# design 1

--- src/rtl/ram_streamer_if.sv ---
// ram_streamer_if
//   Bundles the RAM initiator port and the outgoing valid/ready word stream
//   used by ram_streamer.
//
//   Parameters:
//     W  data word width (matches the RAM word)
//     K  RAM address width (2**K words)
//
//   Signals:
//     ram_address  streamer -> RAM   read/write address
//     ram_in       streamer -> RAM   write data
//     ram_load     streamer -> RAM   write enable
//     ram_out      RAM -> streamer   combinational read data for ram_address
//     m_valid      streamer -> sink  stream word valid
//     m_ready      sink -> streamer  sink accepts the word
//     m_data       streamer -> sink  stream word
//
//   Modports:
//     master  the streamer side (drives the RAM port and the stream)
//     slave   the RAM/sink side
interface ram_streamer_if #(
    parameter int W = 16,
    parameter int K = 14
);
    logic [K-1:0] ram_address;
    logic [W-1:0] ram_in;
    logic         ram_load;
    logic [W-1:0] ram_out;
    logic         m_valid;
    logic         m_ready;
    logic [W-1:0] m_data;

    modport master (
        output ram_address,
        output ram_in,
        output ram_load,
        input  ram_out,
        output m_valid,
        input  m_ready,
        output m_data
    );

    modport slave (
        input  ram_address,
        input  ram_in,
        input  ram_load,
        output ram_out,
        input  m_valid,
        output m_ready,
        input  m_data
    );
endinterface

--- src/rtl/ram_streamer.sv ---
// ram_streamer
//   Sequential read-out engine for the 2**K-word RAM port. A start command
//   latches a base address and a word count; the engine then fetches each
//   word from the RAM's combinational read data and presents it on a
//   valid/ready stream, honouring back-pressure. Addresses wrap modulo 2**K.
//
//   Optional feature (macro RAM_STREAMER_CLEAR_EN): destructive read. Each
//   word is written back as zero in the same cycle it is handed off on the
//   stream. Without the macro the RAM is never written.
//
//   Ports:
//     clk     rising-edge clock shared with the RAM
//     rst_n   asynchronous active-low reset
//     start   one-cycle command strobe, only honoured while idle
//     base    first address, sampled with start
//     count   number of words, sampled with start; saturates at 2**K
//     busy    high while a transfer is in progress (registered)
//     done    one-cycle completion pulse (registered)
//     bus     RAM port and output stream (ram_streamer_if master modport)
module ram_streamer #(
    parameter int W = 16,
    parameter int K = 14
) (
    input  logic           clk,
    input  logic           rst_n,
    input  logic           start,
    input  logic [K-1:0]   base,
    input  logic [K:0]     count,
    output logic           busy,
    output logic           done,
    ram_streamer_if.master bus
);

    localparam logic [1:0] IDLE  = 2'd0;
    localparam logic [1:0] FETCH = 2'd1;
    localparam logic [1:0] SEND  = 2'd2;

    localparam logic [K:0]   MAX_WORDS = {1'b1, {K{1'b0}}};
    localparam logic [K:0]   REM_ONE   = {{K{1'b0}}, 1'b1};
    localparam logic [K-1:0] ADDR_ONE  = {{(K-1){1'b0}}, 1'b1};

    logic [1:0]   state;
    logic [K-1:0] addr;
    logic [K:0]   remaining;
    logic [W-1:0] data_q;
    logic [K:0]   count_sat;
    logic         handshake;

    // A request larger than the whole RAM would otherwise stream some words
    // twice; clamp it to exactly one pass over the address space.
    assign count_sat = (count > MAX_WORDS) ? MAX_WORDS : count;

    // A word leaves the engine only while it is being offered in SEND.
    assign handshake = (state == SEND) && bus.m_ready;

    // Main sequencer: IDLE waits for a command, FETCH captures the RAM read
    // data for the current address, SEND holds that word on the stream until
    // the sink takes it. busy and done are registered here so they change on
    // the same edge as the state they describe.
    always_ff @(posedge clk or negedge rst_n) begin
        if (!rst_n) begin
            state     <= IDLE;
            addr      <= '0;
            remaining <= '0;
            data_q    <= '0;
            busy      <= 1'b0;
            done      <= 1'b0;
        end else begin
            done <= 1'b0;
            case (state)
                IDLE: begin
                    if (start) begin
                        if (count == '0) begin
                            // Empty request: acknowledge without touching the RAM.
                            done <= 1'b1;
                        end else begin
                            addr      <= base;
                            remaining <= count_sat;
                            busy      <= 1'b1;
                            state     <= FETCH;
                        end
                    end
                end
                FETCH: begin
                    data_q <= bus.ram_out;
                    state  <= SEND;
                end
                SEND: begin
                    if (handshake) begin
                        // K-bit add wraps from the top word back to address 0.
                        addr      <= addr + ADDR_ONE;
                        remaining <= remaining - REM_ONE;
                        if (remaining == REM_ONE) begin
                            busy  <= 1'b0;
                            done  <= 1'b1;
                            state <= IDLE;
                        end else begin
                            state <= FETCH;
                        end
                    end
                end
                default: begin
                    busy  <= 1'b0;
                    state <= IDLE;
                end
            endcase
        end
    end

    // The address register drives the RAM in every state, so the address is
    // still valid during SEND for the optional write-back of a cleared word.
    assign bus.ram_address = addr;
    assign bus.ram_in      = '0;
    assign bus.m_valid     = (state == SEND);
    assign bus.m_data      = data_q;

`ifdef RAM_STREAMER_CLEAR_EN
    // Zero the word being handed off, at the same edge as the handshake.
    assign bus.ram_load = handshake;
`else
    assign bus.ram_load = 1'b0;
`endif

endmodule

--- src/flat_wrapper.sv ---
// flat-port wrapper written by rule: the top's interface ports become plain ports
module ram_streamer_flat 
#(
    parameter int W = 16,
    parameter int K = 14
)
  (clk, rst_n, start, base, count, busy, done, bus_ram_address, bus_ram_in, bus_ram_load, bus_ram_out, bus_m_valid, bus_m_ready, bus_m_data);
  ram_streamer_if #(.W(W), .K(K)) bus_i ();
  input  logic clk;
  input  logic rst_n;
  input  logic start;
  input  logic [K-1:0] base;
  input  logic [K:0] count;
  output logic busy;
  output logic done;
  output wire logic [$bits(bus_i.ram_address)-1:0] bus_ram_address;
  output wire logic [$bits(bus_i.ram_in)-1:0] bus_ram_in;
  output wire logic [$bits(bus_i.ram_load)-1:0] bus_ram_load;
  input wire logic [$bits(bus_i.ram_out)-1:0] bus_ram_out;
  output wire logic [$bits(bus_i.m_valid)-1:0] bus_m_valid;
  input wire logic [$bits(bus_i.m_ready)-1:0] bus_m_ready;
  output wire logic [$bits(bus_i.m_data)-1:0] bus_m_data;
  assign bus_ram_address = bus_i.ram_address;
  assign bus_ram_in = bus_i.ram_in;
  assign bus_ram_load = bus_i.ram_load;
  assign bus_i.ram_out = bus_ram_out;
  assign bus_m_valid = bus_i.m_valid;
  assign bus_i.m_ready = bus_m_ready;
  assign bus_m_data = bus_i.m_data;
  ram_streamer #(.W(W), .K(K)) u_core (.clk(clk), .rst_n(rst_n), .start(start), .base(base), .count(count), .busy(busy), .done(done), .bus(bus_i));
endmodule
--- config.mk ---
export PLATFORM = sky130hd
export DESIGN_NAME = ram_streamer_flat
export DESIGN_NICKNAME = d
export VERILOG_FILES = /design/src/rtl/ram_streamer_if.sv /design/src/rtl/ram_streamer.sv /design/src/flat_wrapper.sv
export SDC_FILE = /design/constraint.sdc
export NUM_CORES = 1
export LEC_CHECK = 0
export CAP_MARGIN = 20
export CELL_PAD_IN_SITES_DETAIL_PLACEMENT = 1
export CELL_PAD_IN_SITES_GLOBAL_PLACEMENT = 2
export CORE_ASPECT_RATIO = 1.5
export CORE_MARGIN = 5
export CORE_UTILIZATION = 27
export CTS_BUF_LIST = sky130_fd_sc_hd__clkbuf_4
export CTS_CLUSTER_SIZE = 20
export DETAILED_ROUTE_END_ITERATION = 8
export GPL_TIMING_DRIVEN = 1
export PLACE_DENSITY_LB_ADDON = 0.05
export SYNTH_ARGS = -nofsm -noshare
export SYNTH_HDL_FRONTEND = slang
export SYNTH_SLANG_ARGS = --single-unit
--- constraint.sdc ---
create_clock -name clk -period 2.4 [get_ports clk]
set_input_delay 0.48 -clock clk [delete_from_list [all_inputs] [get_ports clk]]
set_output_delay 0.48 -clock clk [all_outputs]
set_load 0.02 [all_outputs]
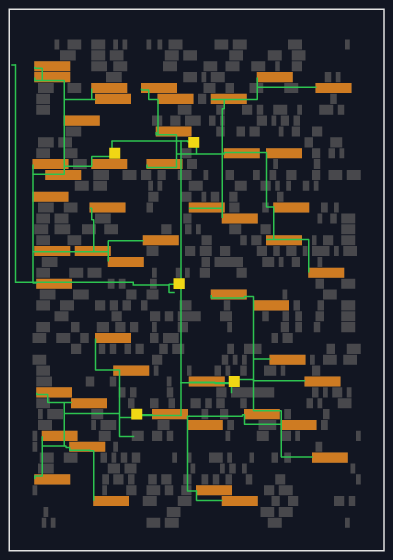
Figure 1: design 1, clock network drawn from the DEF.
Green marks clock wires, length 813 um. Orange marks flip-flops, count 49. Yellow marks cells driving clock nets, count 5.
There are 6 routed clock nets. Position of the flops: widely spread.
clock power share: 10.8%
clk latency of the worst-skew pair: 390 ps
clk_skew: 19.60 ps

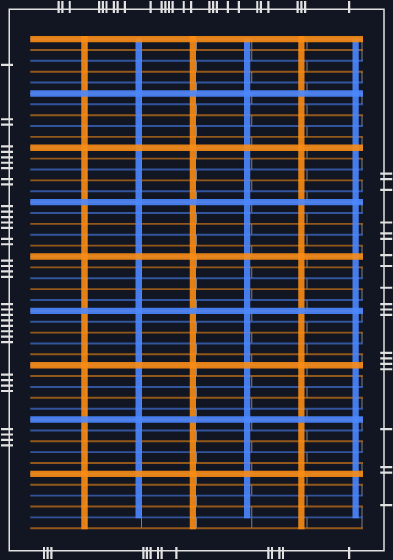
Figure 2: design 1, PDN straps and rails.
Pins as bars on the die edge. Tap cells in gray.
Blue marks VDD. Orange marks VSS.
9 straps on met5. 46 met1 rails follow the rows.

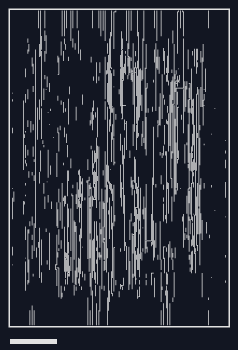
Figure 3: design 1, metal 2.
The bar under the picture is 20 um long.
The layer carries 5190 um of wire. 422 nets have wire on it.

==> out/qor.txt <==
Flops: 49
Tap Count: 141
Placed Cells: 545
# Max-Cap Violations: 0
Crit path kind: in -> reg
Reg2reg path depth: 5
Fin Setup TNS: 0 ps
CTS clk-pin slew, worst paths: 160 ps
Max-slew headroom: 51.66%
Max stage delay on crit path: 650 ps
Largest net degree at the start of global routing: 50
Die W: 93.41 um
I/O Pins: 99
Most numerous cell in the Yosys netlist: dfrtp_1
Initial Utilization: 27.65%
Outcome: finished, final reports clean
Seq/total area: 30.55%
Largest class: logic gates
VDD IR-drop max: 513.9 uV
Row cnt: 45
Final min period: 2370 ps
Stage-log warning count: 27
Layout area overhead: 42.45%
Synth top area cells: dfrtp_1 44%, mux2_2 6.8%, o21ai_0 4.8%, buf_4 4.5%, a21oi_1 3.7%
Max FFs per register: 16
Logic area: 1421 sq um
Reg2reg start: u_core.remaining[8]
Largest delay contributor family on the critical path: simple AND/OR/NAND/NOR gates
Antenna violations before repair: 1
Hold WS: 190.4 ps
Fin crit share: 98.73%
Max Slew Vio Count: 0
Synthesized area per cell: 9.148 sq um
Post-synth EDFFs: 0
RSZ-0062 raised after global routing: false
Worst Setup End Kind: flip-flop
Core ar.: 10190 sq um
Setup crit start: count[0]
Routed Antenna Nets: 0
Logic share of the area: 35.41%
Aoi share: 19.80%
Reg power frac: 32.5%
Die area: 12620 sq um
Worst Path Buf+Inv: 3
Mi-comb count: 232
Synthesis warning total: 0
Post-synth seq share: 43.52%
Critical Path Stages: 8
Tightest Pin Transition: 718.5 ps
Pwr per Cell Area: 1215 nW/um^2
Vias in the first global route: 2879
Clock sinks: 49
Port-buffer cells: 81
Finished Core Util: 39.39%
Post-Route WL: 9767 um
TritonCTS buffer count: 5
Most frequent cells in the layout: 80 x clkdlybuf4s50_1, 49 x dfrtp_1, 33 x buf_4
Comb pwr share: 56.7%
Psw: 0.002148 W
Clock Root Buffer: clkbuf_4
WL/cell: 17.63 um
Total power: 0.004879 W
Clk buf depth: 2
routing by layer:
layer / GRT usage [%] / vias to the layer above / share of wire (%)
li1: - / 1298 / -
met1: 17.15 / 1341 / 39
met2: 29.21 / 70 / 53
met3: 4.181 / 9 / 5.7
met4: 4.971 / 0 / 1.8
met5: 0 / - / 0
worst reg2reg max path, cell delays in order (launching register included):
cell and delay [ps]:
dfrtp_1 430, or4_4 580, or2_1 270, or3_4 380, a21o_1 180, a22o_1 180

# design 2

**config.mk**
```make
export PLATFORM = sky130hd
export DESIGN_NAME = sentinel_guard_ctrl
export DESIGN_NICKNAME = d
export VERILOG_FILES = /design/src/rtl/citadel_pkg.sv /design/src/rtl/sentinel_glitch_sync.sv /design/src/rtl/sentinel_guard_ctrl.sv
export SDC_FILE = /design/constraint.sdc
export NUM_CORES = 1
export LEC_CHECK = 0
export CORE_ASPECT_RATIO = 2
export CORE_UTILIZATION = 55
export CTS_CLUSTER_SIZE = 10
export DETAILED_ROUTE_END_ITERATION = 8
export GPL_ROUTABILITY_DRIVEN = 0
export PLACE_DENSITY = 0.75
export SLEW_MARGIN = 5
export SYNTH_ARGS = -nofsm -noshare
export SYNTH_HDL_FRONTEND = slang
export SYNTH_SLANG_ARGS = --single-unit
```
**constraint.sdc**
```tcl
create_clock -name i_clk -period 2.82 [get_ports i_clk]
set_clock_uncertainty 0.1 [all_clocks]
set_input_delay 0.564 -clock i_clk [delete_from_list [all_inputs] [get_ports i_clk]]
set_output_delay 0.564 -clock i_clk [all_outputs]
set_load 0.01 [all_outputs]
```
**src/rtl/citadel_pkg.sv**
```systemverilog
// citadel_pkg: shared types and constants for the Citadel guard cells.
// Holds the controller state enum, its 2-bit encoding and the event-count width.
package citadel_pkg;

    localparam int CNT_W = 4;

    localparam logic [1:0] ENC_IDLE    = 2'd0;
    localparam logic [1:0] ENC_ARMED   = 2'd1;
    localparam logic [1:0] ENC_WIPE    = 2'd2;
    localparam logic [1:0] ENC_LOCKOUT = 2'd3;

    typedef enum logic [1:0] {
        ST_IDLE    = ENC_IDLE,
        ST_ARMED   = ENC_ARMED,
        ST_WIPE    = ENC_WIPE,
        ST_LOCKOUT = ENC_LOCKOUT
    } state_t;

    localparam logic [CNT_W-1:0] CNT_MAX = '1;

    // Saturating increment used by the event counter so it parks at its maximum.
    function automatic logic [CNT_W-1:0] satInc(input logic [CNT_W-1:0] value);
        return (value == CNT_MAX) ? value : value + CNT_W'(1);
    endfunction

endpackage

```
**src/rtl/sentinel_glitch_sync.sv**
```systemverilog
// sentinel_glitch_sync: brings the raw glitch-detector lines into the clock
// domain, detects rising edges and merges them into one registered event bit.
// Edges are masked for the first three cycles after reset so a sensor that is
// already high when reset releases does not look like a fresh glitch.
(* keep_hierarchy = "yes" *)
module sentinel_glitch_sync
    import citadel_pkg::*;
#(
    parameter int N_SENSE = 4
) (
    input  logic               i_clk,
    input  logic               i_r,
    input  logic [N_SENSE-1:0] i_sense,
    output logic               o_event
);

    logic [N_SENSE-1:0] r_sync1;
    logic [N_SENSE-1:0] r_sync2;
    logic [N_SENSE-1:0] r_prev;
    logic [1:0]         r_maskCnt;
    logic               r_event;

    // Two-flop synchronizer, previous-value flop for edge detect, reset mask and
    // the registered OR of all rising edges (several bits at once are one event).
    always_ff @(posedge i_clk) begin
        if (i_r) begin
            r_sync1   <= '0;
            r_sync2   <= '0;
            r_prev    <= '0;
            r_maskCnt <= 2'd0;
            r_event   <= 1'b0;
        end else begin
            r_sync1 <= i_sense;
            r_sync2 <= r_sync1;
            r_prev  <= r_sync2;
            if (r_maskCnt != 2'd3) begin
                r_maskCnt <= r_maskCnt + 2'd1;
            end
            r_event <= (r_maskCnt == 2'd3) && (|(r_sync2 & ~r_prev));
        end
    end

    assign o_event = r_event;

endmodule

```
**src/rtl/sentinel_guard_ctrl.sv**
```systemverilog
// sentinel_guard_ctrl: Citadel tamper-response controller (Gerlinsky Guard).
// Counts glitch events in a leaky window; at threshold or on a host force it
// drives a timed wipe strobe onto the protected cells, then holds lockout.
// Build option CITADEL_SENTINEL_LATCH_EN: lockout becomes terminal (only reset
// leaves it), ack and force are ignored there and the cooldown counter is gone.
module sentinel_guard_ctrl
    import citadel_pkg::*;
#(
    parameter int N_SENSE  = 4,
    parameter int THRESH   = 3,
    parameter int WINDOW   = 64,
    parameter int WIPE_CYC = 8,
    parameter int COOL_CYC = 256
) (
    input  logic               i_clk,
    input  logic               i_r,
    input  logic               i_arm,
    input  logic [N_SENSE-1:0] i_sense,
    input  logic               i_force,
    input  logic               i_ack,
    output logic               o_wipe,
    output logic               o_alert,
    output logic               o_locked,
    output logic [1:0]         o_state,
    output logic [CNT_W-1:0]   o_evt_count
);

    localparam int LEAK_W = $clog2(WINDOW);
    localparam int WIPE_W = (WIPE_CYC > 1) ? $clog2(WIPE_CYC) : 1;

    localparam logic [LEAK_W-1:0] LEAK_LAST = LEAK_W'(WINDOW - 1);
    localparam logic [WIPE_W-1:0] WIPE_LAST = WIPE_W'(WIPE_CYC - 1);
    localparam logic [CNT_W-1:0]  THRESH_C  = CNT_W'(THRESH);

`ifndef CITADEL_SENTINEL_LATCH_EN
    localparam int COOL_W = $clog2(COOL_CYC + 1);
    localparam logic [COOL_W-1:0] COOL_DONE = COOL_W'(COOL_CYC);

    logic [COOL_W-1:0] r_coolCnt;
    logic              w_coolDone;
`endif

    state_t             r_state;
    logic [CNT_W-1:0]   r_count;
    logic [LEAK_W-1:0]  r_leakCnt;
    logic [WIPE_W-1:0]  r_wipeCnt;
    logic               r_wipe;
    logic               r_alert;
    logic               r_locked;

    logic               w_event;
    logic               w_leakTerm;
    logic [CNT_W-1:0]   w_countNext;
    logic               w_trigger;

    sentinel_glitch_sync #(
        .N_SENSE (N_SENSE)
    ) u_glitchSync (
        .i_clk   (i_clk),
        .i_r     (i_r),
        .i_sense (i_sense),
        .o_event (w_event)
    );

    assign w_leakTerm = (r_leakCnt == LEAK_LAST);
`ifndef CITADEL_SENTINEL_LATCH_EN
    assign w_coolDone = (r_coolCnt == COOL_DONE);
`endif

    // Candidate event count for this ARMED cycle: an event adds one, a leak
    // terminal without an event removes one, and both together cancel out.
    always_comb begin
        w_countNext = r_count;
        if (w_event && !w_leakTerm) begin
            w_countNext = satInc(r_count);
        end else if (!w_event && w_leakTerm && (r_count != '0)) begin
            w_countNext = r_count - CNT_W'(1);
        end
    end

    assign w_trigger = (w_countNext >= THRESH_C) || i_force;

    // Controller FSM with its timers and registered outputs; timers sit at zero
    // outside their own state so every state entry starts them from zero.
    always_ff @(posedge i_clk) begin
        if (i_r) begin
            r_state   <= ST_IDLE;
            r_count   <= '0;
            r_leakCnt <= '0;
            r_wipeCnt <= '0;
            r_wipe    <= 1'b0;
            r_alert   <= 1'b0;
            r_locked  <= 1'b0;
`ifndef CITADEL_SENTINEL_LATCH_EN
            r_coolCnt <= '0;
`endif
        end else begin
            r_leakCnt <= '0;
            r_wipeCnt <= '0;
            r_wipe    <= 1'b0;
            r_alert   <= 1'b0;
            r_locked  <= 1'b0;
`ifndef CITADEL_SENTINEL_LATCH_EN
            r_coolCnt <= '0;
`endif
            case (r_state)
                ST_IDLE: begin
                    r_count <= '0;
                    if (i_force) begin
                        r_state <= ST_WIPE;
                        r_wipe  <= 1'b1;
                    end else if (i_arm) begin
                        r_state <= ST_ARMED;
                    end
                end
                ST_ARMED: begin
                    if (w_trigger) begin
                        r_state <= ST_WIPE;
                        r_count <= '0;
                        r_wipe  <= 1'b1;
                    end else if (!i_arm) begin
                        r_state <= ST_IDLE;
                        r_count <= '0;
                    end else begin
                        r_count   <= w_countNext;
                        r_alert   <= (w_countNext != '0);
                        r_leakCnt <= w_leakTerm ? '0 : r_leakCnt + LEAK_W'(1);
                    end
                end
                ST_WIPE: begin
                    r_count <= '0;
                    if (r_wipeCnt == WIPE_LAST) begin
                        r_state  <= ST_LOCKOUT;
                        r_locked <= 1'b1;
                    end else begin
                        r_wipe    <= 1'b1;
                        r_wipeCnt <= r_wipeCnt + WIPE_W'(1);
                    end
                end
                ST_LOCKOUT: begin
                    r_count <= '0;
`ifdef CITADEL_SENTINEL_LATCH_EN
                    r_locked <= 1'b1;
`else
                    if (i_force) begin
                        r_state <= ST_WIPE;
                        r_wipe  <= 1'b1;
                    end else if (i_ack && w_coolDone) begin
                        r_state <= ST_IDLE;
                    end else begin
                        r_locked  <= 1'b1;
                        r_coolCnt <= w_coolDone ? r_coolCnt : r_coolCnt + COOL_W'(1);
                    end
`endif
                end
                default: begin
                    r_state <= ST_IDLE;
                    r_count <= '0;
                end
            endcase
        end
    end

    assign o_wipe      = r_wipe;
    assign o_alert     = r_alert;
    assign o_locked    = r_locked;
    assign o_state     = r_state;
    assign o_evt_count = r_count;

endmodule

```
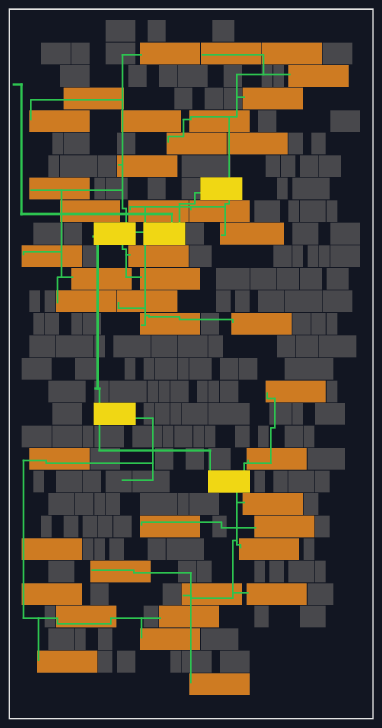
Figure 4: design 2, clock network drawn from the DEF.
Yellow marks cells driving clock nets, count 5. Orange marks flip-flops, count 42. Green marks clock wires, length 429 um.
There are 6 routed clock nets.
P_clk: 0.000366 W
clk latency of the worst-skew pair: 280 ps
clock power share: 28.2%

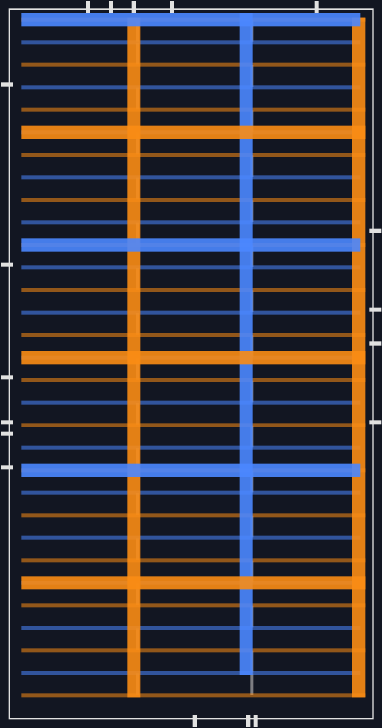
Figure 5: design 2, PDN straps and rails.
Pins as bars on the die edge. Tap cells in gray.
Orange marks VSS. Blue marks VDD.
31 met1 rails follow the rows. 32 tap cells. The core has 30 rows. 18 signal pins sit on the boundary.

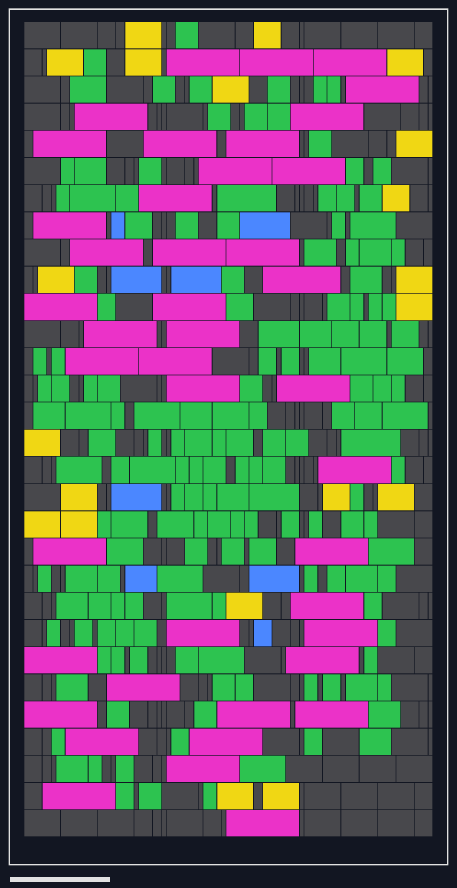
Figure 6: design 2, cells colored by class.
The bar under the picture is 10 um long. Fill, decap, tap and diode cells in gray.
Yellow marks other buffers and delay cells, cells 20. Blue marks clock drivers and dummy loads, cells 8. Magenta marks flip-flops, cells 42. Green marks all other logic, cells 161.

==> out/qor.txt <==
Outcome: finished, violations left
Failing checks: DRC
Final min period: 2669 ps
CP Cell Sequence: inv_1 -> ha_1 -> or4_1 -> nor4_2 -> and2_1 -> o32ai_2 -> or4b_4 -> nor3_1
Largest net degree at the start of global routing: 25
GRT Overall Usage: 21.20%
Ys flops: 42
Max Slew Vio Count: 0
Worst Setup End Kind: flip-flop
WL met2: 2060 um
Synth top area cells: dfxtp_1 44%, ha_1 7.8%, nor2_1 4.1%, nor2b_1 3.9%, xor2_1 2.7%
Hold endpoint: r_wipeCnt[0]
Post-synth seq share: 43.86%
Max FFs per register: 9
Die area: 3740 sq um
CP Capture Point: r_leakCnt[5]
TritonCTS buffer count: 5
Final setup viols: 0
Critical Path AT: 2770 ps
Pre-antenna DRT Iters: 6
DRC: 1
Top pwr grp: registers
Most numerous cell in the Yosys netlist: dfxtp_1
Post-Route WL: 3609 um
Cell Int Power: 0.0009408 W
Adder Area Share: 7.833%
Fraction of layout cells with a size suffix above 1: 7.792%
H-tree depth: 2
P_leak: 0.8185 nW
Yosys simple share: 25.91%
Synth async-reset ratio: 0%
Most frequent logic cell in the layout: dfxtp_1
Synthesis warning total: 0
==> area by class of cell <==
type | instances | area (sq um) | area share [%]
clock inverter | 2 | 13.76 | 0.6229
clock buffer | 6 | 72.57 | 3.284
timing repair buffer | 20 | 192.7 | 8.720
sequential | 42 | 842.1 | 38.11
tap | 32 | 40.04 | 1.812
inverter | 10 | 37.54 | 1.699
multi-input combinational | 151 | 1011 | 45.75

# design 3

<file path="src/rtl/rv32i_opcodes.sv">
// rtl/rv32i_opcodes.sv - shared RV32I opcode encodings and constants
package rv32i_opcodes;

    typedef enum logic [6:0] {
        OP_LOAD   = 7'b0000011,
        OP_FENCE  = 7'b0001111,
        OP_IMM    = 7'b0010011,
        OP_AUIPC  = 7'b0010111,
        OP_STORE  = 7'b0100011,
        OP_REG    = 7'b0110011,
        OP_LUI    = 7'b0110111,
        OP_BRANCH = 7'b1100011,
        OP_JALR   = 7'b1100111,
        OP_JAL    = 7'b1101111,
        OP_SYSTEM = 7'b1110011
    } rv32i_opcode_t;

    // addi x0, x0, 0
    localparam logic [31:0] RV32I_NOP = 32'h0000_0013;

endpackage

</file>
<file path="src/rtl/instr_fetch.sv">
// rtl/instr_fetch.sv - RV32I multicycle instruction fetch stage
//
// Holds the fetch PC, issues one-word requests to instruction memory, captures
// the returned word and presents inst/pc/opcode to the controller. Redirects
// reload the fetch PC; a response made stale by a redirect is discarded.
// A misaligned redirect target locks the stage in FAULT until reset.
//
// Ports:
//   clk, rst_n          clock, asynchronous active-low reset
//   fetch_req           controller asks for the next instruction
//   redirect/redirect_pc  branch/jump target load
//   inst_valid/inst/opcode/pc/pc_plus4  instruction presented to controller
//   fetch_fault         sticky misaligned-redirect flag
//   imem_req/imem_addr  single-cycle read request to instruction memory
//   imem_rvalid/imem_rdata  read response
module instr_fetch
    import rv32i_opcodes::*;
#(
    parameter int               WIDTH    = 32,
    parameter logic [WIDTH-1:0] RESET_PC = '0
) (
    input  logic                clk,
    input  logic                rst_n,
    input  logic                fetch_req,
    input  logic                redirect,
    input  logic [WIDTH-1:0]    redirect_pc,
    output logic                inst_valid,
    output logic [31:0]         inst,
    output rv32i_opcode_t       opcode,
    output logic [WIDTH-1:0]    pc,
    output logic [WIDTH-1:0]    pc_plus4,
    output logic                fetch_fault,
    output logic                imem_req,
    output logic [WIDTH-1:0]    imem_addr,
    input  logic                imem_rvalid,
    input  logic [31:0]         imem_rdata
);

    typedef enum logic [2:0] {
        ST_IDLE,
        ST_WAIT,
        ST_HOLD,
        ST_FLUSH,
        ST_FAULT
    } fetch_state_t;

    localparam logic [WIDTH-1:0] PC_STEP = WIDTH'(4);

    fetch_state_t     state;
    fetch_state_t     state_nx;
    logic [WIDTH-1:0] fetch_pc;
    logic [WIDTH-1:0] fetch_pc_nx;
    logic             capture;

    // State and datapath registers
    always_ff @(posedge clk or negedge rst_n) begin
        if (!rst_n) begin
            state       <= ST_IDLE;
            fetch_pc    <= RESET_PC;
            pc          <= RESET_PC;
            inst        <= RV32I_NOP;
            fetch_fault <= 1'b0;
        end else begin
            state       <= state_nx;
            fetch_pc    <= fetch_pc_nx;
            fetch_fault <= (state_nx == ST_FAULT);
            if (capture) begin
                inst <= imem_rdata;
                pc   <= fetch_pc;
            end
        end
    end

    // Next state. A redirect outranks fetch_req and any response arriving in
    // the same cycle; the redirected request is issued on a later fetch_req.
    always_comb begin
        state_nx    = state;
        fetch_pc_nx = fetch_pc;
        capture     = 1'b0;
        if (redirect && state != ST_FAULT) begin
            if (redirect_pc[1:0] != 2'b00) begin
                state_nx = ST_FAULT;
            end else begin
                fetch_pc_nx = redirect_pc;
                case (state)
                    ST_WAIT, ST_FLUSH: state_nx = imem_rvalid ? ST_IDLE : ST_FLUSH;
                    default:           state_nx = ST_IDLE;
                endcase
            end
        end else begin
            case (state)
                ST_IDLE: if (fetch_req) state_nx = ST_WAIT;
                ST_WAIT: begin
                    if (imem_rvalid) begin
                        capture     = 1'b1;
                        fetch_pc_nx = fetch_pc + PC_STEP;
                        state_nx    = ST_HOLD;
                    end
                end
                ST_HOLD:  if (fetch_req) state_nx = ST_WAIT;
                ST_FLUSH: if (imem_rvalid) state_nx = ST_IDLE;
                default:  state_nx = ST_FAULT;
            endcase
        end
    end

    // Outputs. imem_req is the only combinational input-to-output path.
    always_comb begin
        inst_valid = (state == ST_HOLD);
        imem_req   = fetch_req && !redirect && (state == ST_IDLE || state == ST_HOLD);
        imem_addr  = fetch_pc;
        pc_plus4   = pc + PC_STEP;
        opcode     = rv32i_opcode_t'(inst[6:0]);
    end

endmodule

</file>
<file path="config.mk">
export PLATFORM = sky130hd
export DESIGN_NAME = instr_fetch
export DESIGN_NICKNAME = d
export VERILOG_FILES = /design/src/rtl/rv32i_opcodes.sv /design/src/rtl/instr_fetch.sv
export SDC_FILE = /design/constraint.sdc
export NUM_CORES = 1
export LEC_CHECK = 0
export CORE_ASPECT_RATIO = 1.25
export CORE_UTILIZATION = 40
export CTS_BUF_LIST = sky130_fd_sc_hd__clkbuf_8
export CTS_CLUSTER_SIZE = 30
export DETAILED_ROUTE_END_ITERATION = 10
export MAX_ROUTING_LAYER = met4
export PLACE_DENSITY = 0.83
export SYNTH_ARGS = -nofsm -noshare
export SYNTH_HDL_FRONTEND = slang
export SYNTH_SLANG_ARGS = --single-unit
</file>
<file path="constraint.sdc">
create_clock -name clk -period 5.3 [get_ports clk]
set_input_delay 0.795 -clock clk [delete_from_list [all_inputs] [get_ports clk]]
set_output_delay 0.795 -clock clk [all_outputs]
set_load 0.005 [all_outputs]
</file>
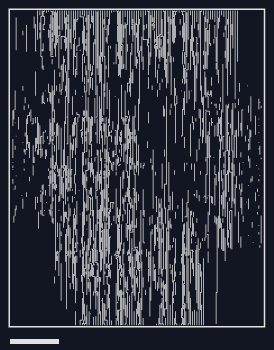
Figure 7: design 3, metal 2.
The bar under the picture is 20 um long.
The layer carries 8000 um of wire. The longest straight run is 38.2 um. The layer holds 51% of the routed length. 684 nets have wire on it. The wires run mostly vertical.
GR Layer Usage met2: 38.94%
Vias: 5032

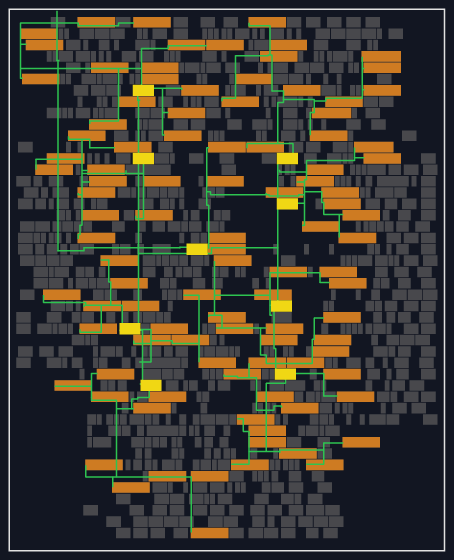
Figure 8: design 3, clock network drawn from the DEF.
Orange marks flip-flops, count 100. Green marks clock wires, length 1160 um. Yellow marks cells driving clock nets, count 9.
There are 10 routed clock nets.

==> out/qor.txt <==
Outcome: finished, final reports clean
Flops: 100
Antenna violations before repair: 0
Xor/xnor share: 4.719%
CTS clk-pin slew, worst paths: 100 ps
Post-Route WL: 15830 um
WL/cell: 16.37 um
I/O Pins: 207
Synthesis warning total: 0
Post-CTS setup buffers: 0
RSZ-0062 raised after global routing: false
Most frequent cells after synthesis: 211 x nand2_1, 97 x dfrtp_1, 31 x a21oi_1
Buffering overhead: 27.74%
Global route total overflow: 0
Post-synth seq share: 48.23%
DRT iter0 DRCs: 299
Syn nets: 686
Clock power share: 37.3%
Clk_skew: 8.932 ps
Nonclk buf count: 210
CP required: 4510 ps
VDD IR-drop max: 153.0 uV
Mapped cell area: 5196 sq um
Routed Antenna Nets: 0
Final instance area: 7533 sq um
Synth async-reset ratio: 100.0%
Highest Clock Rate: 275.9 MHz
Final setup viols: 0
Ys cells: 615
Yosys stat chip area: 5196 sq um
Vias per cell: 5.204
GR Layer Usage met3: 2.465%
Commonest flop: dfrtp_1
Met1 usage: 31.67%
Height of the die: 129.4 um
Total power: 0.001504 W
Largest net degree at the start of global routing: 73
WL met2: 8002 um
R2R setup slack: 2530 ps
Aoi share: 12.14%
# fillers: 1108
# Max-Cap Violations: 0
Vias in the first global route: 4662
Gr busiest metal: met2
Clock sinks: 100
Ys flops: 100
Worst Setup End Kind: output port
Reg power frac: 53.5%
Synthesized area per cell: 8.449 sq um
CTS Hold Bufs: 0
Final Hold Viols: 0
Pwr per Cell Area: 199.7 nW/um^2
CP Launch Type: flip-flop
Placer Congestion: 0.8447
P_clk: 0.000562 W
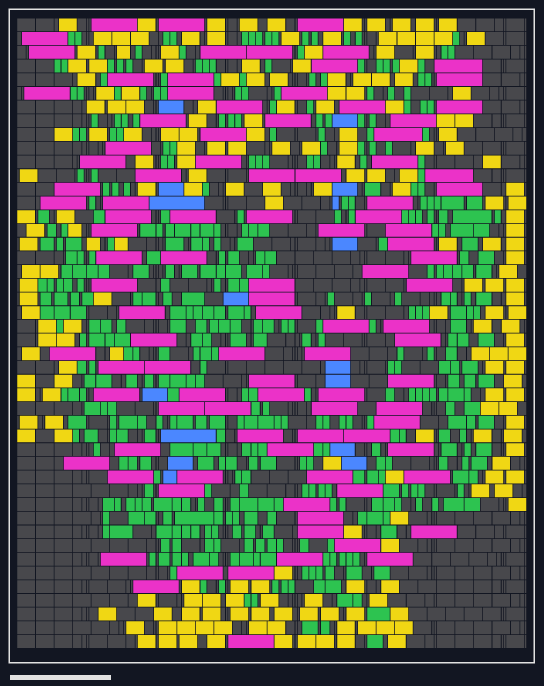
Figure 9: design 3, cells colored by class.
The bar under the picture is 20 um long. Fill, decap, tap and diode cells in gray.
Yellow marks other buffers and delay cells, cells 210. Magenta marks flip-flops, cells 100. Green marks all other logic, cells 473. Blue marks clock drivers and dummy loads, cells 16.

cells in the final DEF, fill, tap and decap left out, types with 7 or more instances in the layout:
cell type / n
o21ai_0: 20
dfrtp_1: 97
nor2_1: 29
and3_1: 10
nand4_1: 14
xor2_1: 9
nand2_1: 210
nand3_1: 21
xnor2_1: 19
nor3_1: 14
a21oi_1: 31
and4_1: 7
o22ai_1: 11
clkdlybuf4s50_1: 205
clkbuf_8: 12
inv_1: 10
registers in the layout, indices dropped and copies added (netlist names):
signal and count:
fetch_fault 1, imem_addr 32, inst 32, pc 32, state 3

# design 4

### src/rtl/spi_flash_rd_seq.sv
// spi_flash_rd_seq
//   Boot-time sequencer that copies a block of 32-bit words from a SPI NOR
//   flash (READ 0x03, 24-bit address) into instruction RAM over spi0.
//
//   Parameters
//     CLK_DIV  clk cycles per SCK half-period (>= 1)
//     LEN_W    width of the word count and RAM word address
//
//   Ports
//     clk, rst       system clock, asynchronous active-high reset
//     start_i        start request, sampled only while idle
//     flash_addr_i   flash byte address, captured on accepted start
//     word_cnt_i     number of words to copy, captured on accepted start
//     abort_i        early termination request (ignored while idle)
//     busy_o         transfer in progress
//     done_o         one-cycle completion pulse (normal, empty or aborted)
//     spi_ss_o       flash chip select, active-low
//     spi_clk_o      SCK, mode 0
//     spi_mosi_o     serial data to flash, MSB first
//     spi_miso_i     serial data from flash
//     wr_en_o        RAM write strobe, one cycle per word
//     wr_addr_o      RAM word index
//     wr_data_o      assembled word, little-endian byte packing
module spi_flash_rd_seq #(
  parameter int CLK_DIV = 2,
  parameter int LEN_W   = 16
) (
  input  logic             clk,
  input  logic             rst,
  input  logic             start_i,
  input  logic [23:0]      flash_addr_i,
  input  logic [LEN_W-1:0] word_cnt_i,
  input  logic             abort_i,
  output logic             busy_o,
  output logic             done_o,
  output logic             spi_ss_o,
  output logic             spi_clk_o,
  output logic             spi_mosi_o,
  input  logic             spi_miso_i,
  output logic             wr_en_o,
  output logic [LEN_W-1:0] wr_addr_o,
  output logic [31:0]      wr_data_o
);

  localparam int               DIV_W    = (CLK_DIV > 1) ? $clog2(CLK_DIV) : 1;
  localparam logic [DIV_W-1:0] DIV_LAST = DIV_W'(CLK_DIV - 1);
  localparam logic [7:0]       CMD_READ = 8'h03;

  typedef enum logic [2:0] {
    IDLE, CS_SETUP, CMD, ADDR, DATA, CS_HOLD, DONE
  } state_t;

  state_t           state;
  logic [DIV_W-1:0] div_cnt;
  logic [4:0]       bit_cnt;
  // Bits still to be sent after the one currently on MOSI.
  logic [30:0]      tx_sr;
  logic [30:0]      rx_sr;
  logic [LEN_W-1:0] word_cnt_q;
  logic [LEN_W-1:0] word_idx;

  logic [31:0]      rx_next;
  logic             half_end;
  logic             bit_last;
  logic             abortable;

  always_comb begin
    rx_next   = {rx_sr, spi_miso_i};
    half_end  = (div_cnt == DIV_LAST);
    abortable = (state == CS_SETUP) || (state == CMD) ||
                (state == ADDR) || (state == DATA);
    case (state)
      CMD:     bit_last = (bit_cnt == 5'd7);
      ADDR:    bit_last = (bit_cnt == 5'd23);
      default: bit_last = (bit_cnt == 5'd31);
    endcase
  end

  always_ff @(posedge clk or posedge rst) begin
    if (rst) begin
      state      <= IDLE;
      div_cnt    <= '0;
      bit_cnt    <= '0;
      tx_sr      <= '0;
      rx_sr      <= '0;
      word_cnt_q <= '0;
      word_idx   <= '0;
      busy_o     <= 1'b0;
      done_o     <= 1'b0;
      spi_ss_o   <= 1'b1;
      spi_clk_o  <= 1'b0;
      spi_mosi_o <= 1'b0;
      wr_en_o    <= 1'b0;
      wr_addr_o  <= '0;
      wr_data_o  <= '0;
    end else begin
      wr_en_o <= 1'b0;
      done_o  <= 1'b0;
      if (abort_i && abortable) begin
        // Partial word is dropped; the chip-select hold still runs.
        state      <= CS_HOLD;
        spi_clk_o  <= 1'b0;
        spi_mosi_o <= 1'b0;
        div_cnt    <= '0;
      end else begin
        case (state)
          IDLE: begin
            if (start_i) begin
              word_cnt_q <= word_cnt_i;
              tx_sr      <= {CMD_READ[6:0], flash_addr_i};
              div_cnt    <= '0;
              bit_cnt    <= '0;
              word_idx   <= '0;
              if (word_cnt_i == '0) begin
                state <= DONE;
              end else begin
                state      <= CS_SETUP;
                busy_o     <= 1'b1;
                spi_ss_o   <= 1'b0;
                spi_mosi_o <= CMD_READ[7];
              end
            end
          end
          CS_SETUP: begin
            if (half_end) begin
              div_cnt <= '0;
              state   <= CMD;
            end else begin
              div_cnt <= div_cnt + 1'b1;
            end
          end
          CMD, ADDR, DATA: begin
            if (!half_end) begin
              div_cnt <= div_cnt + 1'b1;
            end else begin
              div_cnt <= '0;
              if (!spi_clk_o) begin
                // Rising SCK: sample MISO; the 32nd data bit completes a word.
                spi_clk_o <= 1'b1;
                rx_sr     <= rx_next[30:0];
                if (state == DATA && bit_last) begin
                  wr_en_o   <= 1'b1;
                  wr_addr_o <= word_idx;
                  wr_data_o <= {rx_next[7:0], rx_next[15:8],
                                rx_next[23:16], rx_next[31:24]};
                end
              end else begin
                // Falling SCK: end of bit, shift out the next MOSI bit.
                spi_clk_o  <= 1'b0;
                spi_mosi_o <= tx_sr[30];
                tx_sr      <= {tx_sr[29:0], 1'b0};
                if (bit_last) begin
                  bit_cnt <= '0;
                  case (state)
                    CMD:  state <= ADDR;
                    ADDR: state <= DATA;
                    default: begin
                      word_idx <= word_idx + 1'b1;
                      if (word_idx == word_cnt_q - 1'b1) state <= CS_HOLD;
                    end
                  endcase
                end else begin
                  bit_cnt <= bit_cnt + 5'd1;
                end
              end
            end
          end
          CS_HOLD: begin
            if (half_end) begin
              div_cnt  <= '0;
              spi_ss_o <= 1'b1;
              state    <= DONE;
            end else begin
              div_cnt <= div_cnt + 1'b1;
            end
          end
          DONE: begin
            done_o <= 1'b1;
            busy_o <= 1'b0;
            state  <= IDLE;
          end
          default: state <= IDLE;
        endcase
      end
    end
  end

endmodule

### config.mk
export PLATFORM = sky130hd
export DESIGN_NAME = spi_flash_rd_seq
export DESIGN_NICKNAME = d
export VERILOG_FILES = /design/src/rtl/spi_flash_rd_seq.sv
export SDC_FILE = /design/constraint.sdc
export NUM_CORES = 1
export LEC_CHECK = 0
export CAP_MARGIN = 5
export CORE_MARGIN = 2
export CORE_UTILIZATION = 55
export DETAILED_ROUTE_END_ITERATION = 8
export MAX_ROUTING_LAYER = met4
export PLACE_DENSITY = 0.84
export SKIP_CTS_REPAIR_TIMING = 1
export SYNTH_ARGS = -nofsm -noshare
export SYNTH_HDL_FRONTEND = slang
export SYNTH_SLANG_ARGS = --single-unit
### constraint.sdc
create_clock -name clk -period 6.7 [get_ports clk]
set_input_delay 1.005 -clock clk [delete_from_list [all_inputs] [get_ports clk]]
set_output_delay 1.005 -clock clk [all_outputs]
set_load 0.02 [all_outputs]
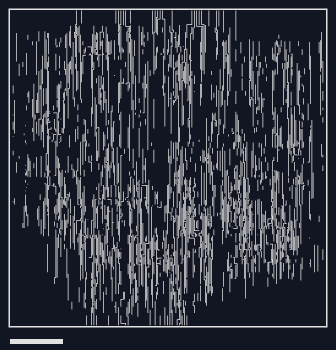
Figure 10: design 4, metal 2.
The bar under the picture is 20 um long.
The wires run mostly vertical. The layer carries 7790 um of wire. The layer holds 48% of the routed length. The longest straight run is 33.3 um.

==> out/qor.txt <==
Fin nets: 849
Synth top area cells: dfrtp_1 54%, nand2_1 10%, mux2_1 3.9%, mux2_2 3.4%, o21ai_0 3.4%
Hold path depth: 2
CP Capture Point: wr_data_o[3]
Antenna violations before repair: 0
Cell Type Count: 68
Worst setup margin: 3046 ps
Stage-log warning count: 28
Top reg by flops: wr_data_o
Synth async-reset ratio: 100.0%
Wl on met1: 7403 um
# Max-Cap Violations: 0
Hold_sp: spi_ss_o
Yosys stat chip area: 7237 sq um
Final setup viols: 0
CTS tree: yes
Outcome: finished, final reports clean
Clock sinks: 157
Layout area overhead: 23.29%
Hold endpoint: spi_ss_o
Pre-antenna DRT Iters: 5
Final min period: 3654 ps
Tightest Pin Transition: 1152 ps
Buffering overhead: 11.25%
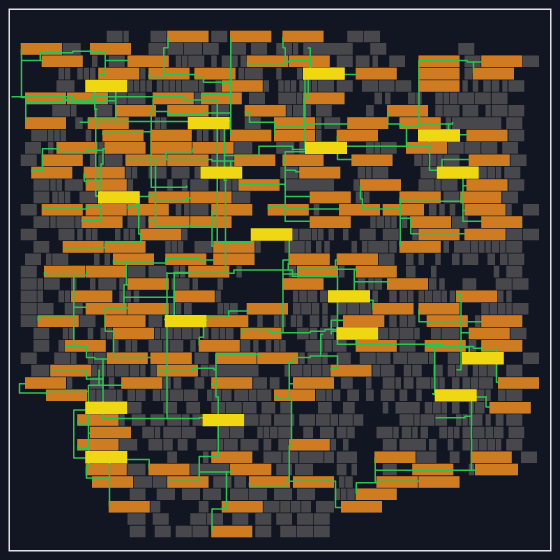
Figure 11: design 4, clock network drawn from the DEF.
Green marks clock wires, length 1810 um. Orange marks flip-flops, count 157. Yellow marks cells driving clock nets, count 17.
There are 18 routed clock nets. Position of the flops: widely spread.

==> synth_stat cells, drive strengths merged (13+ instances only) <==
| library cell | instances |
|---|---|
| a21oi | 16 |
| inv | 13 |
| xnor2 | 18 |
| nand2 | 194 |
| buf | 18 |
| mux2 | 47 |
| clkbuf | 23 |
| nand3 | 16 |
| mux2i | 23 |
| dfrtp | 156 |
| o21ai | 59 |
| nor2 | 31 |
==> worst max-delay path, delay by kind of cell (launching register included) <==
kind / cells / cell delay, ps
simple gates: 4 / 2030
buf+inv: 1 / 790
flops: 1 / 710

# design 5

Figure 12. Cells colored by class (design 5).
The bar under the picture is 100 um long. Fill, decap, tap and diode cells in gray.
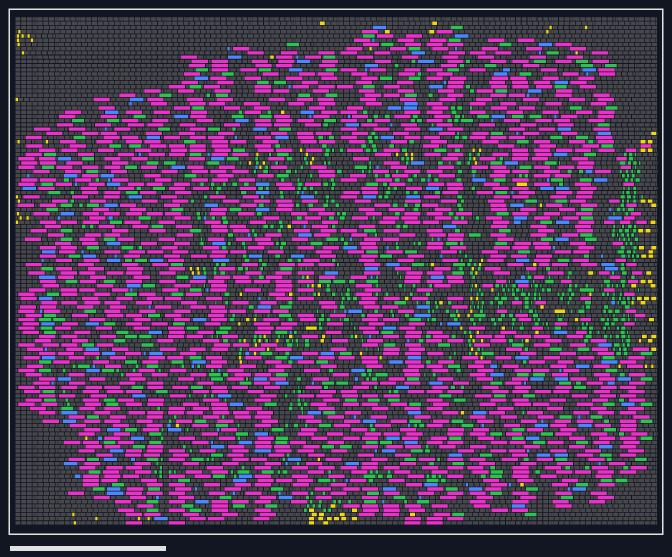
**src/rtl/spdif_sample_buffer_pkg.sv**
```systemverilog
// Shared types for the S/PDIF sample buffer: sample width, channel tag, tagged entry, buffer state.
package spdif_pkg;

  localparam int SAMPLE_W = 20;

  typedef enum logic {CH_A = 1'b0, CH_B = 1'b1} spdif_ch_t;

  typedef struct packed {
    spdif_ch_t             ch;
    logic [SAMPLE_W-1:0]   data;
  } tagged_sample_t;

  typedef enum logic {BUF_FILL = 1'b0, BUF_STREAM = 1'b1} buf_state_t;

  function automatic logic [7:0] sat_inc8(input logic [7:0] v);
    return (v == 8'hFF) ? v : v + 8'd1;
  endfunction

endpackage

```
**src/rtl/spdif_sample_buffer_sample_ram.sv**
```systemverilog
// Simple dual-port sample store, one write and one registered read port; read data valid 1 clk after rd_en.
// No flow control here: the caller guarantees address validity, and a same-address read returns the old entry.
module sample_ram #(
  parameter int  DEPTH = 64,
  parameter int  W     = 21,
  localparam int AW    = $clog2(DEPTH)
) (
  input  logic          clk,
  input  logic          wr_en,
  input  logic [AW-1:0] wr_addr,
  input  logic [W-1:0]  wr_dat,
  input  logic          rd_en,
  input  logic [AW-1:0] rd_addr,
  output logic [W-1:0]  rd_dat
);

  logic [W-1:0] mem [DEPTH];

  always_ff @(posedge clk) begin
    if (wr_en) mem[wr_addr] <= wr_dat;
    if (rd_en) rd_dat <= mem[rd_addr];
  end

endmodule

```
**src/rtl/spdif_sample_buffer.sv**
```systemverilog
// Elastic L/R-aligned sample buffer between the S/PDIF decoder and retransmitter; prefills before streaming.
// One-clock pull latency; writes are dropped (and counted) when full, empty pulls return mute (and are counted).
module spdif_sample_buffer
  import spdif_pkg::*;
#(
  parameter int  DEPTH   = 64,
  parameter int  PREFILL = 16,
  localparam int AW      = $clog2(DEPTH),
  localparam int CW      = AW + 1
) (
  input  logic                clk,
  input  logic                rst,
  input  logic                vin,
  input  logic [SAMPLE_W-1:0] din,
  input  logic                in_channel,
  input  logic                flush,
  input  logic                frame_ready,
  output logic [SAMPLE_W-1:0] dout,
  output logic                dout_channel,
  output logic                dout_valid,
  output logic                fifo_ready,
  output logic [CW-1:0]       count,
  output logic [7:0]          overflow_count,
  output logic [7:0]          underflow_count
);

  logic [AW:0]    wr_ptr, rd_ptr;
  buf_state_t     state;
  logic           expect_ch;
  logic           mute;
  tagged_sample_t wr_entry, rd_entry;

  logic empty, full, cand_vld, pull_vld, pop, push, underflow, drop;

  // The extra MSB tells a full buffer (MSBs differ) from an empty one (pointers equal).
  assign empty     = (wr_ptr == rd_ptr);
  assign full      = (wr_ptr[AW] != rd_ptr[AW]) && (wr_ptr[AW-1:0] == rd_ptr[AW-1:0]);

  assign cand_vld  = vin && (in_channel == expect_ch);
  assign pull_vld  = frame_ready && (state == BUF_STREAM);
  assign pop       = pull_vld && !empty && !flush && !rst;
  assign push      = cand_vld && (!full || pop) && !flush && !rst;
  assign underflow = pull_vld && empty && !flush;
  assign drop      = cand_vld && full && !pop && !flush;

  assign wr_entry  = '{ch: spdif_ch_t'(in_channel), data: din};

  sample_ram #(
    .DEPTH (DEPTH),
    .W     (SAMPLE_W + 1)
  ) u_ram (
    .clk     (clk),
    .wr_en   (push),
    .wr_addr (wr_ptr[AW-1:0]),
    .wr_dat  (wr_entry),
    .rd_en   (pop),
    .rd_addr (rd_ptr[AW-1:0]),
    .rd_dat  (rd_entry)
  );

  // The RAM read register is the output register; mute masks it after reset or an empty pull.
  assign dout         = mute ? '0   : rd_entry.data;
  assign dout_channel = mute ? 1'b0 : rd_entry.ch;

  always_ff @(posedge clk) begin
    if (rst) begin
      wr_ptr          <= '0;
      rd_ptr          <= '0;
      count           <= '0;
      state           <= BUF_FILL;
      fifo_ready      <= 1'b0;
      expect_ch       <= 1'b0;
      mute            <= 1'b1;
      dout_valid      <= 1'b0;
      overflow_count  <= '0;
      underflow_count <= '0;
    end else if (flush) begin
      wr_ptr     <= '0;
      rd_ptr     <= '0;
      count      <= '0;
      state      <= BUF_FILL;
      fifo_ready <= 1'b0;
      expect_ch  <= 1'b0;
      dout_valid <= 1'b0;
    end else begin
      dout_valid <= 1'b0;

      if (push) begin
        wr_ptr    <= wr_ptr + 1'b1;
        expect_ch <= ~expect_ch;
      end else if (vin && !cand_vld) begin
        expect_ch <= 1'b0;
      end

      if (pop) begin
        rd_ptr     <= rd_ptr + 1'b1;
        mute       <= 1'b0;
        dout_valid <= 1'b1;
      end

      if (drop) overflow_count <= sat_inc8(overflow_count);

      case ({push, pop})
        2'b10:   count <= count + 1'b1;
        2'b01:   count <= count - 1'b1;
        default: count <= count;
      endcase

      case (state)
        BUF_FILL: begin
          // Only start streaming on a whole number of L/R pairs.
          if (count >= CW'(PREFILL) && !count[0]) begin
            state      <= BUF_STREAM;
            fifo_ready <= 1'b1;
          end
        end
        BUF_STREAM: begin
          if (underflow) begin
            mute            <= 1'b1;
            dout_valid      <= 1'b1;
            underflow_count <= sat_inc8(underflow_count);
            state           <= BUF_FILL;
            fifo_ready      <= 1'b0;
          end
        end
        default: state <= BUF_FILL;
      endcase
    end
  end

endmodule
```
**config.mk**
```make
export PLATFORM = sky130hd
export DESIGN_NAME = spdif_sample_buffer
export DESIGN_NICKNAME = d
export VERILOG_FILES = /design/src/rtl/spdif_sample_buffer_pkg.sv /design/src/rtl/spdif_sample_buffer_sample_ram.sv /design/src/rtl/spdif_sample_buffer.sv
export SDC_FILE = /design/constraint.sdc
export NUM_CORES = 2
export LEC_CHECK = 0
export CAP_MARGIN = 0
export CELL_PAD_IN_SITES_DETAIL_PLACEMENT = 1
export CELL_PAD_IN_SITES_GLOBAL_PLACEMENT = 1
export CORE_ASPECT_RATIO = 0.8
export CORE_MARGIN = 3
export CORE_UTILIZATION = 40
export CTS_CLUSTER_DIAMETER = 150
export DETAILED_ROUTE_END_ITERATION = 8
export PLACE_DENSITY_LB_ADDON = 0.12
export RECOVER_POWER = 100
export SYNTH_ARGS = -nofsm -noshare
export SYNTH_HDL_FRONTEND = slang
export SYNTH_SLANG_ARGS = --single-unit
```
**constraint.sdc**
```tcl
create_clock -name clk -period 10.2 [get_ports clk]
set_input_delay 2.04 -clock clk [delete_from_list [all_inputs] [get_ports clk]]
set_output_delay 2.04 -clock clk [all_outputs]
set_load 0.05 [all_outputs]
```
==> out/qor.txt <==
Port-buffer cells: 71
Mapped cell area: 54540 sq um
Logic share of the area: 19.27%
Mi-comb count: 1025
Initial Utilization: 40.50%
Failing checks: capacitance limit, slew limit
Fin Setup TNS: 0 ps
Critical Path Stages: 12
CTS tree: yes
P_comb: 0.000142 W
Cell Type Count: 77
Cell mode on critical path: ha_1
Clock Root Buffer: clkbuf_16
P_leak: 18.33 nW
GR Layer Usage met3: 4.868%
Post-synth top area cell: edfxtp_1
Worst Path Buf+Inv: 2
Synth top area cells: edfxtp_1 75%, mux4_2 12%, mux2i_1 2.2%, dfxtp_1 1.5%, nor2_1 0.69%
Outcome: finished, violations left
Worst Setup End Kind: flip-flop
Fin nets: 2785
Hold_sp: overflow_count[4]
Max Slew Vio Count: 2281
Clk_skew: 25.34 ps
# Max-Cap Violations: 66
WL met2: 69160 um
Most frequent logic cell in the layout: edfxtp_1
Dpl ws: 3490 ps
Hold WS: 489.9 ps
Clk latency of the worst-skew pair: 770 ps
Ant diodes: 5
Largest class: flip-flops and latches
Register Area: 41840 sq um
Pre-antenna DRT Iters: 5
Post-route insts no fill: 4645
RSZ-0062 raised after global routing: false
Post-Route WL: 152100 um
Crit-path slowest cell: clkbuf_1
Psw: 0.002331 W
Gr busiest metal: met2
P_clk: 0.00524 W
Met1 usage: 31.53%
CTS Hold Bufs: 0
Top pwr grp: registers
# fillers: 12255
Post-CTS sizing: 0
Clk tree area frac: 7.556%
Vias in the first global route: 28025
Sw Share: 19.87%
Cells after Synth: 2591
Largest delay contributor family on the critical path: buffers and inverters
About Figure 12:
Blue marks clock drivers and dummy loads, cells 265. Magenta marks flip-flops, cells 1407. Yellow marks other buffers and delay cells, cells 167. Green marks all other logic, cells 1032.
Core ar.: 134700 sq um
Finished Core Util: 45.84%
row cnt: 120
final instance area: 61740 sq um
Seq/total area: 67.78%

-- registers in the layout, summed over array words and instances (netlist names) --
| register | cells |
|---|---|
| u_ram.mem | 1344 |
| u_ram.rd_dat | 21 |
| overflow_count | 8 |
| underflow_count | 8 |
| count | 7 |
| rd_ptr | 7 |
| wr_ptr | 7 |
| dout_valid | 1 |
| expect_ch | 1 |
| fifo_ready | 1 |
| mute | 1 |
| state | 1 |
-- kinds of logic after synthesis --
kind of cell,synth area share (%)
flops,76.69
xor+xnor,0.2707
fa+ha+maj,0.1606
buf+inv,1.677
simple gates,2.826
mux,14.65
compound gates,3.725

# design 6

Figure 13. Clock network drawn from the DEF (design 6).
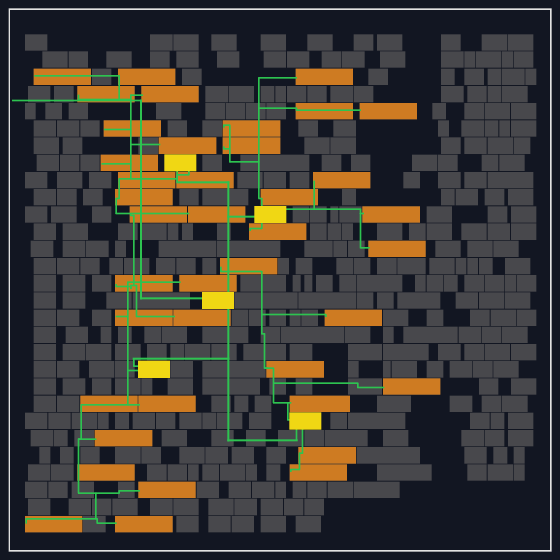
Figure 14. Cell placement (design 6).
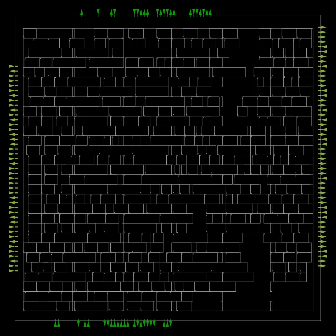
## src/rtl/mem_arbiter_if.sv

```systemverilog
// Bus bundle tying the IF/MEM requesters and the unified memory to mem_arbiter.
// slave: arbiter side; master: pipeline stages plus memory.
interface mem_arbiter_if #(
  parameter int AW = 16,
  parameter int DW = 16
);
  logic          i_req;
  logic [AW-1:0] i_addr;
  logic          i_valid;
  logic [DW-1:0] i_rdata;

  logic          d_req;
  logic          d_wr;
  logic [AW-1:0] d_addr;
  logic [DW-1:0] d_wdata;
  logic          d_valid;
  logic [DW-1:0] d_rdata;

  logic          mem_enable;
  logic          mem_wr;
  logic [AW-1:0] mem_addr;
  logic [DW-1:0] mem_data_in;
  logic [DW-1:0] mem_data_out;

  logic          busy;

  modport slave (
    input  i_req, i_addr,
    input  d_req, d_wr, d_addr, d_wdata,
    input  mem_data_out,
    output i_valid, i_rdata,
    output d_valid, d_rdata,
    output mem_enable, mem_wr, mem_addr, mem_data_in,
    output busy
  );

  modport master (
    output i_req, i_addr,
    output d_req, d_wr, d_addr, d_wdata,
    output mem_data_out,
    input  i_valid, i_rdata,
    input  d_valid, d_rdata,
    input  mem_enable, mem_wr, mem_addr, mem_data_in,
    input  busy
  );
endinterface

```

## src/rtl/mem_arbiter.sv

```systemverilog
// Shares one fixed-latency single-port memory between IF reads and MEM reads/writes.
// Define ARB_ROUND_ROBIN_EN to alternate on ties; otherwise MEM always wins a tie.
//
// state | meaning
// IDLE  | no access in flight; a pending req is granted and latched here
// GRANT | memory access in flight; count runs down to the completion cycle
module mem_arbiter #(
  parameter int LATENCY = 4,
  parameter int AW      = 16,
  parameter int DW      = 16
) (
  input  logic         clk,
  input  logic         rst_n,
  mem_arbiter_if.slave bus
);

  typedef enum logic {
    IDLE,
    GRANT
  } state_t;

  typedef enum logic [1:0] {
    OWN_NONE,
    OWN_I,
    OWN_D
  } owner_t;

  // LATENCY is legal in 1..15, so the load value always fits the 4-bit counter.
  localparam logic [3:0] CNT_LOAD = 4'(LATENCY - 1);

  state_t        state_q, state_d;
  owner_t        owner_q, owner_d;
  logic [3:0]    count_q, count_d;
  logic [AW-1:0] addr_q, addr_d;
  logic          wr_q, wr_d;
  logic [DW-1:0] wdata_q, wdata_d;

  logic          grant;
  logic          done;
  logic          pick_d;

`ifdef ARB_ROUND_ROBIN_EN
  logic last_d_q, last_d_d;

  // On a tie the requester not served last goes next; a lone requester always wins.
  assign pick_d = bus.d_req && (!bus.i_req || !last_d_q);

  always_ff @(posedge clk or negedge rst_n) begin
    if (!rst_n) begin
      last_d_q <= 1'b0;
    end else begin
      last_d_q <= last_d_d;
    end
  end

  always_comb begin
    last_d_d = last_d_q;
    if (state_q == IDLE && (bus.i_req || bus.d_req)) begin
      last_d_d = pick_d;
    end
  end
`else
  // MEM holds the older instruction, so it wins every tie.
  assign pick_d = bus.d_req;
`endif

  always_ff @(posedge clk or negedge rst_n) begin
    if (!rst_n) begin
      state_q <= IDLE;
      owner_q <= OWN_NONE;
      count_q <= '0;
      addr_q  <= '0;
      wr_q    <= 1'b0;
      wdata_q <= '0;
    end else begin
      state_q <= state_d;
      owner_q <= owner_d;
      count_q <= count_d;
      addr_q  <= addr_d;
      wr_q    <= wr_d;
      wdata_q <= wdata_d;
    end
  end

  always_comb begin
    state_d = state_q;
    owner_d = owner_q;
    count_d = count_q;
    addr_d  = addr_q;
    wr_d    = wr_q;
    wdata_d = wdata_q;
    done    = 1'b0;

    case (state_q)
      IDLE: begin
        if (bus.i_req || bus.d_req) begin
          state_d = GRANT;
          count_d = CNT_LOAD;
          if (pick_d) begin
            owner_d = OWN_D;
            addr_d  = bus.d_addr;
            wr_d    = bus.d_wr;
            wdata_d = bus.d_wdata;
          end else begin
            owner_d = OWN_I;
            addr_d  = bus.i_addr;
            wr_d    = 1'b0;
            wdata_d = '0;
          end
        end
      end
      GRANT: begin
        if (count_q == 4'd0) begin
          done    = 1'b1;
          state_d = IDLE;
          owner_d = OWN_NONE;
        end else begin
          count_d = count_q - 4'd1;
        end
      end
      default: begin
        state_d = IDLE;
        owner_d = OWN_NONE;
      end
    endcase
  end

  assign grant = (state_q == GRANT);

  // The memory side sees only latched values, so requester inputs may wander mid-access.
  assign bus.mem_enable  = grant;
  assign bus.mem_wr      = grant && wr_q;
  assign bus.mem_addr    = grant ? addr_q : '0;
  assign bus.mem_data_in = grant ? wdata_q : '0;
  assign bus.busy        = grant;

  assign bus.i_valid = done && (owner_q == OWN_I);
  assign bus.d_valid = done && (owner_q == OWN_D);
  assign bus.i_rdata = bus.i_valid ? bus.mem_data_out : '0;
  assign bus.d_rdata = (bus.d_valid && !wr_q) ? bus.mem_data_out : '0;

endmodule
```

## src/flat_wrapper.sv

```systemverilog
// flat-port wrapper written by rule: the top's interface ports become plain ports
module mem_arbiter_flat 
#(
  parameter int LATENCY = 4,
  parameter int AW      = 16,
  parameter int DW      = 16
)
  (clk, rst_n, bus_i_req, bus_i_addr, bus_d_req, bus_d_wr, bus_d_addr, bus_d_wdata, bus_mem_data_out, bus_i_valid, bus_i_rdata, bus_d_valid, bus_d_rdata, bus_mem_enable, bus_mem_wr, bus_mem_addr, bus_mem_data_in, bus_busy);
  mem_arbiter_if #(.AW(AW), .DW(DW)) bus_i ();
  input  logic clk;
  input  logic rst_n;
  input wire logic [$bits(bus_i.i_req)-1:0] bus_i_req;
  input wire logic [$bits(bus_i.i_addr)-1:0] bus_i_addr;
  input wire logic [$bits(bus_i.d_req)-1:0] bus_d_req;
  input wire logic [$bits(bus_i.d_wr)-1:0] bus_d_wr;
  input wire logic [$bits(bus_i.d_addr)-1:0] bus_d_addr;
  input wire logic [$bits(bus_i.d_wdata)-1:0] bus_d_wdata;
  input wire logic [$bits(bus_i.mem_data_out)-1:0] bus_mem_data_out;
  output wire logic [$bits(bus_i.i_valid)-1:0] bus_i_valid;
  output wire logic [$bits(bus_i.i_rdata)-1:0] bus_i_rdata;
  output wire logic [$bits(bus_i.d_valid)-1:0] bus_d_valid;
  output wire logic [$bits(bus_i.d_rdata)-1:0] bus_d_rdata;
  output wire logic [$bits(bus_i.mem_enable)-1:0] bus_mem_enable;
  output wire logic [$bits(bus_i.mem_wr)-1:0] bus_mem_wr;
  output wire logic [$bits(bus_i.mem_addr)-1:0] bus_mem_addr;
  output wire logic [$bits(bus_i.mem_data_in)-1:0] bus_mem_data_in;
  output wire logic [$bits(bus_i.busy)-1:0] bus_busy;
  assign bus_i.i_req = bus_i_req;
  assign bus_i.i_addr = bus_i_addr;
  assign bus_i.d_req = bus_d_req;
  assign bus_i.d_wr = bus_d_wr;
  assign bus_i.d_addr = bus_d_addr;
  assign bus_i.d_wdata = bus_d_wdata;
  assign bus_i.mem_data_out = bus_mem_data_out;
  assign bus_i_valid = bus_i.i_valid;
  assign bus_i_rdata = bus_i.i_rdata;
  assign bus_d_valid = bus_i.d_valid;
  assign bus_d_rdata = bus_i.d_rdata;
  assign bus_mem_enable = bus_i.mem_enable;
  assign bus_mem_wr = bus_i.mem_wr;
  assign bus_mem_addr = bus_i.mem_addr;
  assign bus_mem_data_in = bus_i.mem_data_in;
  assign bus_busy = bus_i.busy;
  mem_arbiter #(.LATENCY(LATENCY), .AW(AW), .DW(DW)) u_core (.clk(clk), .rst_n(rst_n), .bus(bus_i));
endmodule
```

## config.mk

```make
export PLATFORM = sky130hd
export DESIGN_NAME = mem_arbiter_flat
export DESIGN_NICKNAME = d
export VERILOG_FILES = /design/src/rtl/mem_arbiter_if.sv /design/src/rtl/mem_arbiter.sv /design/src/flat_wrapper.sv
export SDC_FILE = /design/constraint.sdc
export NUM_CORES = 1
export LEC_CHECK = 0
export CAP_MARGIN = 25
export CORE_MARGIN = 2
export CORE_UTILIZATION = 33
export DETAILED_ROUTE_END_ITERATION = 10
export PLACE_DENSITY_LB_ADDON = 0.25
export SYNTH_ARGS = -nofsm -noshare
export SYNTH_HDL_FRONTEND = slang
export SYNTH_SLANG_ARGS = --single-unit
```

## constraint.sdc

```tcl
create_clock -name clk -period 1.5 [get_ports clk]
set_input_delay 0.225 -clock clk [delete_from_list [all_inputs] [get_ports clk]]
set_output_delay 0.225 -clock clk [all_outputs]
set_load 0.005 [all_outputs]
```

==> out/qor.txt <==
Outcome: finished, violations left
Failing checks: setup timing
Worst setup margin: -676.9 ps
Worst Setup End Kind: output port
Adder Area Share: 1.145%
Area after DPL: 3744 sq um
Post-synth seq share: 45.82%
TritonCTS buffer count: 5
Mux share: 7.789%
Clock sinks: 40
Fin nets: 476
Post-Route WL: 8430 um
Max-slew headroom: 65.26%
Height of the die: 85.37 um
Final setup viols: 109
Cell Int Power: 0.005628 W
Vias: 2391
Worst Path Buf+Inv: 5
Largest delay contributor family on the critical path: simple AND/OR/NAND/NOR gates
Crit path max fanout: 3
CTS tree: yes
## Picture notes: Figure 13
Orange marks flip-flops, count 40. Green marks clock wires, length 526 um. Yellow marks cells driving clock nets, count 5.
There are 6 routed clock nets.
P_clk: 0.000922 W
clk_skew: 2.964 ps
clk latency of the worst-skew pair: 300 ps
clock power share: 11.0%

## Picture notes: Figure 14
Flops: 40
Tap Count: 77
post-route insts no fill: 483

-- power by group through the flow --
stage / clock network (W) / registers [W] / logic [W]
detailed placement: 0 / 0.00186 / 0.00326
finish: 0.000922 / 0.00200 / 0.00544
global route: 0.000978 / 0.00206 / 0.00578
global placement: 0 / 0.00184 / 0.00320
CTS: 0.000925 / 0.00190 / 0.00464
floorplan: 0 / 0.00182 / 0.00148
-- per-layer routing --
layer	GRT usage, %	up-vias	share of wire (%)
met5	0	-	0
met4	7.359	0	2.7
met3	6.518	17	8.6
met2	36.86	115	51
met1	23.74	1143	38
li1	-	1116	-

# design 7

Figure 15. PDN straps and rails (design 7).
Pins as bars on the die edge. Tap cells in gray.
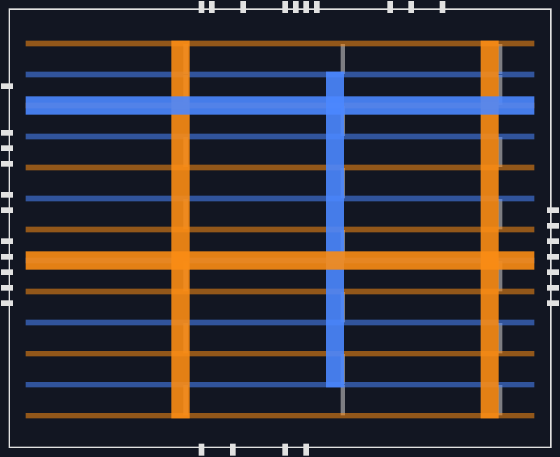
Figure 16. Metal 2 (design 7).
The bar under the picture is 10 um long.
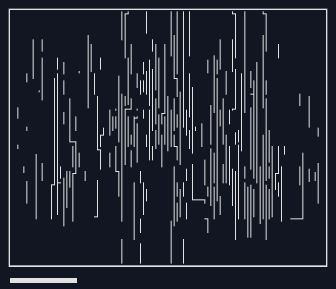
Figure 17. Cell placement (design 7).
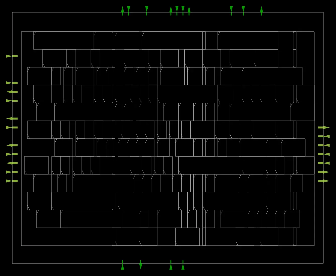
$ cat src/rtl/enc_pkg.sv
// Shared constants, FSM state type and clear-vector helper for the
// registered 8:3 priority encoder.
package enc_pkg;

    localparam int unsigned N  = 8;
    localparam int unsigned IW = 3;

    typedef enum logic {
        IDLE  = 1'b0,
        OFFER = 1'b1
    } state_e;

    // One-hot vector with only bit `idx` set; used to retire an accepted event.
    function automatic logic [N-1:0] onehot(input logic [IW-1:0] idx);
        logic [N-1:0] v;
        v      = '0;
        v[idx] = 1'b1;
        return v;
    endfunction

endpackage

$ cat src/rtl/pri_enc83.sv
// Combinational 8:3 priority encoder: bit 7 has the highest priority.
module pri_enc83
    import enc_pkg::*;
(
    input  logic [N-1:0]  data_i,
    output logic          found_o,
    output logic [IW-1:0] idx_o
);

    // Scan upward so the highest set bit is the last assignment to win.
    always_comb begin
        found_o = 1'b0;
        idx_o   = '0;
        for (int unsigned i = 0; i < N; i++) begin
            if (data_i[i]) begin
                found_o = 1'b1;
                idx_o   = IW'(i);
            end
        end
    end

endmodule

$ cat src/rtl/enc83_irq.sv
// Registered 8:3 priority encoder with sticky request capture and a
// valid/ready offer handshake. Pending bits are retired on acceptance;
// a simultaneous new request on the same bit keeps it pending.
module enc83_irq
    import enc_pkg::*;
(
    input  logic          clk,
    input  logic          rst_n,
    input  logic          en,
    input  logic [N-1:0]  req,
    input  logic [N-1:0]  mask,
    output logic          valid,
    output logic [IW-1:0] idx,
    input  logic          ready,
    output logic [N-1:0]  pend
);

    state_e        state_q, state_d;
    logic [N-1:0]  pend_q,  pend_d;
    logic          valid_q, valid_d;
    logic [IW-1:0] idx_q,   idx_d;
    logic [N-1:0]  clr;
    logic [N-1:0]  cand;
    logic          found;
    logic [IW-1:0] sel_idx;

    assign cand = pend_q & ~mask;

    pri_enc83 u_pri (
        .data_i  (cand),
        .found_o (found),
        .idx_o   (sel_idx)
    );

    // Next-state, offer registers and pending update.
    always_comb begin
        state_d = state_q;
        valid_d = valid_q;
        idx_d   = idx_q;
        clr     = '0;
        unique case (state_q)
            IDLE: begin
                if (found) begin
                    idx_d   = sel_idx;
                    valid_d = 1'b1;
                    state_d = OFFER;
                end else begin
                    valid_d = 1'b0;
                end
            end
            OFFER: begin
                // Offer is frozen until accepted; new arrivals and mask changes are ignored here.
                if (ready) begin
                    clr     = onehot(idx_q);
                    valid_d = 1'b0;
                    state_d = IDLE;
                end
            end
            default: begin
                state_d = IDLE;
                valid_d = 1'b0;
            end
        endcase
        // Set term is OR'd last so a same-cycle request wins over the clear.
        pend_d = (pend_q & ~clr) | (req & {N{en}});
    end

    // State, pending and output registers.
    always_ff @(posedge clk or negedge rst_n) begin
        if (!rst_n) begin
            state_q <= IDLE;
            pend_q  <= '0;
            valid_q <= 1'b0;
            idx_q   <= '0;
        end else begin
            state_q <= state_d;
            pend_q  <= pend_d;
            valid_q <= valid_d;
            idx_q   <= idx_d;
        end
    end

    assign valid = valid_q;
    assign idx   = idx_q;
    assign pend  = pend_q;

endmodule

$ cat config.mk
export PLATFORM = sky130hd
export DESIGN_NAME = enc83_irq
export DESIGN_NICKNAME = d
export VERILOG_FILES = /design/src/rtl/enc_pkg.sv /design/src/rtl/pri_enc83.sv /design/src/rtl/enc83_irq.sv
export SDC_FILE = /design/constraint.sdc
export NUM_CORES = 1
export LEC_CHECK = 0
export ABC_AREA = 1
export CAP_MARGIN = 20
export CORE_ASPECT_RATIO = 0.8
export CORE_MARGIN = 1
export CORE_UTILIZATION = 42
export CTS_BUF_LIST = sky130_fd_sc_hd__clkbuf_2 sky130_fd_sc_hd__clkbuf_4 sky130_fd_sc_hd__clkbuf_8
export DETAILED_ROUTE_END_ITERATION = 16
export GPL_ROUTABILITY_DRIVEN = 0
export PLACE_DENSITY = 0.92
export SLEW_MARGIN = 25
export SYNTH_ARGS = -nofsm -noshare
export SYNTH_HDL_FRONTEND = slang
export SYNTH_HIERARCHICAL = 1
export SYNTH_SLANG_ARGS = --single-unit
$ cat constraint.sdc
create_clock -name clk -period 1.4 [get_ports clk]
set_clock_uncertainty 0.15 [all_clocks]
set_input_delay 0.21 -clock clk [delete_from_list [all_inputs] [get_ports clk]]
set_output_delay 0.21 -clock clk [all_outputs]
set_load 0.03 [all_outputs]
==> out/qor.txt <==
Outcome: finished, violations left
Failing checks: setup timing
Dpl ws: -268.0 ps
Critical Path Stages: 9
Total power: 0.001849 W
Post-CTS setup buffers: 2
Post-route insts no fill: 165
Wl on met1: 775 um
Port-buffer cells: 31
Vias in the first global route: 724
Cells after Synth: 105
# Max-Cap Violations: 0
R2R setup slack: -40 ps
Psw: 0.0008486 W
Routed Antenna Nets: 0
Worst Path Buf+Inv: 2
Pre-antenna DRT Iters: 4
Worst setup margin: -36.37 ps
Most frequent cells after synthesis: 45 x nand2_1, 19 x inv_1, 16 x nor2_1
Final Hold Viols: 0
Gr busiest metal: met2
Final setup viols: 3
WL met2: 918 um
Most frequent logic cell in the layout: nand2_1
Reg2reg path depth: 9
WL/cell: 10.98 um
Final min period: 1436 ps
Fin nets: 165
## Picture notes: Figure 15
Blue marks VDD. Orange marks VSS.
The core has 12 rows. 13 met1 rails follow the rows.
height of the die: 38.31 um
VDD IR-drop max: 1059 uV

## Picture notes: Figure 16
135 nets have wire on it. The layer holds 51% of the routed length.

## Picture notes: Figure 17
# fillers: 123
Flops: 13

==> cell type report <==
class | instances | share of cell area, %
flip-flops and latches | 13 | 29.94
inverters | 20 | 6.857
clock buffers | 4 | 2.743
repair buffers | 36 | 29.03
well taps | 21 | 2.400
multi-input cells | 71 | 29.03
==> power groups by stage <==
stage | clock network [W] | registers [W] | logic, W
detailed placement | 0 | 0.000628 | 0.000912
finish | 0.000252 | 0.000621 | 0.000975
global route | 0.000280 | 0.000638 | 0.00107
CTS | 0.000258 | 0.000618 | 0.000928
global placement | 0 | 0.000621 | 0.000891
floorplan | 0 | 0.000834 | 0.000348

# design 8

**src/rtl/bcd_down_counter_5digit.sv**
```systemverilog
// 5-digit packed-BCD countdown counter with run/stop control, tick prescaler and load clamping.
// Optional build macro BCD_WRAP_EN: wrap 00000 -> 99999 with a borrow pulse instead of expiring.
//
// state     | meaning
// ----------+------------------------------------------------
// S_IDLE    | holding count; ticks ignored
// S_RUN     | counting; every TICK_DIV-th tick decrements
// S_EXPIRED | count reached 00000; holding, ticks ignored
module bcd_down_counter_5digit #(
    parameter int unsigned TICK_DIV = 1
) (
    input  logic        clk,
    input  logic        rst,
    input  logic        load,
    input  logic [19:0] load_value,
    input  logic        start,
    input  logic        stop,
    input  logic        tick,
    output logic [19:0] count,
    output logic        running,
    output logic        expired,
    output logic        done,
    output logic        borrow,
    output logic        load_err
);

    typedef enum logic [1:0] {
        S_IDLE    = 2'd0,
        S_RUN     = 2'd1,
        S_EXPIRED = 2'd2
    } state_t;

    localparam logic [15:0] TICK_LAST = 16'(TICK_DIV - 1);

    state_t      r_state;
    logic [19:0] r_count;
    logic [15:0] r_presc;
    logic        r_done;
    logic        r_load_err;

    state_t      w_state_nxt;
    logic [19:0] w_count_nxt;
    logic [15:0] w_presc_nxt;
    logic        w_done_nxt;
    logic        w_load_err_nxt;
    logic [19:0] w_load_clamped;
    logic        w_load_bad;
    logic [19:0] w_count_dec;
    logic        w_count_zero;

    function automatic logic [19:0] f_clamp(input logic [19:0] v);
        logic [19:0] r;
        r = v;
        for (int i = 0; i < 5; i++) begin
            if (v[4*i +: 4] > 4'd9) r[4*i +: 4] = 4'd9;
        end
        return r;
    endfunction

    function automatic logic f_any_bad(input logic [19:0] v);
        logic b;
        b = 1'b0;
        for (int i = 0; i < 5; i++) begin
            if (v[4*i +: 4] > 4'd9) b = 1'b1;
        end
        return b;
    endfunction

    // Ripple borrow: a zero digit becomes 9 and passes the borrow upward.
    function automatic logic [19:0] f_bcd_dec(input logic [19:0] v);
        logic [19:0] r;
        logic        b;
        r = v;
        b = 1'b1;
        for (int i = 0; i < 5; i++) begin
            if (b) begin
                if (v[4*i +: 4] == 4'd0) begin
                    r[4*i +: 4] = 4'd9;
                end else begin
                    r[4*i +: 4] = v[4*i +: 4] - 4'd1;
                    b           = 1'b0;
                end
            end
        end
        return r;
    endfunction

    assign w_load_clamped = f_clamp(load_value);
    assign w_load_bad     = f_any_bad(load_value);
    assign w_count_dec    = f_bcd_dec(r_count);
    assign w_count_zero   = (r_count == 20'h00000);

`ifdef BCD_WRAP_EN
    logic r_borrow;
    logic w_borrow_nxt;
`endif

    always_comb begin
        w_state_nxt    = r_state;
        w_count_nxt    = r_count;
        w_presc_nxt    = r_presc;
        w_done_nxt     = 1'b0;
        w_load_err_nxt = 1'b0;
`ifdef BCD_WRAP_EN
        w_borrow_nxt   = 1'b0;
`endif
        if (load) begin
            w_state_nxt    = S_IDLE;
            w_count_nxt    = w_load_clamped;
            w_presc_nxt    = '0;
            w_load_err_nxt = w_load_bad;
        end else if (stop) begin
            if (r_state == S_RUN) w_state_nxt = S_IDLE;
        end else if (start) begin
            if (r_state == S_IDLE) begin
`ifdef BCD_WRAP_EN
                w_state_nxt = S_RUN;
                w_presc_nxt = '0;
`else
                if (!w_count_zero) begin
                    w_state_nxt = S_RUN;
                    w_presc_nxt = '0;
                end else begin
                    w_state_nxt = S_EXPIRED;
                    w_done_nxt  = 1'b1;
                end
`endif
            end
        end else if (tick && (r_state == S_RUN)) begin
            if (r_presc == TICK_LAST) begin
                w_presc_nxt = '0;
                w_count_nxt = w_count_dec;
`ifdef BCD_WRAP_EN
                w_borrow_nxt = w_count_zero;
`else
                if (w_count_dec == 20'h00000) begin
                    w_state_nxt = S_EXPIRED;
                    w_done_nxt  = 1'b1;
                end
`endif
            end else begin
                w_presc_nxt = r_presc + 16'd1;
            end
        end
    end

    always_ff @(posedge clk) begin
        if (rst) begin
            r_state    <= S_IDLE;
            r_count    <= '0;
            r_presc    <= '0;
            r_done     <= 1'b0;
            r_load_err <= 1'b0;
        end else begin
            r_state    <= w_state_nxt;
            r_count    <= w_count_nxt;
            r_presc    <= w_presc_nxt;
            r_done     <= w_done_nxt;
            r_load_err <= w_load_err_nxt;
        end
    end

`ifdef BCD_WRAP_EN
    always_ff @(posedge clk) begin
        if (rst) r_borrow <= 1'b0;
        else     r_borrow <= w_borrow_nxt;
    end
    assign borrow = r_borrow;
`else
    assign borrow = 1'b0;
`endif

    assign count    = r_count;
    assign running  = (r_state == S_RUN);
    assign expired  = (r_state == S_EXPIRED);
    assign done     = r_done;
    assign load_err = r_load_err;

endmodule

```
**config.mk**
```make
export PLATFORM = sky130hd
export DESIGN_NAME = bcd_down_counter_5digit
export DESIGN_NICKNAME = d
export VERILOG_FILES = /design/src/rtl/bcd_down_counter_5digit.sv
export SDC_FILE = /design/constraint.sdc
export NUM_CORES = 1
export LEC_CHECK = 0
export ABC_AREA = 0
export CORE_UTILIZATION = 28
export DETAILED_ROUTE_END_ITERATION = 6
export HOLD_SLACK_MARGIN = 0.06
export PLACE_DENSITY_LB_ADDON = 0.1
export SYNTH_ARGS = -nofsm -noshare
export SYNTH_HDL_FRONTEND = slang
export SYNTH_SLANG_ARGS = --single-unit
export TNS_END_PERCENT = 100
```
**constraint.sdc**
```tcl
create_clock -name clk -period 2.8 [get_ports clk]
set_input_delay 0.7 -clock clk [delete_from_list [all_inputs] [get_ports clk]]
set_output_delay 0.7 -clock clk [all_outputs]
set_load 0.05 [all_outputs]
```
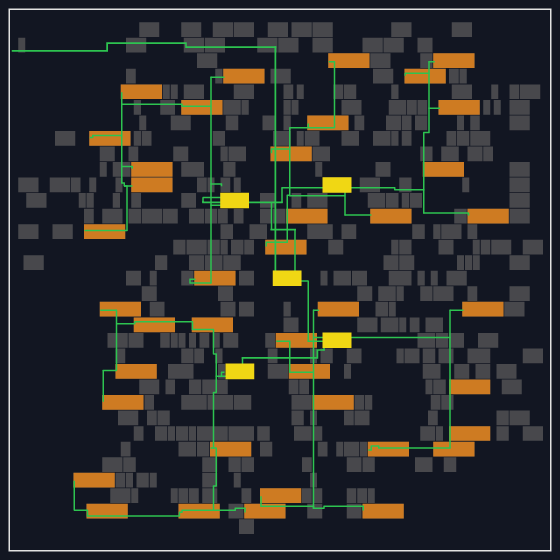
Figure 18: design 8, clock network drawn from the DEF.
Green marks clock wires, length 662 um. Yellow marks cells driving clock nets, count 5. Orange marks flip-flops, count 40.
Position of the flops: widely spread. There are 6 routed clock nets.

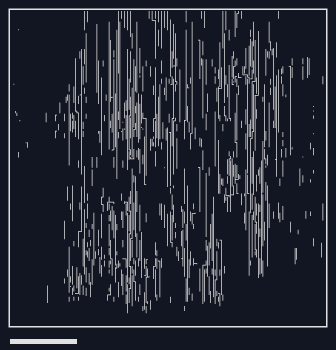
Figure 19: design 8, metal 2.
The bar under the picture is 20 um long.
330 nets have wire on it. The layer carries 3380 um of wire.
Post-Route WL: 7528 um
Vias: 2538
GR Layer Usage met2: 26.45%

==> out/qor.txt <==
Max-slew headroom: 56.50%
Pwr per Cell Area: 404.0 nW/um^2
Most frequent cells after synthesis: 40 x dfxtp_1, 34 x nor2_1, 27 x o21ai_0
Seq/total area: 24.92%
Largest class: logic gates
Highest Clock Rate: 413.8 MHz
Global route total overflow: 0
Fraction of layout cells with a size suffix above 1: 10.84%
Final min period: 2417 ps
Area after DPL: 3136 sq um
Mux share: 4.643%
Worst Setup End Kind: flip-flop
Outcome: finished, final reports clean
Worst Hold Class: reg -> reg
Setup crit start: start
Most frequent logic cell in the layout: clkdlybuf4s50_1
Clock sinks: 40
Post-synth seq share: 33.39%
Stage-log warning count: 27
H-tree depth: 2
Syn nets: 332
Ys flops: 40
Logic share of the area: 46.65%
Max stage delay on crit path: 450 ps
Dpl ws: 62.92 ps
Aoi share: 20.45%
Row cnt: 33
Layout area overhead: 33.96%
Clock Root Buffer: clkbuf_8
Post-CTS setup buffers: 0
Height of the die: 94.56 um
VDD IR-drop max: 150.1 uV
Clk buf depth: 2
RSZ-0062 raised after global routing: false
CP Cell Sequence: clkdlybuf4s50_1 -> nand4bb_1 -> or2_1 -> or4_1 -> or3_1 -> a311oi_1
Most numerous cell in the Yosys netlist: dfxtp_1
GR Layer Usage met3: 2.496%
CTS Hold Bufs: 0
Post-synth top area cell: dfxtp_1
Yosys stat chip area: 2399 sq um
Synth top area cells: dfxtp_1 33%, o21ai_0 5.6%, nor2_1 5.3%, mux2i_1 4.2%, nand2_1 4.1%
Clk latency of the worst-skew pair: 290 ps
GRT Overall Usage: 17.25%
Clk_skew: 5.512 ps
Crit path kind: in -> reg
Crit path max fanout: 3
Reg2reg path depth: 5
Initial Utilization: 29.05%
Top cell area share: 33.39%
Tap Count: 105
## power by group through the flow
stage	Combinational (W)	Clock [W]	Sequential, W
detailed placement	0.000300	0	0.000625
global placement	0.000300	0	0.000625
CTS	0.000301	0.000397	0.000612
floorplan	0.000110	0	0.000684
finish	0.000301	0.000386	0.000612
global route	0.000324	0.000419	0.000614
## tightest hold or removal path, cell delays in order (launching register included)
cell	delay [ps]
dfxtp_1	340
nand2_1	60
a21oi_1	50
## sequential cells by signal, indices dropped and copies added, names as in the netlist
signal    cells
r_presc      16
load_err      1
count        20
done          1
r_state       2

# design 9

File: src/rtl/dequant9sx8u_if.sv
// rtl/dequant9sx8u_if.sv - coefficient/table/output bundle for the dequantizer
//
// Purpose: groups the quantized-coefficient input, quant-table write port and
// dequantized output of dequant9sx8u into one interface.
// Modports:
//   master - drives in_valid/in_sop/qcoef and tbl_we/tbl_addr/tbl_data,
//            observes out_valid/out_sop/out_eop/coef/sat/frame_err
//   slave  - the dequantizer side (inputs and outputs reversed)
interface dequant9sx8u_if;
  logic        in_valid;
  logic        in_sop;
  logic [8:0]  qcoef;
  logic        tbl_we;
  logic [5:0]  tbl_addr;
  logic [7:0]  tbl_data;
  logic        out_valid;
  logic        out_sop;
  logic        out_eop;
  logic [11:0] coef;
  logic        sat;
  logic        frame_err;

  modport master (
    output in_valid, in_sop, qcoef, tbl_we, tbl_addr, tbl_data,
    input  out_valid, out_sop, out_eop, coef, sat, frame_err
  );

  modport slave (
    input  in_valid, in_sop, qcoef, tbl_we, tbl_addr, tbl_data,
    output out_valid, out_sop, out_eop, coef, sat, frame_err
  );
endinterface

File: src/rtl/dequant9sx8u.sv
// rtl/dequant9sx8u.sv - 9-bit signed x 8-bit unsigned inverse quantizer, 4-stage pipeline
//
// Purpose: multiplies each 9-bit signed quantized coefficient by its step from
// a writable 64-entry table, saturates to 12-bit signed and emits it exactly 4
// cycles after it was accepted, with block start/end framing.
// Ports:
//   clk  - rising-edge clock
//   rst  - asynchronous active-high reset
//   bus  - dequant9sx8u_if.slave: in_valid/in_sop/qcoef in, tbl_we/tbl_addr/
//          tbl_data table write, out_valid/out_sop/out_eop/coef/sat out,
//          frame_err sticky framing error
// Build option: DEQUANT_MIDRISE_EN - reconstruct nonzero coefficients at the
//   quantization interval midpoint, ((2|q|+1)*step)>>1, instead of |q|*step.
module dequant9sx8u #(
  parameter int LAT       = 4,
  parameter int TBL_DEPTH = 64
) (
  input logic           clk,
  input logic           rst,
  dequant9sx8u_if.slave bus
);

  generate
    if (LAT != 4) begin : g_lat_chk
      $error("dequant9sx8u: only LAT=4 is supported");
    end
  endgenerate

  // Quant step table (not reset) and the S1 step register it feeds.
  logic [7:0]  tbl_q [TBL_DEPTH];
  logic [7:0]  s1_step_q;

  // Block index tracking.
  logic [5:0]  cnt_q, cnt_d;
  logic [5:0]  idx_d;
  logic        ferr_q, ferr_d;

  // S1: sign/magnitude split.
  logic        s1_vld_q, s1_sop_q, s1_eop_q, s1_neg_q;
  logic [8:0]  s1_mag_q;
  logic [8:0]  mag_d;

  // S2: unsigned product.
  logic        s2_vld_q, s2_sop_q, s2_eop_q, s2_neg_q;
  logic [16:0] s2_mag_q, s2_mag_d;

  // S3: saturated, signed result.
  logic        s3_vld_q, s3_sop_q, s3_eop_q, s3_sat_q;
  logic [11:0] s3_coef_q;
  logic        s3_neg_eff;
  logic        s3_sat_d;
  logic [11:0] s3_coef_d;

  // S4: output register.
  logic        out_vld_q, out_sop_q, out_eop_q, out_sat_q;
  logic [11:0] out_coef_q;

  // Index selection: an in_sop always forces index 0 and realigns the
  // counter; seeing it anywhere but at counter 0 is a framing error.
  always_comb begin
    cnt_d  = cnt_q;
    idx_d  = cnt_q;
    ferr_d = ferr_q;
    if (bus.in_valid) begin
      if (bus.in_sop) begin
        idx_d = 6'd0;
        cnt_d = 6'd1;
        if (cnt_q != 6'd0) ferr_d = 1'b1;
      end else begin
        cnt_d = cnt_q + 6'd1;
      end
    end
  end

  // Two's-complement magnitude; -256 maps to 256, which still fits 9 bits.
  assign mag_d = bus.qcoef[8] ? (~bus.qcoef + 9'd1) : bus.qcoef;

  // Table write and synchronous read share the edge, so a read of the
  // address being written returns the old entry.
  always_ff @(posedge clk) begin
    if (bus.tbl_we) tbl_q[bus.tbl_addr] <= bus.tbl_data;
    s1_step_q <= tbl_q[idx_d];
  end

`ifdef DEQUANT_MIDRISE_EN
  // (2|q|+1)*step is at most 513*255, 17 bits; the >>1 is the [17:1] slice.
  logic [17:0] odd_prod;
  assign odd_prod = 18'({s1_mag_q, 1'b1}) * 18'(s1_step_q);
  assign s2_mag_d = (s1_mag_q == 9'd0) ? 17'd0 : odd_prod[17:1];
`else
  assign s2_mag_d = 17'(s1_mag_q) * 17'(s1_step_q);
`endif

  // A zero product never takes the negative path, so -0 cannot appear and
  // the asymmetric negative limit is never applied to it.
  assign s3_neg_eff = s2_neg_q && (s2_mag_q != 17'd0);

  always_comb begin
    s3_sat_d  = 1'b0;
    s3_coef_d = s2_mag_q[11:0];
    if (s3_neg_eff) begin
      if (s2_mag_q > 17'd2048) begin
        s3_sat_d  = 1'b1;
        s3_coef_d = 12'h800;
      end else begin
        s3_coef_d = ~s2_mag_q[11:0] + 12'd1;
      end
    end else if (s2_mag_q > 17'd2047) begin
      s3_sat_d  = 1'b1;
      s3_coef_d = 12'h7FF;
    end
  end

  always_ff @(posedge clk or posedge rst) begin
    if (rst) begin
      cnt_q      <= 6'd0;
      ferr_q     <= 1'b0;
      s1_vld_q   <= 1'b0;
      s1_sop_q   <= 1'b0;
      s1_eop_q   <= 1'b0;
      s1_neg_q   <= 1'b0;
      s1_mag_q   <= 9'd0;
      s2_vld_q   <= 1'b0;
      s2_sop_q   <= 1'b0;
      s2_eop_q   <= 1'b0;
      s2_neg_q   <= 1'b0;
      s2_mag_q   <= 17'd0;
      s3_vld_q   <= 1'b0;
      s3_sop_q   <= 1'b0;
      s3_eop_q   <= 1'b0;
      s3_sat_q   <= 1'b0;
      s3_coef_q  <= 12'd0;
      out_vld_q  <= 1'b0;
      out_sop_q  <= 1'b0;
      out_eop_q  <= 1'b0;
      out_sat_q  <= 1'b0;
      out_coef_q <= 12'd0;
    end else begin
      cnt_q      <= cnt_d;
      ferr_q     <= ferr_d;

      // Framing flags are qualified here so they are zero in idle slots.
      s1_vld_q   <= bus.in_valid;
      s1_sop_q   <= bus.in_valid & bus.in_sop;
      s1_eop_q   <= bus.in_valid & (idx_d == 6'd63);
      s1_neg_q   <= bus.qcoef[8];
      s1_mag_q   <= mag_d;

      s2_vld_q   <= s1_vld_q;
      s2_sop_q   <= s1_sop_q;
      s2_eop_q   <= s1_eop_q;
      s2_neg_q   <= s1_neg_q;
      s2_mag_q   <= s2_mag_d;

      // Data and sat are forced to zero on idle slots from here on.
      s3_vld_q   <= s2_vld_q;
      s3_sop_q   <= s2_sop_q;
      s3_eop_q   <= s2_eop_q;
      s3_sat_q   <= s2_vld_q & s3_sat_d;
      s3_coef_q  <= s2_vld_q ? s3_coef_d : 12'd0;

      out_vld_q  <= s3_vld_q;
      out_sop_q  <= s3_sop_q;
      out_eop_q  <= s3_eop_q;
      out_sat_q  <= s3_sat_q;
      out_coef_q <= s3_coef_q;
    end
  end

  assign bus.out_valid = out_vld_q;
  assign bus.out_sop   = out_sop_q;
  assign bus.out_eop   = out_eop_q;
  assign bus.sat       = out_sat_q;
  assign bus.coef      = out_coef_q;
  assign bus.frame_err = ferr_q;

endmodule
File: src/flat_wrapper.sv
// flat-port wrapper written by rule: the top's interface ports become plain ports
module dequant9sx8u_flat 
#(
  parameter int LAT       = 4,
  parameter int TBL_DEPTH = 64
)
  (clk, rst, bus_in_valid, bus_in_sop, bus_qcoef, bus_tbl_we, bus_tbl_addr, bus_tbl_data, bus_out_valid, bus_out_sop, bus_out_eop, bus_coef, bus_sat, bus_frame_err);
  dequant9sx8u_if bus_i ();
  input logic clk;
  input logic rst;
  input wire logic [$bits(bus_i.in_valid)-1:0] bus_in_valid;
  input wire logic [$bits(bus_i.in_sop)-1:0] bus_in_sop;
  input wire logic [$bits(bus_i.qcoef)-1:0] bus_qcoef;
  input wire logic [$bits(bus_i.tbl_we)-1:0] bus_tbl_we;
  input wire logic [$bits(bus_i.tbl_addr)-1:0] bus_tbl_addr;
  input wire logic [$bits(bus_i.tbl_data)-1:0] bus_tbl_data;
  output wire logic [$bits(bus_i.out_valid)-1:0] bus_out_valid;
  output wire logic [$bits(bus_i.out_sop)-1:0] bus_out_sop;
  output wire logic [$bits(bus_i.out_eop)-1:0] bus_out_eop;
  output wire logic [$bits(bus_i.coef)-1:0] bus_coef;
  output wire logic [$bits(bus_i.sat)-1:0] bus_sat;
  output wire logic [$bits(bus_i.frame_err)-1:0] bus_frame_err;
  assign bus_i.in_valid = bus_in_valid;
  assign bus_i.in_sop = bus_in_sop;
  assign bus_i.qcoef = bus_qcoef;
  assign bus_i.tbl_we = bus_tbl_we;
  assign bus_i.tbl_addr = bus_tbl_addr;
  assign bus_i.tbl_data = bus_tbl_data;
  assign bus_out_valid = bus_i.out_valid;
  assign bus_out_sop = bus_i.out_sop;
  assign bus_out_eop = bus_i.out_eop;
  assign bus_coef = bus_i.coef;
  assign bus_sat = bus_i.sat;
  assign bus_frame_err = bus_i.frame_err;
  dequant9sx8u #(.LAT(LAT), .TBL_DEPTH(TBL_DEPTH)) u_core (.clk(clk), .rst(rst), .bus(bus_i));
endmodule
File: config.mk
export PLATFORM = sky130hd
export DESIGN_NAME = dequant9sx8u_flat
export DESIGN_NICKNAME = d
export VERILOG_FILES = /design/src/rtl/dequant9sx8u_if.sv /design/src/rtl/dequant9sx8u.sv /design/src/flat_wrapper.sv
export SDC_FILE = /design/constraint.sdc
export NUM_CORES = 1
export LEC_CHECK = 0
export ABC_CLOCK_PERIOD_IN_PS = 4300
export CORE_MARGIN = 2
export CORE_UTILIZATION = 40
export CTS_BUF_LIST = sky130_fd_sc_hd__clkbuf_16
export CTS_CLUSTER_DIAMETER = 50
export DETAILED_ROUTE_END_ITERATION = 12
export SYNTH_ARGS = -nofsm -noshare
export SYNTH_HDL_FRONTEND = slang
export SYNTH_SLANG_ARGS = --single-unit
File: constraint.sdc
create_clock -name clk -period 4.3 [get_ports clk]
set_input_delay 0.86 -clock clk [delete_from_list [all_inputs] [get_ports clk]]
set_output_delay 0.86 -clock clk [all_outputs]
set_load 0.01 [all_outputs]
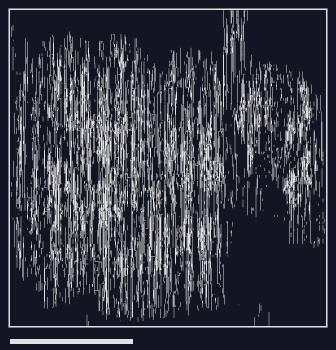
Figure 20: design 9, metal 2.
The bar under the picture is 100 um long.
The layer holds 50% of the routed length. The layer carries 31.2 mm of wire. The longest straight run is 87.0 um.

==> out/qor.txt <==
Final setup viols: 0
Max Slew Vio Count: 0
Reg2reg start: u_core.s1_step_q[2]
HPWL Detailed: 40920 um
Max-slew headroom: 18.13%
Hold WS: 343.6 ps
Commonest flop: edfxtp_1
Nonclk buf count: 152
Clock power share: 28.1%
Syn nets: 1858
Fraction of layout cells with a size suffix above 1: 14.74%
Antenna violations before repair: 0
Critical Path AT: 4680 ps
Non-clk invs: 72
Vias per cell: 5.493
Outcome: finished, final reports clean
CP required: 4800 ps
Cell Int Power: 0.01271 W
CTS tree: yes
Logic area: 7779 sq um
Most frequent logic cell in the layout: edfxtp_1
Final min period: 4188 ps
Top reg by flops: u_core.tbl_q
Adder Area Share: 5.318%
Dpl ws: -98.26 ps
Logic share of the area: 26.07%
Crit path kind: reg -> reg
Flops: 593
Clk_skew: 35.08 ps
DRT iter0 DRCs: 1662
P_clk: 0.00536 W
Crit-path slowest cell: fa_1
Mapped cell area: 25690 sq um
Worst Path Buf+Inv: 4
P_leak: 10.78 nW
Vias: 15270
Fin nets: 1993
Seq/total area: 58.24%
Clock sinks: 593
Total power: 0.01910 W
Mux share: 7.163%
Die area: 66280 sq um
Setup crit start: u_core.s1_step_q[2]
Ant diodes: 0
Most frequent cells after synthesis: 512 x edfxtp_1, 122 x mux2i_1, 116 x nor2_1
Synthesis warning total: 0
Post-route insts no fill: 2780
Pre-antenna DRT Iters: 5
R2R setup slack: 110 ps
Psw: 0.006390 W
Worst Hold Class: reg -> reg
Worst setup margin: 112.1 ps
Synth async-reset ratio: 12.31%
Top pwr grp: combinational cells
Reg2reg path depth: 15
Area after DPL: 27570 sq um
Vias in the first global route: 15452
Tightest Pin Transition: 1228 ps
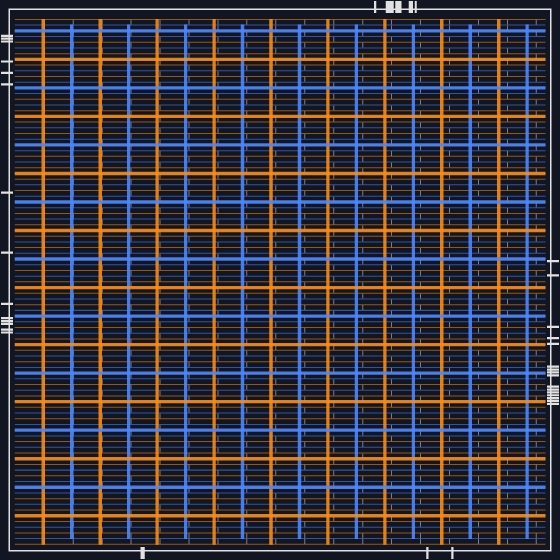
Figure 21: design 9, PDN straps and rails.
Pins as bars on the die edge. Tap cells in gray.
Blue marks VDD. Orange marks VSS.
18 straps on met4. 846 tap cells. The core has 92 rows.
Die W: 257.4 um
height of the die: 257.4 um
VDD IR-drop max: 868.5 uV

==> repair_timing <==
action | CTS | global route
endpoints found under the hold margin | 0 | 0
pin swaps | 4 | 19
setup buffers | 0 | 3
gates resized | 10 | 22
endpoints found under the setup margin | 5 | 5
==> layer usage <==
metal  share of wire, %  wire (um)  track usage [%]
met1                 42      26000            24.59
met2                 50      31210            31.94
met3                5.7       3599            3.359
met4                2.9       1789            6.374
met5                  0          0                0

# design 10

Figure 22. Cells colored by class (design 10).
The bar under the picture is 20 um long. Fill, decap, tap and diode cells in gray.
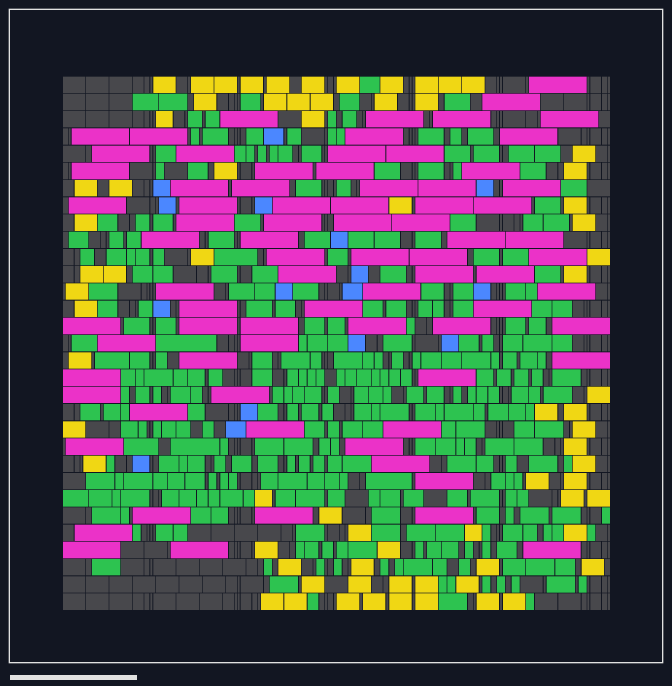
Figure 23. Cell placement (design 10).
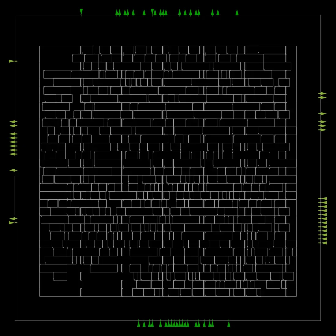
### config.mk
export PLATFORM = sky130hd
export DESIGN_NAME = trapez_energy_extractor
export DESIGN_NICKNAME = d
export VERILOG_FILES = /design/src/rtl/trapez_energy_extractor.sv
export SDC_FILE = /design/constraint.sdc
export NUM_CORES = 1
export LEC_CHECK = 0
export CORE_MARGIN = 8
export CORE_UTILIZATION = 60
export CTS_BUF_LIST = sky130_fd_sc_hd__clkbuf_4
export CTS_CLUSTER_SIZE = 40
export DETAILED_ROUTE_END_ITERATION = 10
export GPL_ROUTABILITY_DRIVEN = 0
export PLACE_DENSITY = 0.87
export SLEW_MARGIN = 20
export SYNTH_ARGS = -nofsm -noshare
export SYNTH_HDL_FRONTEND = slang
export SYNTH_SLANG_ARGS = --single-unit
### constraint.sdc
create_clock -name clk -period 8.4 [get_ports clk]
set_clock_uncertainty 0.15 [all_clocks]
set_input_delay 2.52 -clock clk [delete_from_list [all_inputs] [get_ports clk]]
set_output_delay 2.52 -clock clk [all_outputs]
set_load 0.02 [all_outputs]
### src/rtl/trapez_energy_extractor.sv
// trapez_energy_extractor
//   Consumes the trapezoidal shaper sample stream, detects each pulse, skips
//   the rising edge, averages 2**FLAT_LOG2 flat-top samples and hands one
//   signed energy word per pulse downstream over a valid/ready handshake.
// Ports
//   clk, reset        : rising-edge clock, asynchronous active-high reset
//   input_data        : signed shaper sample
//   input_data_valid  : sample qualifier; invalid cycles stall all counting
//   threshold         : signed trigger / flat-top threshold (static in a run)
//   energy            : signed averaged flat-top amplitude
//   energy_valid      : energy holds a result not yet accepted
//   energy_ready      : downstream accept
//   busy              : pulse processing in progress (not idle)
//   dropped_count     : results lost to backpressure (saturating)
//   aborted_count     : pulses that fell below threshold in flat-top (saturating)
module trapez_energy_extractor #(
  parameter int DATA_WIDTH = 16,
  parameter int RISE_DELAY = 32,
  parameter int FLAT_LOG2  = 3,
  parameter int HOLDOFF    = 64,
  parameter int CNT_WIDTH  = 8
) (
  input  logic                         clk,
  input  logic                         reset,
  input  logic signed [DATA_WIDTH-1:0] input_data,
  input  logic                         input_data_valid,
  input  logic signed [DATA_WIDTH-1:0] threshold,
  output logic signed [DATA_WIDTH-1:0] energy,
  output logic                         energy_valid,
  input  logic                         energy_ready,
  output logic                         busy,
  output logic [CNT_WIDTH-1:0]         dropped_count,
  output logic [CNT_WIDTH-1:0]         aborted_count
);

  localparam int FLAT_SAMPLES = 1 << FLAT_LOG2;
  localparam int ACC_W        = DATA_WIDTH + FLAT_LOG2;
  localparam int MAX_RD       = (RISE_DELAY > HOLDOFF) ? RISE_DELAY : HOLDOFF;
  localparam int MAXC         = (MAX_RD > FLAT_SAMPLES) ? MAX_RD : FLAT_SAMPLES;
  localparam int CW           = $clog2(MAXC + 1);

  localparam logic [CW-1:0] RISE_LAST = CW'(RISE_DELAY - 1);
  localparam logic [CW-1:0] FLAT_LAST = CW'(FLAT_SAMPLES - 1);
  localparam logic [CW-1:0] HOLD_LAST = CW'(HOLDOFF - 1);

  typedef enum logic [1:0] {IDLE, DELAY, ACCUM, HOLD} state_t;

  state_t                  state, state_nxt;
  logic [CW-1:0]           cnt, cnt_nxt;
  logic signed [ACC_W-1:0] acc, acc_nxt;
  logic signed [ACC_W-1:0] sample_ext;
  logic signed [ACC_W-1:0] sum;
  logic                    above;
  logic [CNT_WIDTH-1:0]    aborted_nxt;
  logic                    res_vld_nxt;
  logic signed [DATA_WIDTH-1:0] res_nxt;
  logic signed [DATA_WIDTH-1:0] res_p0;
  logic                         vld_p0;

  // Divide by the power-of-two sample count, rounding toward -inf.
  // The sum of FLAT_SAMPLES in-range samples always fits after the shift.
  function automatic logic signed [DATA_WIDTH-1:0] avg_floor(
    input logic signed [ACC_W-1:0] s);
    return DATA_WIDTH'(s >>> FLAT_LOG2);
  endfunction

  function automatic logic [CNT_WIDTH-1:0] sat_inc(input logic [CNT_WIDTH-1:0] c);
    return (&c) ? c : c + 1'b1;
  endfunction

  assign sample_ext = {{FLAT_LOG2{input_data[DATA_WIDTH-1]}}, input_data};
  assign sum        = acc + sample_ext;
  assign above      = input_data > threshold;
  assign busy       = (state != IDLE);

  always_comb begin
    state_nxt   = state;
    cnt_nxt     = cnt;
    acc_nxt     = acc;
    aborted_nxt = aborted_count;
    res_vld_nxt = 1'b0;
    res_nxt     = res_p0;
    if (input_data_valid) begin
      case (state)
        IDLE: begin
          // The trigger sample itself is not part of the rise delay.
          if (above) begin
            state_nxt = DELAY;
            cnt_nxt   = '0;
          end
        end
        DELAY: begin
          if (cnt == RISE_LAST) begin
            state_nxt = ACCUM;
            cnt_nxt   = '0;
            acc_nxt   = '0;
          end else begin
            cnt_nxt = cnt + 1'b1;
          end
        end
        ACCUM: begin
          if (!above) begin
            aborted_nxt = sat_inc(aborted_count);
            state_nxt   = HOLD;
            cnt_nxt     = '0;
          end else if (cnt == FLAT_LAST) begin
            res_nxt     = avg_floor(sum);
            res_vld_nxt = 1'b1;
            acc_nxt     = sum;
            state_nxt   = HOLD;
            cnt_nxt     = '0;
          end else begin
            acc_nxt = sum;
            cnt_nxt = cnt + 1'b1;
          end
        end
        HOLD: begin
          if (cnt == HOLD_LAST) begin
            state_nxt = IDLE;
            cnt_nxt   = '0;
          end else begin
            cnt_nxt = cnt + 1'b1;
          end
        end
        default: state_nxt = IDLE;
      endcase
    end
  end

  // Stage p0: pulse FSM, accumulator and averaged result
  always_ff @(posedge clk or posedge reset) begin
    if (reset) begin
      state         <= IDLE;
      cnt           <= '0;
      acc           <= '0;
      aborted_count <= '0;
      res_p0        <= '0;
      vld_p0        <= 1'b0;
    end else begin
      state         <= state_nxt;
      cnt           <= cnt_nxt;
      acc           <= acc_nxt;
      aborted_count <= aborted_nxt;
      res_p0        <= res_nxt;
      vld_p0        <= res_vld_nxt;
    end
  end

  // Stage p1: output holding register with valid/ready handshake.
  // A new result only replaces the held one if it is empty or leaving now.
  always_ff @(posedge clk or posedge reset) begin
    if (reset) begin
      energy        <= '0;
      energy_valid  <= 1'b0;
      dropped_count <= '0;
    end else if (vld_p0) begin
      if (!energy_valid || energy_ready) begin
        energy       <= res_p0;
        energy_valid <= 1'b1;
      end else begin
        dropped_count <= sat_inc(dropped_count);
      end
    end else if (energy_valid && energy_ready) begin
      energy_valid <= 1'b0;
    end
  end

endmodule

==> out/qor.txt <==
Outcome: finished, final reports clean
RSZ-0062 raised after global routing: false
Pwr per Cell Area: 234.1 nW/um^2
Max Slew Vio Count: 0
Fin Setup TNS: 0 ps
CTS tree: yes
Logic area: 2419 sq um
Reg2reg path depth: 10
Clock Root Buffer: clkbuf_4
Die W: 102.9 um
Most frequent cells after synthesis: 78 x dfrtp_1, 42 x ha_1, 32 x mux2_2
Most frequent logic cell in the layout: dfrtp_1
CTS clk-pin slew, worst paths: 120 ps
VDD IR-drop max: 161.7 uV
FF-to-FF End: res_p0[15]
Ys flops: 78
Antenna violations before repair: 0
Post-CTS setup buffers: 0
Clock sinks: 78
Crit path kind: in -> reg
Top reg by flops: acc
Post-Route WL: 9844 um
Fraction of layout cells with a size suffix above 1: 12.98%
Worst Path Buf+Inv: 3
Post-synth EDFFs: 0
Synth async-reset ratio: 100.0%
Routed Antenna Nets: 0
Post-CTS sizing: 0
DRC: 0
DRT iter0 DRCs: 202
Global route total overflow: 0
Synthesis warning total: 0
Yosys simple share: 10.62%
Mapped cell area: 4534 sq um
Adder Area Share: 12.03%
Clk buf depth: 2
Top cell area share: 43.05%
Cells after Synth: 415
Worst Setup End Kind: flip-flop
CTS Hold Bufs: 0
Most numerous cell in the Yosys netlist: dfrtp_1
Syn nets: 494
Register Area: 1952 sq um
Stage-log warning count: 30
Worst setup margin: 2794 ps
About Figure 22:
Green marks all other logic, cells 327. Magenta marks flip-flops, cells 78. Yellow marks other buffers and delay cells, cells 72. Blue marks clock drivers and dummy loads, cells 16.
Seq/total area: 35.88%
final instance area: 5440 sq um
Core ar.: 7292 sq um
row cnt: 31

About Figure 23:
Tap Count: 99
Flops: 78
post-route insts no fill: 592
Finished Core Util: 74.61%
# fillers: 541

-- where the power goes --
| group | leakage (nW) | switching, W | internal, W |
|---|---|---|---|
| registers | 1.07 | 0.0000459 | 0.000432 |
| logic | 1.52 | 0.000336 | 0.000256 |
| clock network | 0.0556 | 0.000140 | 0.0000635 |
-- metal layers --
metal | wire, um | up-vias | GRT usage, %
met5 | 0 | - | 0
met4 | 263 | 0 | 8.009
met3 | 518 | 26 | 4.794
met2 | 4998 | 86 | 33.05
met1 | 4063 | 1668 | 23.28
li1 | - | 1653 | -

# design 11

Figure 24. Clock network drawn from the DEF (design 11).
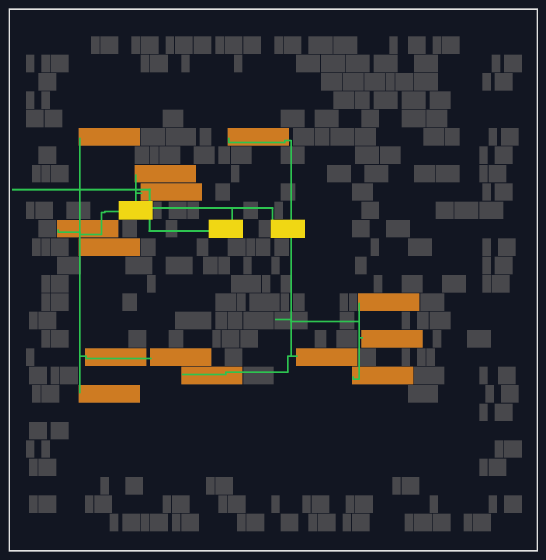
Figure 25. PDN straps and rails (design 11).
Pins as bars on the die edge. Tap cells in gray.
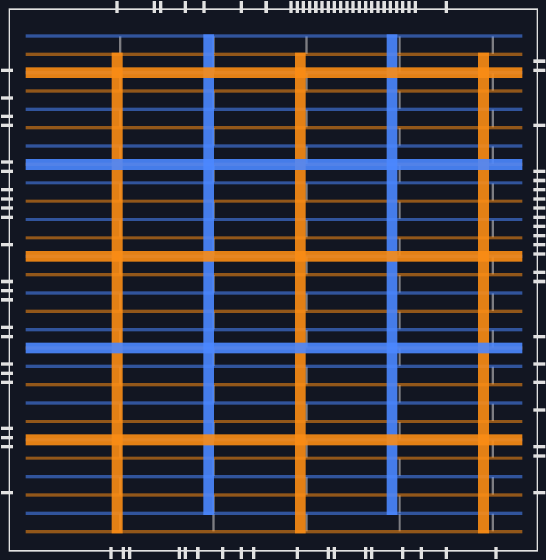
Figure 26. Cells colored by class (design 11).
The bar under the picture is 20 um long. Fill, decap, tap and diode cells in gray.
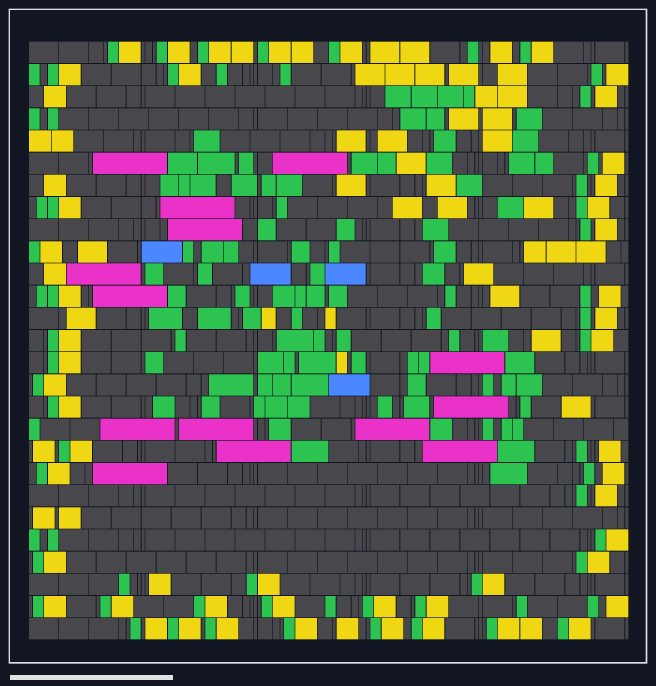
## config.mk

```make
export PLATFORM = sky130hd
export DESIGN_NAME = hazard_ctrl
export DESIGN_NICKNAME = d
export VERILOG_FILES = /design/src/rtl/hazard_ctrl.sv
export SDC_FILE = /design/constraint.sdc
export NUM_CORES = 1
export LEC_CHECK = 0
export CAP_MARGIN = 20
export CELL_PAD_IN_SITES_DETAIL_PLACEMENT = 0
export CELL_PAD_IN_SITES_GLOBAL_PLACEMENT = 1
export CORE_AREA = 2 2 76 78
export DETAILED_ROUTE_END_ITERATION = 16
export DIE_AREA = 0 0 78 80
export GPL_TIMING_DRIVEN = 0
export PLACE_DENSITY_LB_ADDON = 0.25
export SYNTH_ARGS = -nofsm -noshare
export SYNTH_HDL_FRONTEND = slang
export SYNTH_SLANG_ARGS = --single-unit
export TNS_END_PERCENT = 1
```

## constraint.sdc

```tcl
create_clock -name clk -period 3.3 [get_ports clk]
set_input_delay 0.33 -clock clk [delete_from_list [all_inputs] [get_ports clk]]
set_output_delay 0.33 -clock clk [all_outputs]
set_load 0.01 [all_outputs]
```

## src/rtl/hazard_ctrl.sv

```systemverilog
// Pipeline hazard controller: load-use bubbles, branch squash, data-memory wait and timeout.
// Optional performance counters are built when HAZ_PERF_CNT_EN is defined.
module hazard_ctrl #(
  parameter int REG_ADDR_W   = 5,
  parameter int FLUSH_CYCLES = 2,
  parameter int MEM_TIMEOUT  = 16,
  parameter int CNT_W        = 32
) (
  input  logic                  clk,
  input  logic                  rstn,
  input  logic [REG_ADDR_W-1:0] id_rs1,
  input  logic [REG_ADDR_W-1:0] id_rs2,
  input  logic                  id_use_rs1,
  input  logic                  id_use_rs2,
  input  logic [REG_ADDR_W-1:0] ex_rd,
  input  logic                  ex_mem_read,
  input  logic                  branch_taken,
  input  logic                  mem_busy,
  output logic                  pc_stall,
  output logic                  ifid_stall,
  output logic                  ifid_flush,
  output logic                  idex_bubble,
  output logic                  ex_stall,
  output logic                  mem_err,
  output logic [CNT_W-1:0]      stall_cycles,
  output logic [CNT_W-1:0]      flush_cycles
);

  // state    | meaning
  // RUN      | normal flow; mem_busy > branch_taken > load-use
  // MEM_WAIT | data memory busy, counting toward timeout
  // FLUSH    | squashing fetch/decode for the remaining post-branch cycles
  typedef enum logic [1:0] {RUN, MEM_WAIT, FLUSH} state_t;

  localparam logic [3:0] FL_INIT = 4'(FLUSH_CYCLES - 1);
  localparam logic [7:0] TO_LAST = 8'(MEM_TIMEOUT - 1);

  state_t     state, state_nxt;
  logic [3:0] flush_cnt, flush_cnt_nxt;
  logic [7:0] to_cnt, to_cnt_nxt;
  logic       lu, run_eval;

  assign lu = ex_mem_read && (ex_rd != '0) &&
              ((id_use_rs1 && (id_rs1 == ex_rd)) || (id_use_rs2 && (id_rs2 == ex_rd)));

  always_comb begin
    state_nxt     = state;
    flush_cnt_nxt = flush_cnt;
    to_cnt_nxt    = to_cnt;
    run_eval      = 1'b0;
    pc_stall      = 1'b0;
    ifid_stall    = 1'b0;
    ifid_flush    = 1'b0;
    idex_bubble   = 1'b0;
    ex_stall      = 1'b0;
    mem_err       = 1'b0;

    case (state)
      RUN: run_eval = 1'b1;
      MEM_WAIT: begin
        if (mem_busy) begin
          if (to_cnt < TO_LAST) begin
            pc_stall   = 1'b1;
            ifid_stall = 1'b1;
            ex_stall   = 1'b1;
            to_cnt_nxt = to_cnt + 8'd1;
          end else begin
            mem_err   = 1'b1;
            state_nxt = RUN;
          end
        end else begin
          // the cycle memory completes is also a normal RUN decision cycle
          state_nxt = RUN;
          run_eval  = 1'b1;
        end
      end
      FLUSH: begin
        ifid_flush  = 1'b1;
        idex_bubble = 1'b1;
        if (mem_busy) begin
          pc_stall   = 1'b1;
          ifid_stall = 1'b1;
          ex_stall   = 1'b1;
        end else begin
          flush_cnt_nxt = flush_cnt - 4'd1;
          if (flush_cnt == 4'd1) state_nxt = RUN;
        end
      end
      default: state_nxt = RUN;
    endcase

    if (run_eval) begin
      if (mem_busy) begin
        pc_stall   = 1'b1;
        ifid_stall = 1'b1;
        ex_stall   = 1'b1;
        to_cnt_nxt = 8'd1;
        state_nxt  = MEM_WAIT;
      end else if (branch_taken) begin
        ifid_flush  = 1'b1;
        idex_bubble = 1'b1;
        if (FLUSH_CYCLES > 1) begin
          flush_cnt_nxt = FL_INIT;
          state_nxt     = FLUSH;
        end
      end else if (lu) begin
        pc_stall    = 1'b1;
        ifid_stall  = 1'b1;
        idex_bubble = 1'b1;
      end
    end

    // outputs are combinational, so they must be forced low while reset is held
    if (!rstn) begin
      pc_stall    = 1'b0;
      ifid_stall  = 1'b0;
      ifid_flush  = 1'b0;
      idex_bubble = 1'b0;
      ex_stall    = 1'b0;
      mem_err     = 1'b0;
    end
  end

  always_ff @(posedge clk or negedge rstn) begin
    if (!rstn) begin
      state     <= RUN;
      flush_cnt <= 4'd0;
      to_cnt    <= 8'd0;
    end else begin
      state     <= state_nxt;
      flush_cnt <= flush_cnt_nxt;
      to_cnt    <= to_cnt_nxt;
    end
  end

`ifdef HAZ_PERF_CNT_EN
  always_ff @(posedge clk or negedge rstn) begin
    if (!rstn) begin
      stall_cycles <= '0;
      flush_cycles <= '0;
    end else begin
      if (pc_stall)   stall_cycles <= stall_cycles + CNT_W'(1);
      if (ifid_flush) flush_cycles <= flush_cycles + CNT_W'(1);
    end
  end
`else
  assign stall_cycles = '0;
  assign flush_cycles = '0;
`endif

endmodule

```

==> out/qor.txt <==
Outcome: finished, final reports clean
Placed Cells: 334
Top comb family, area: buffers and inverters
Gr busiest metal: met2
Fin Setup TNS: 0 ps
Synthesis warning total: 0
Highest Clock Rate: 339.8 MHz
Critical Path AT: 2610 ps
Clock Root Buffer: clkbuf_8
Area after DPL: 2078 sq um
Post-synth EDFFs: 0
Clock buf count: 4
Yosys simple share: 13.94%
CP Launch Type: flip-flop
Logic share of the area: 39.24%
Die W: 78 um
Top Metal Used: met4
Cells after Synth: 172
Hold WS: 489.1 ps
Routed Antenna Nets: 0
Largest net degree at the start of global routing: 20
WL met2: 1291 um
TritonCTS buffer count: 3
Nonclk buf count: 95
H-tree depth: 1
RSZ-0062 raised after global routing: false
Port-buffer cells: 27
Cell Type Count: 40
Aoi share: 11.49%
Wl on met1: 1204 um
WL/cell: 8.169 um
Stage-log warning count: 30
Non-clk invs: 8
DRC: 0
Worst setup margin: 356.9 ps
Synthesized area per cell: 8.613 sq um
Commonest flop: dfrtp_1
FF-to-FF End: state[1]
Total power: 0.0009450 W
Core ar.: 5405 sq um
HPWL Detailed: 2394 um
Setup crit start: state[0]
Ys cells: 172
Post-CTS setup buffers: 0
Logic area: 837.1 sq um
Most frequent cells in the layout: 65 x buf_4, 64 x conb_1, 27 x clkdlybuf4s50_1
Clk_skew: 6.194 ps
Clock sinks: 14
Most frequent logic cell in the layout: buf_4
Clk buf depth: 2
Die area: 6240 sq um
Dpl ws: 283.6 ps
Pre-antenna DRT Iters: 4
R2R setup slack: 1390 ps
Ant diodes: 0
GR Layer Usage met2: 15.00%
About Figure 24:
Orange marks flip-flops, count 14. Green marks clock wires, length 226 um. Yellow marks cells driving clock nets, count 3.
There are 4 routed clock nets.

About Figure 25:
Blue marks VDD. Orange marks VSS.
28 met1 rails follow the rows. The core has 27 rows. 5 straps on met5.

About Figure 26:
Green marks all other logic, cells 153. Blue marks clock drivers and dummy loads, cells 4. Magenta marks flip-flops, cells 14. Yellow marks other buffers and delay cells, cells 95.
Finished Core Util: 39.47%
Seq/total area: 16.42%

## power groups by stage
stage	logic (W)	registers, W	clock network [W]
2_1_floorplan	0.000372	0.000267	0
6_report	0.000502	0.000276	0.000167
5_1_grt	0.000563	0.000285	0.000184
3_5_place_dp	0.000504	0.000277	0
3_3_place_gp	0.000501	0.000276	0
4_1_cts	0.000507	0.000275	0.000175
## worst max-delay path, stage by stage, from the launching register on
cell             delay, ps
dfrtp_1                420
inv_1                  100
ha_1                   140
clkbuf_1               330
o21ai_0                270
nor2_1                 270
o21ai_0                140
o31ai_1                120
clkdlybuf4s50_1        580


==> layout pictures side by side <==
Cell placement.
picture 1
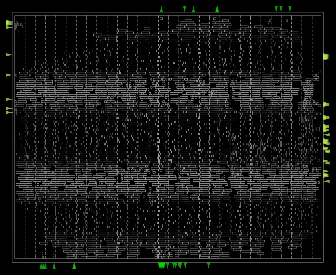
picture 2
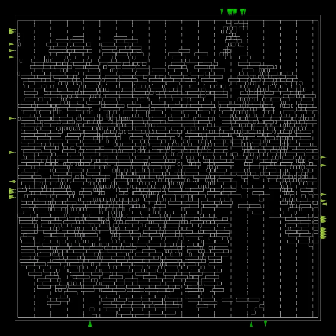
picture 3
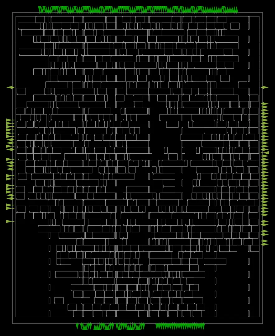
picture 4
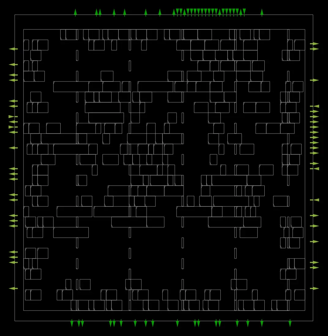
picture 5
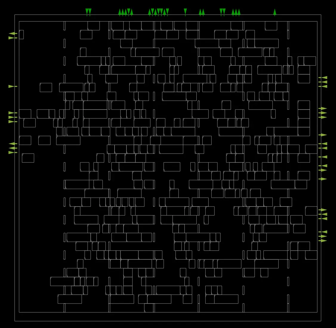
picture 6
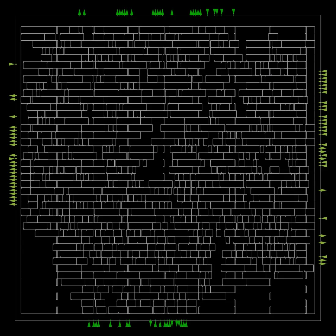
Design 3 is picture 3.
Design 8 is picture 5.
Design 4 is picture 6.
Design 11 is picture 4.
Design 9 is picture 2.
Design 5 is picture 1.


==> gallery <==
Clock network drawn from the DEF.
Plate I
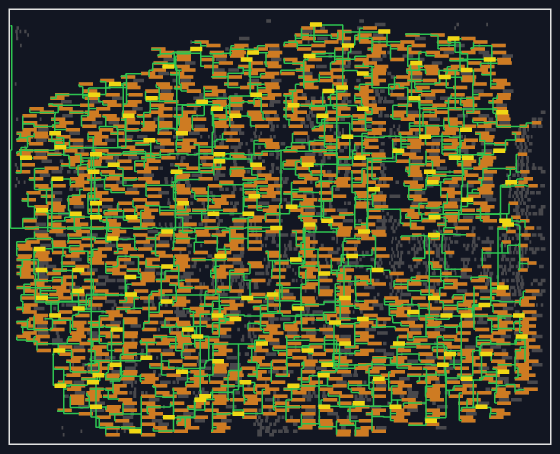
Plate II
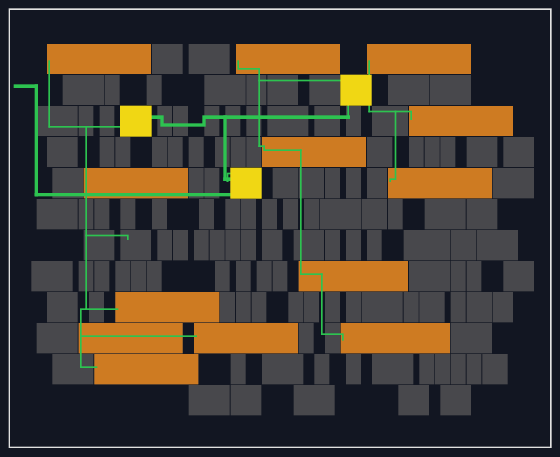
Plate III
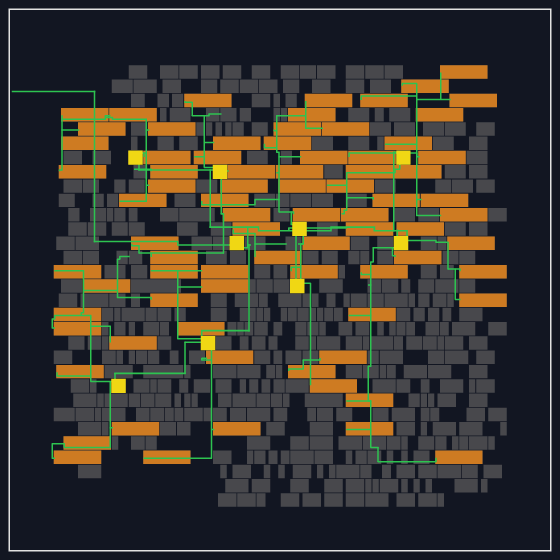
Plate IV
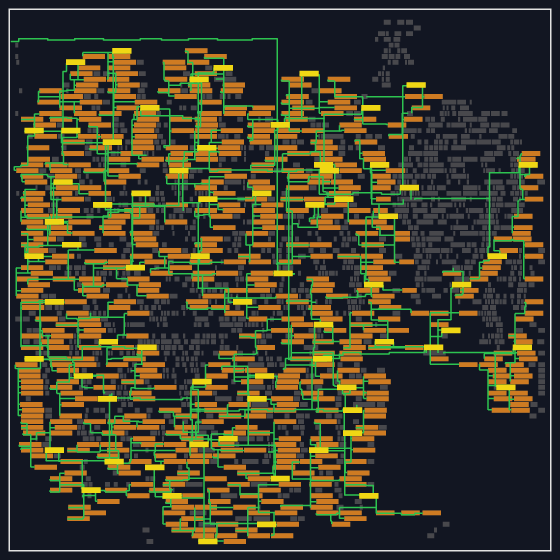
design 7 -> Plate II
design 10 -> Plate III
design 5 -> Plate I
design 9 -> Plate IV
The one with the most sequential cells is Plate I.
The one with the fewest sequential cells is Plate II.

Key to Plate I:
Green marks clock wires, length 17400 um. Yellow marks cells driving clock nets, count 144. Orange marks flip-flops, count 1407.
Position of the flops: widely spread. There are 145 routed clock nets.

Power is estimated from default activity; no workload was simulated.
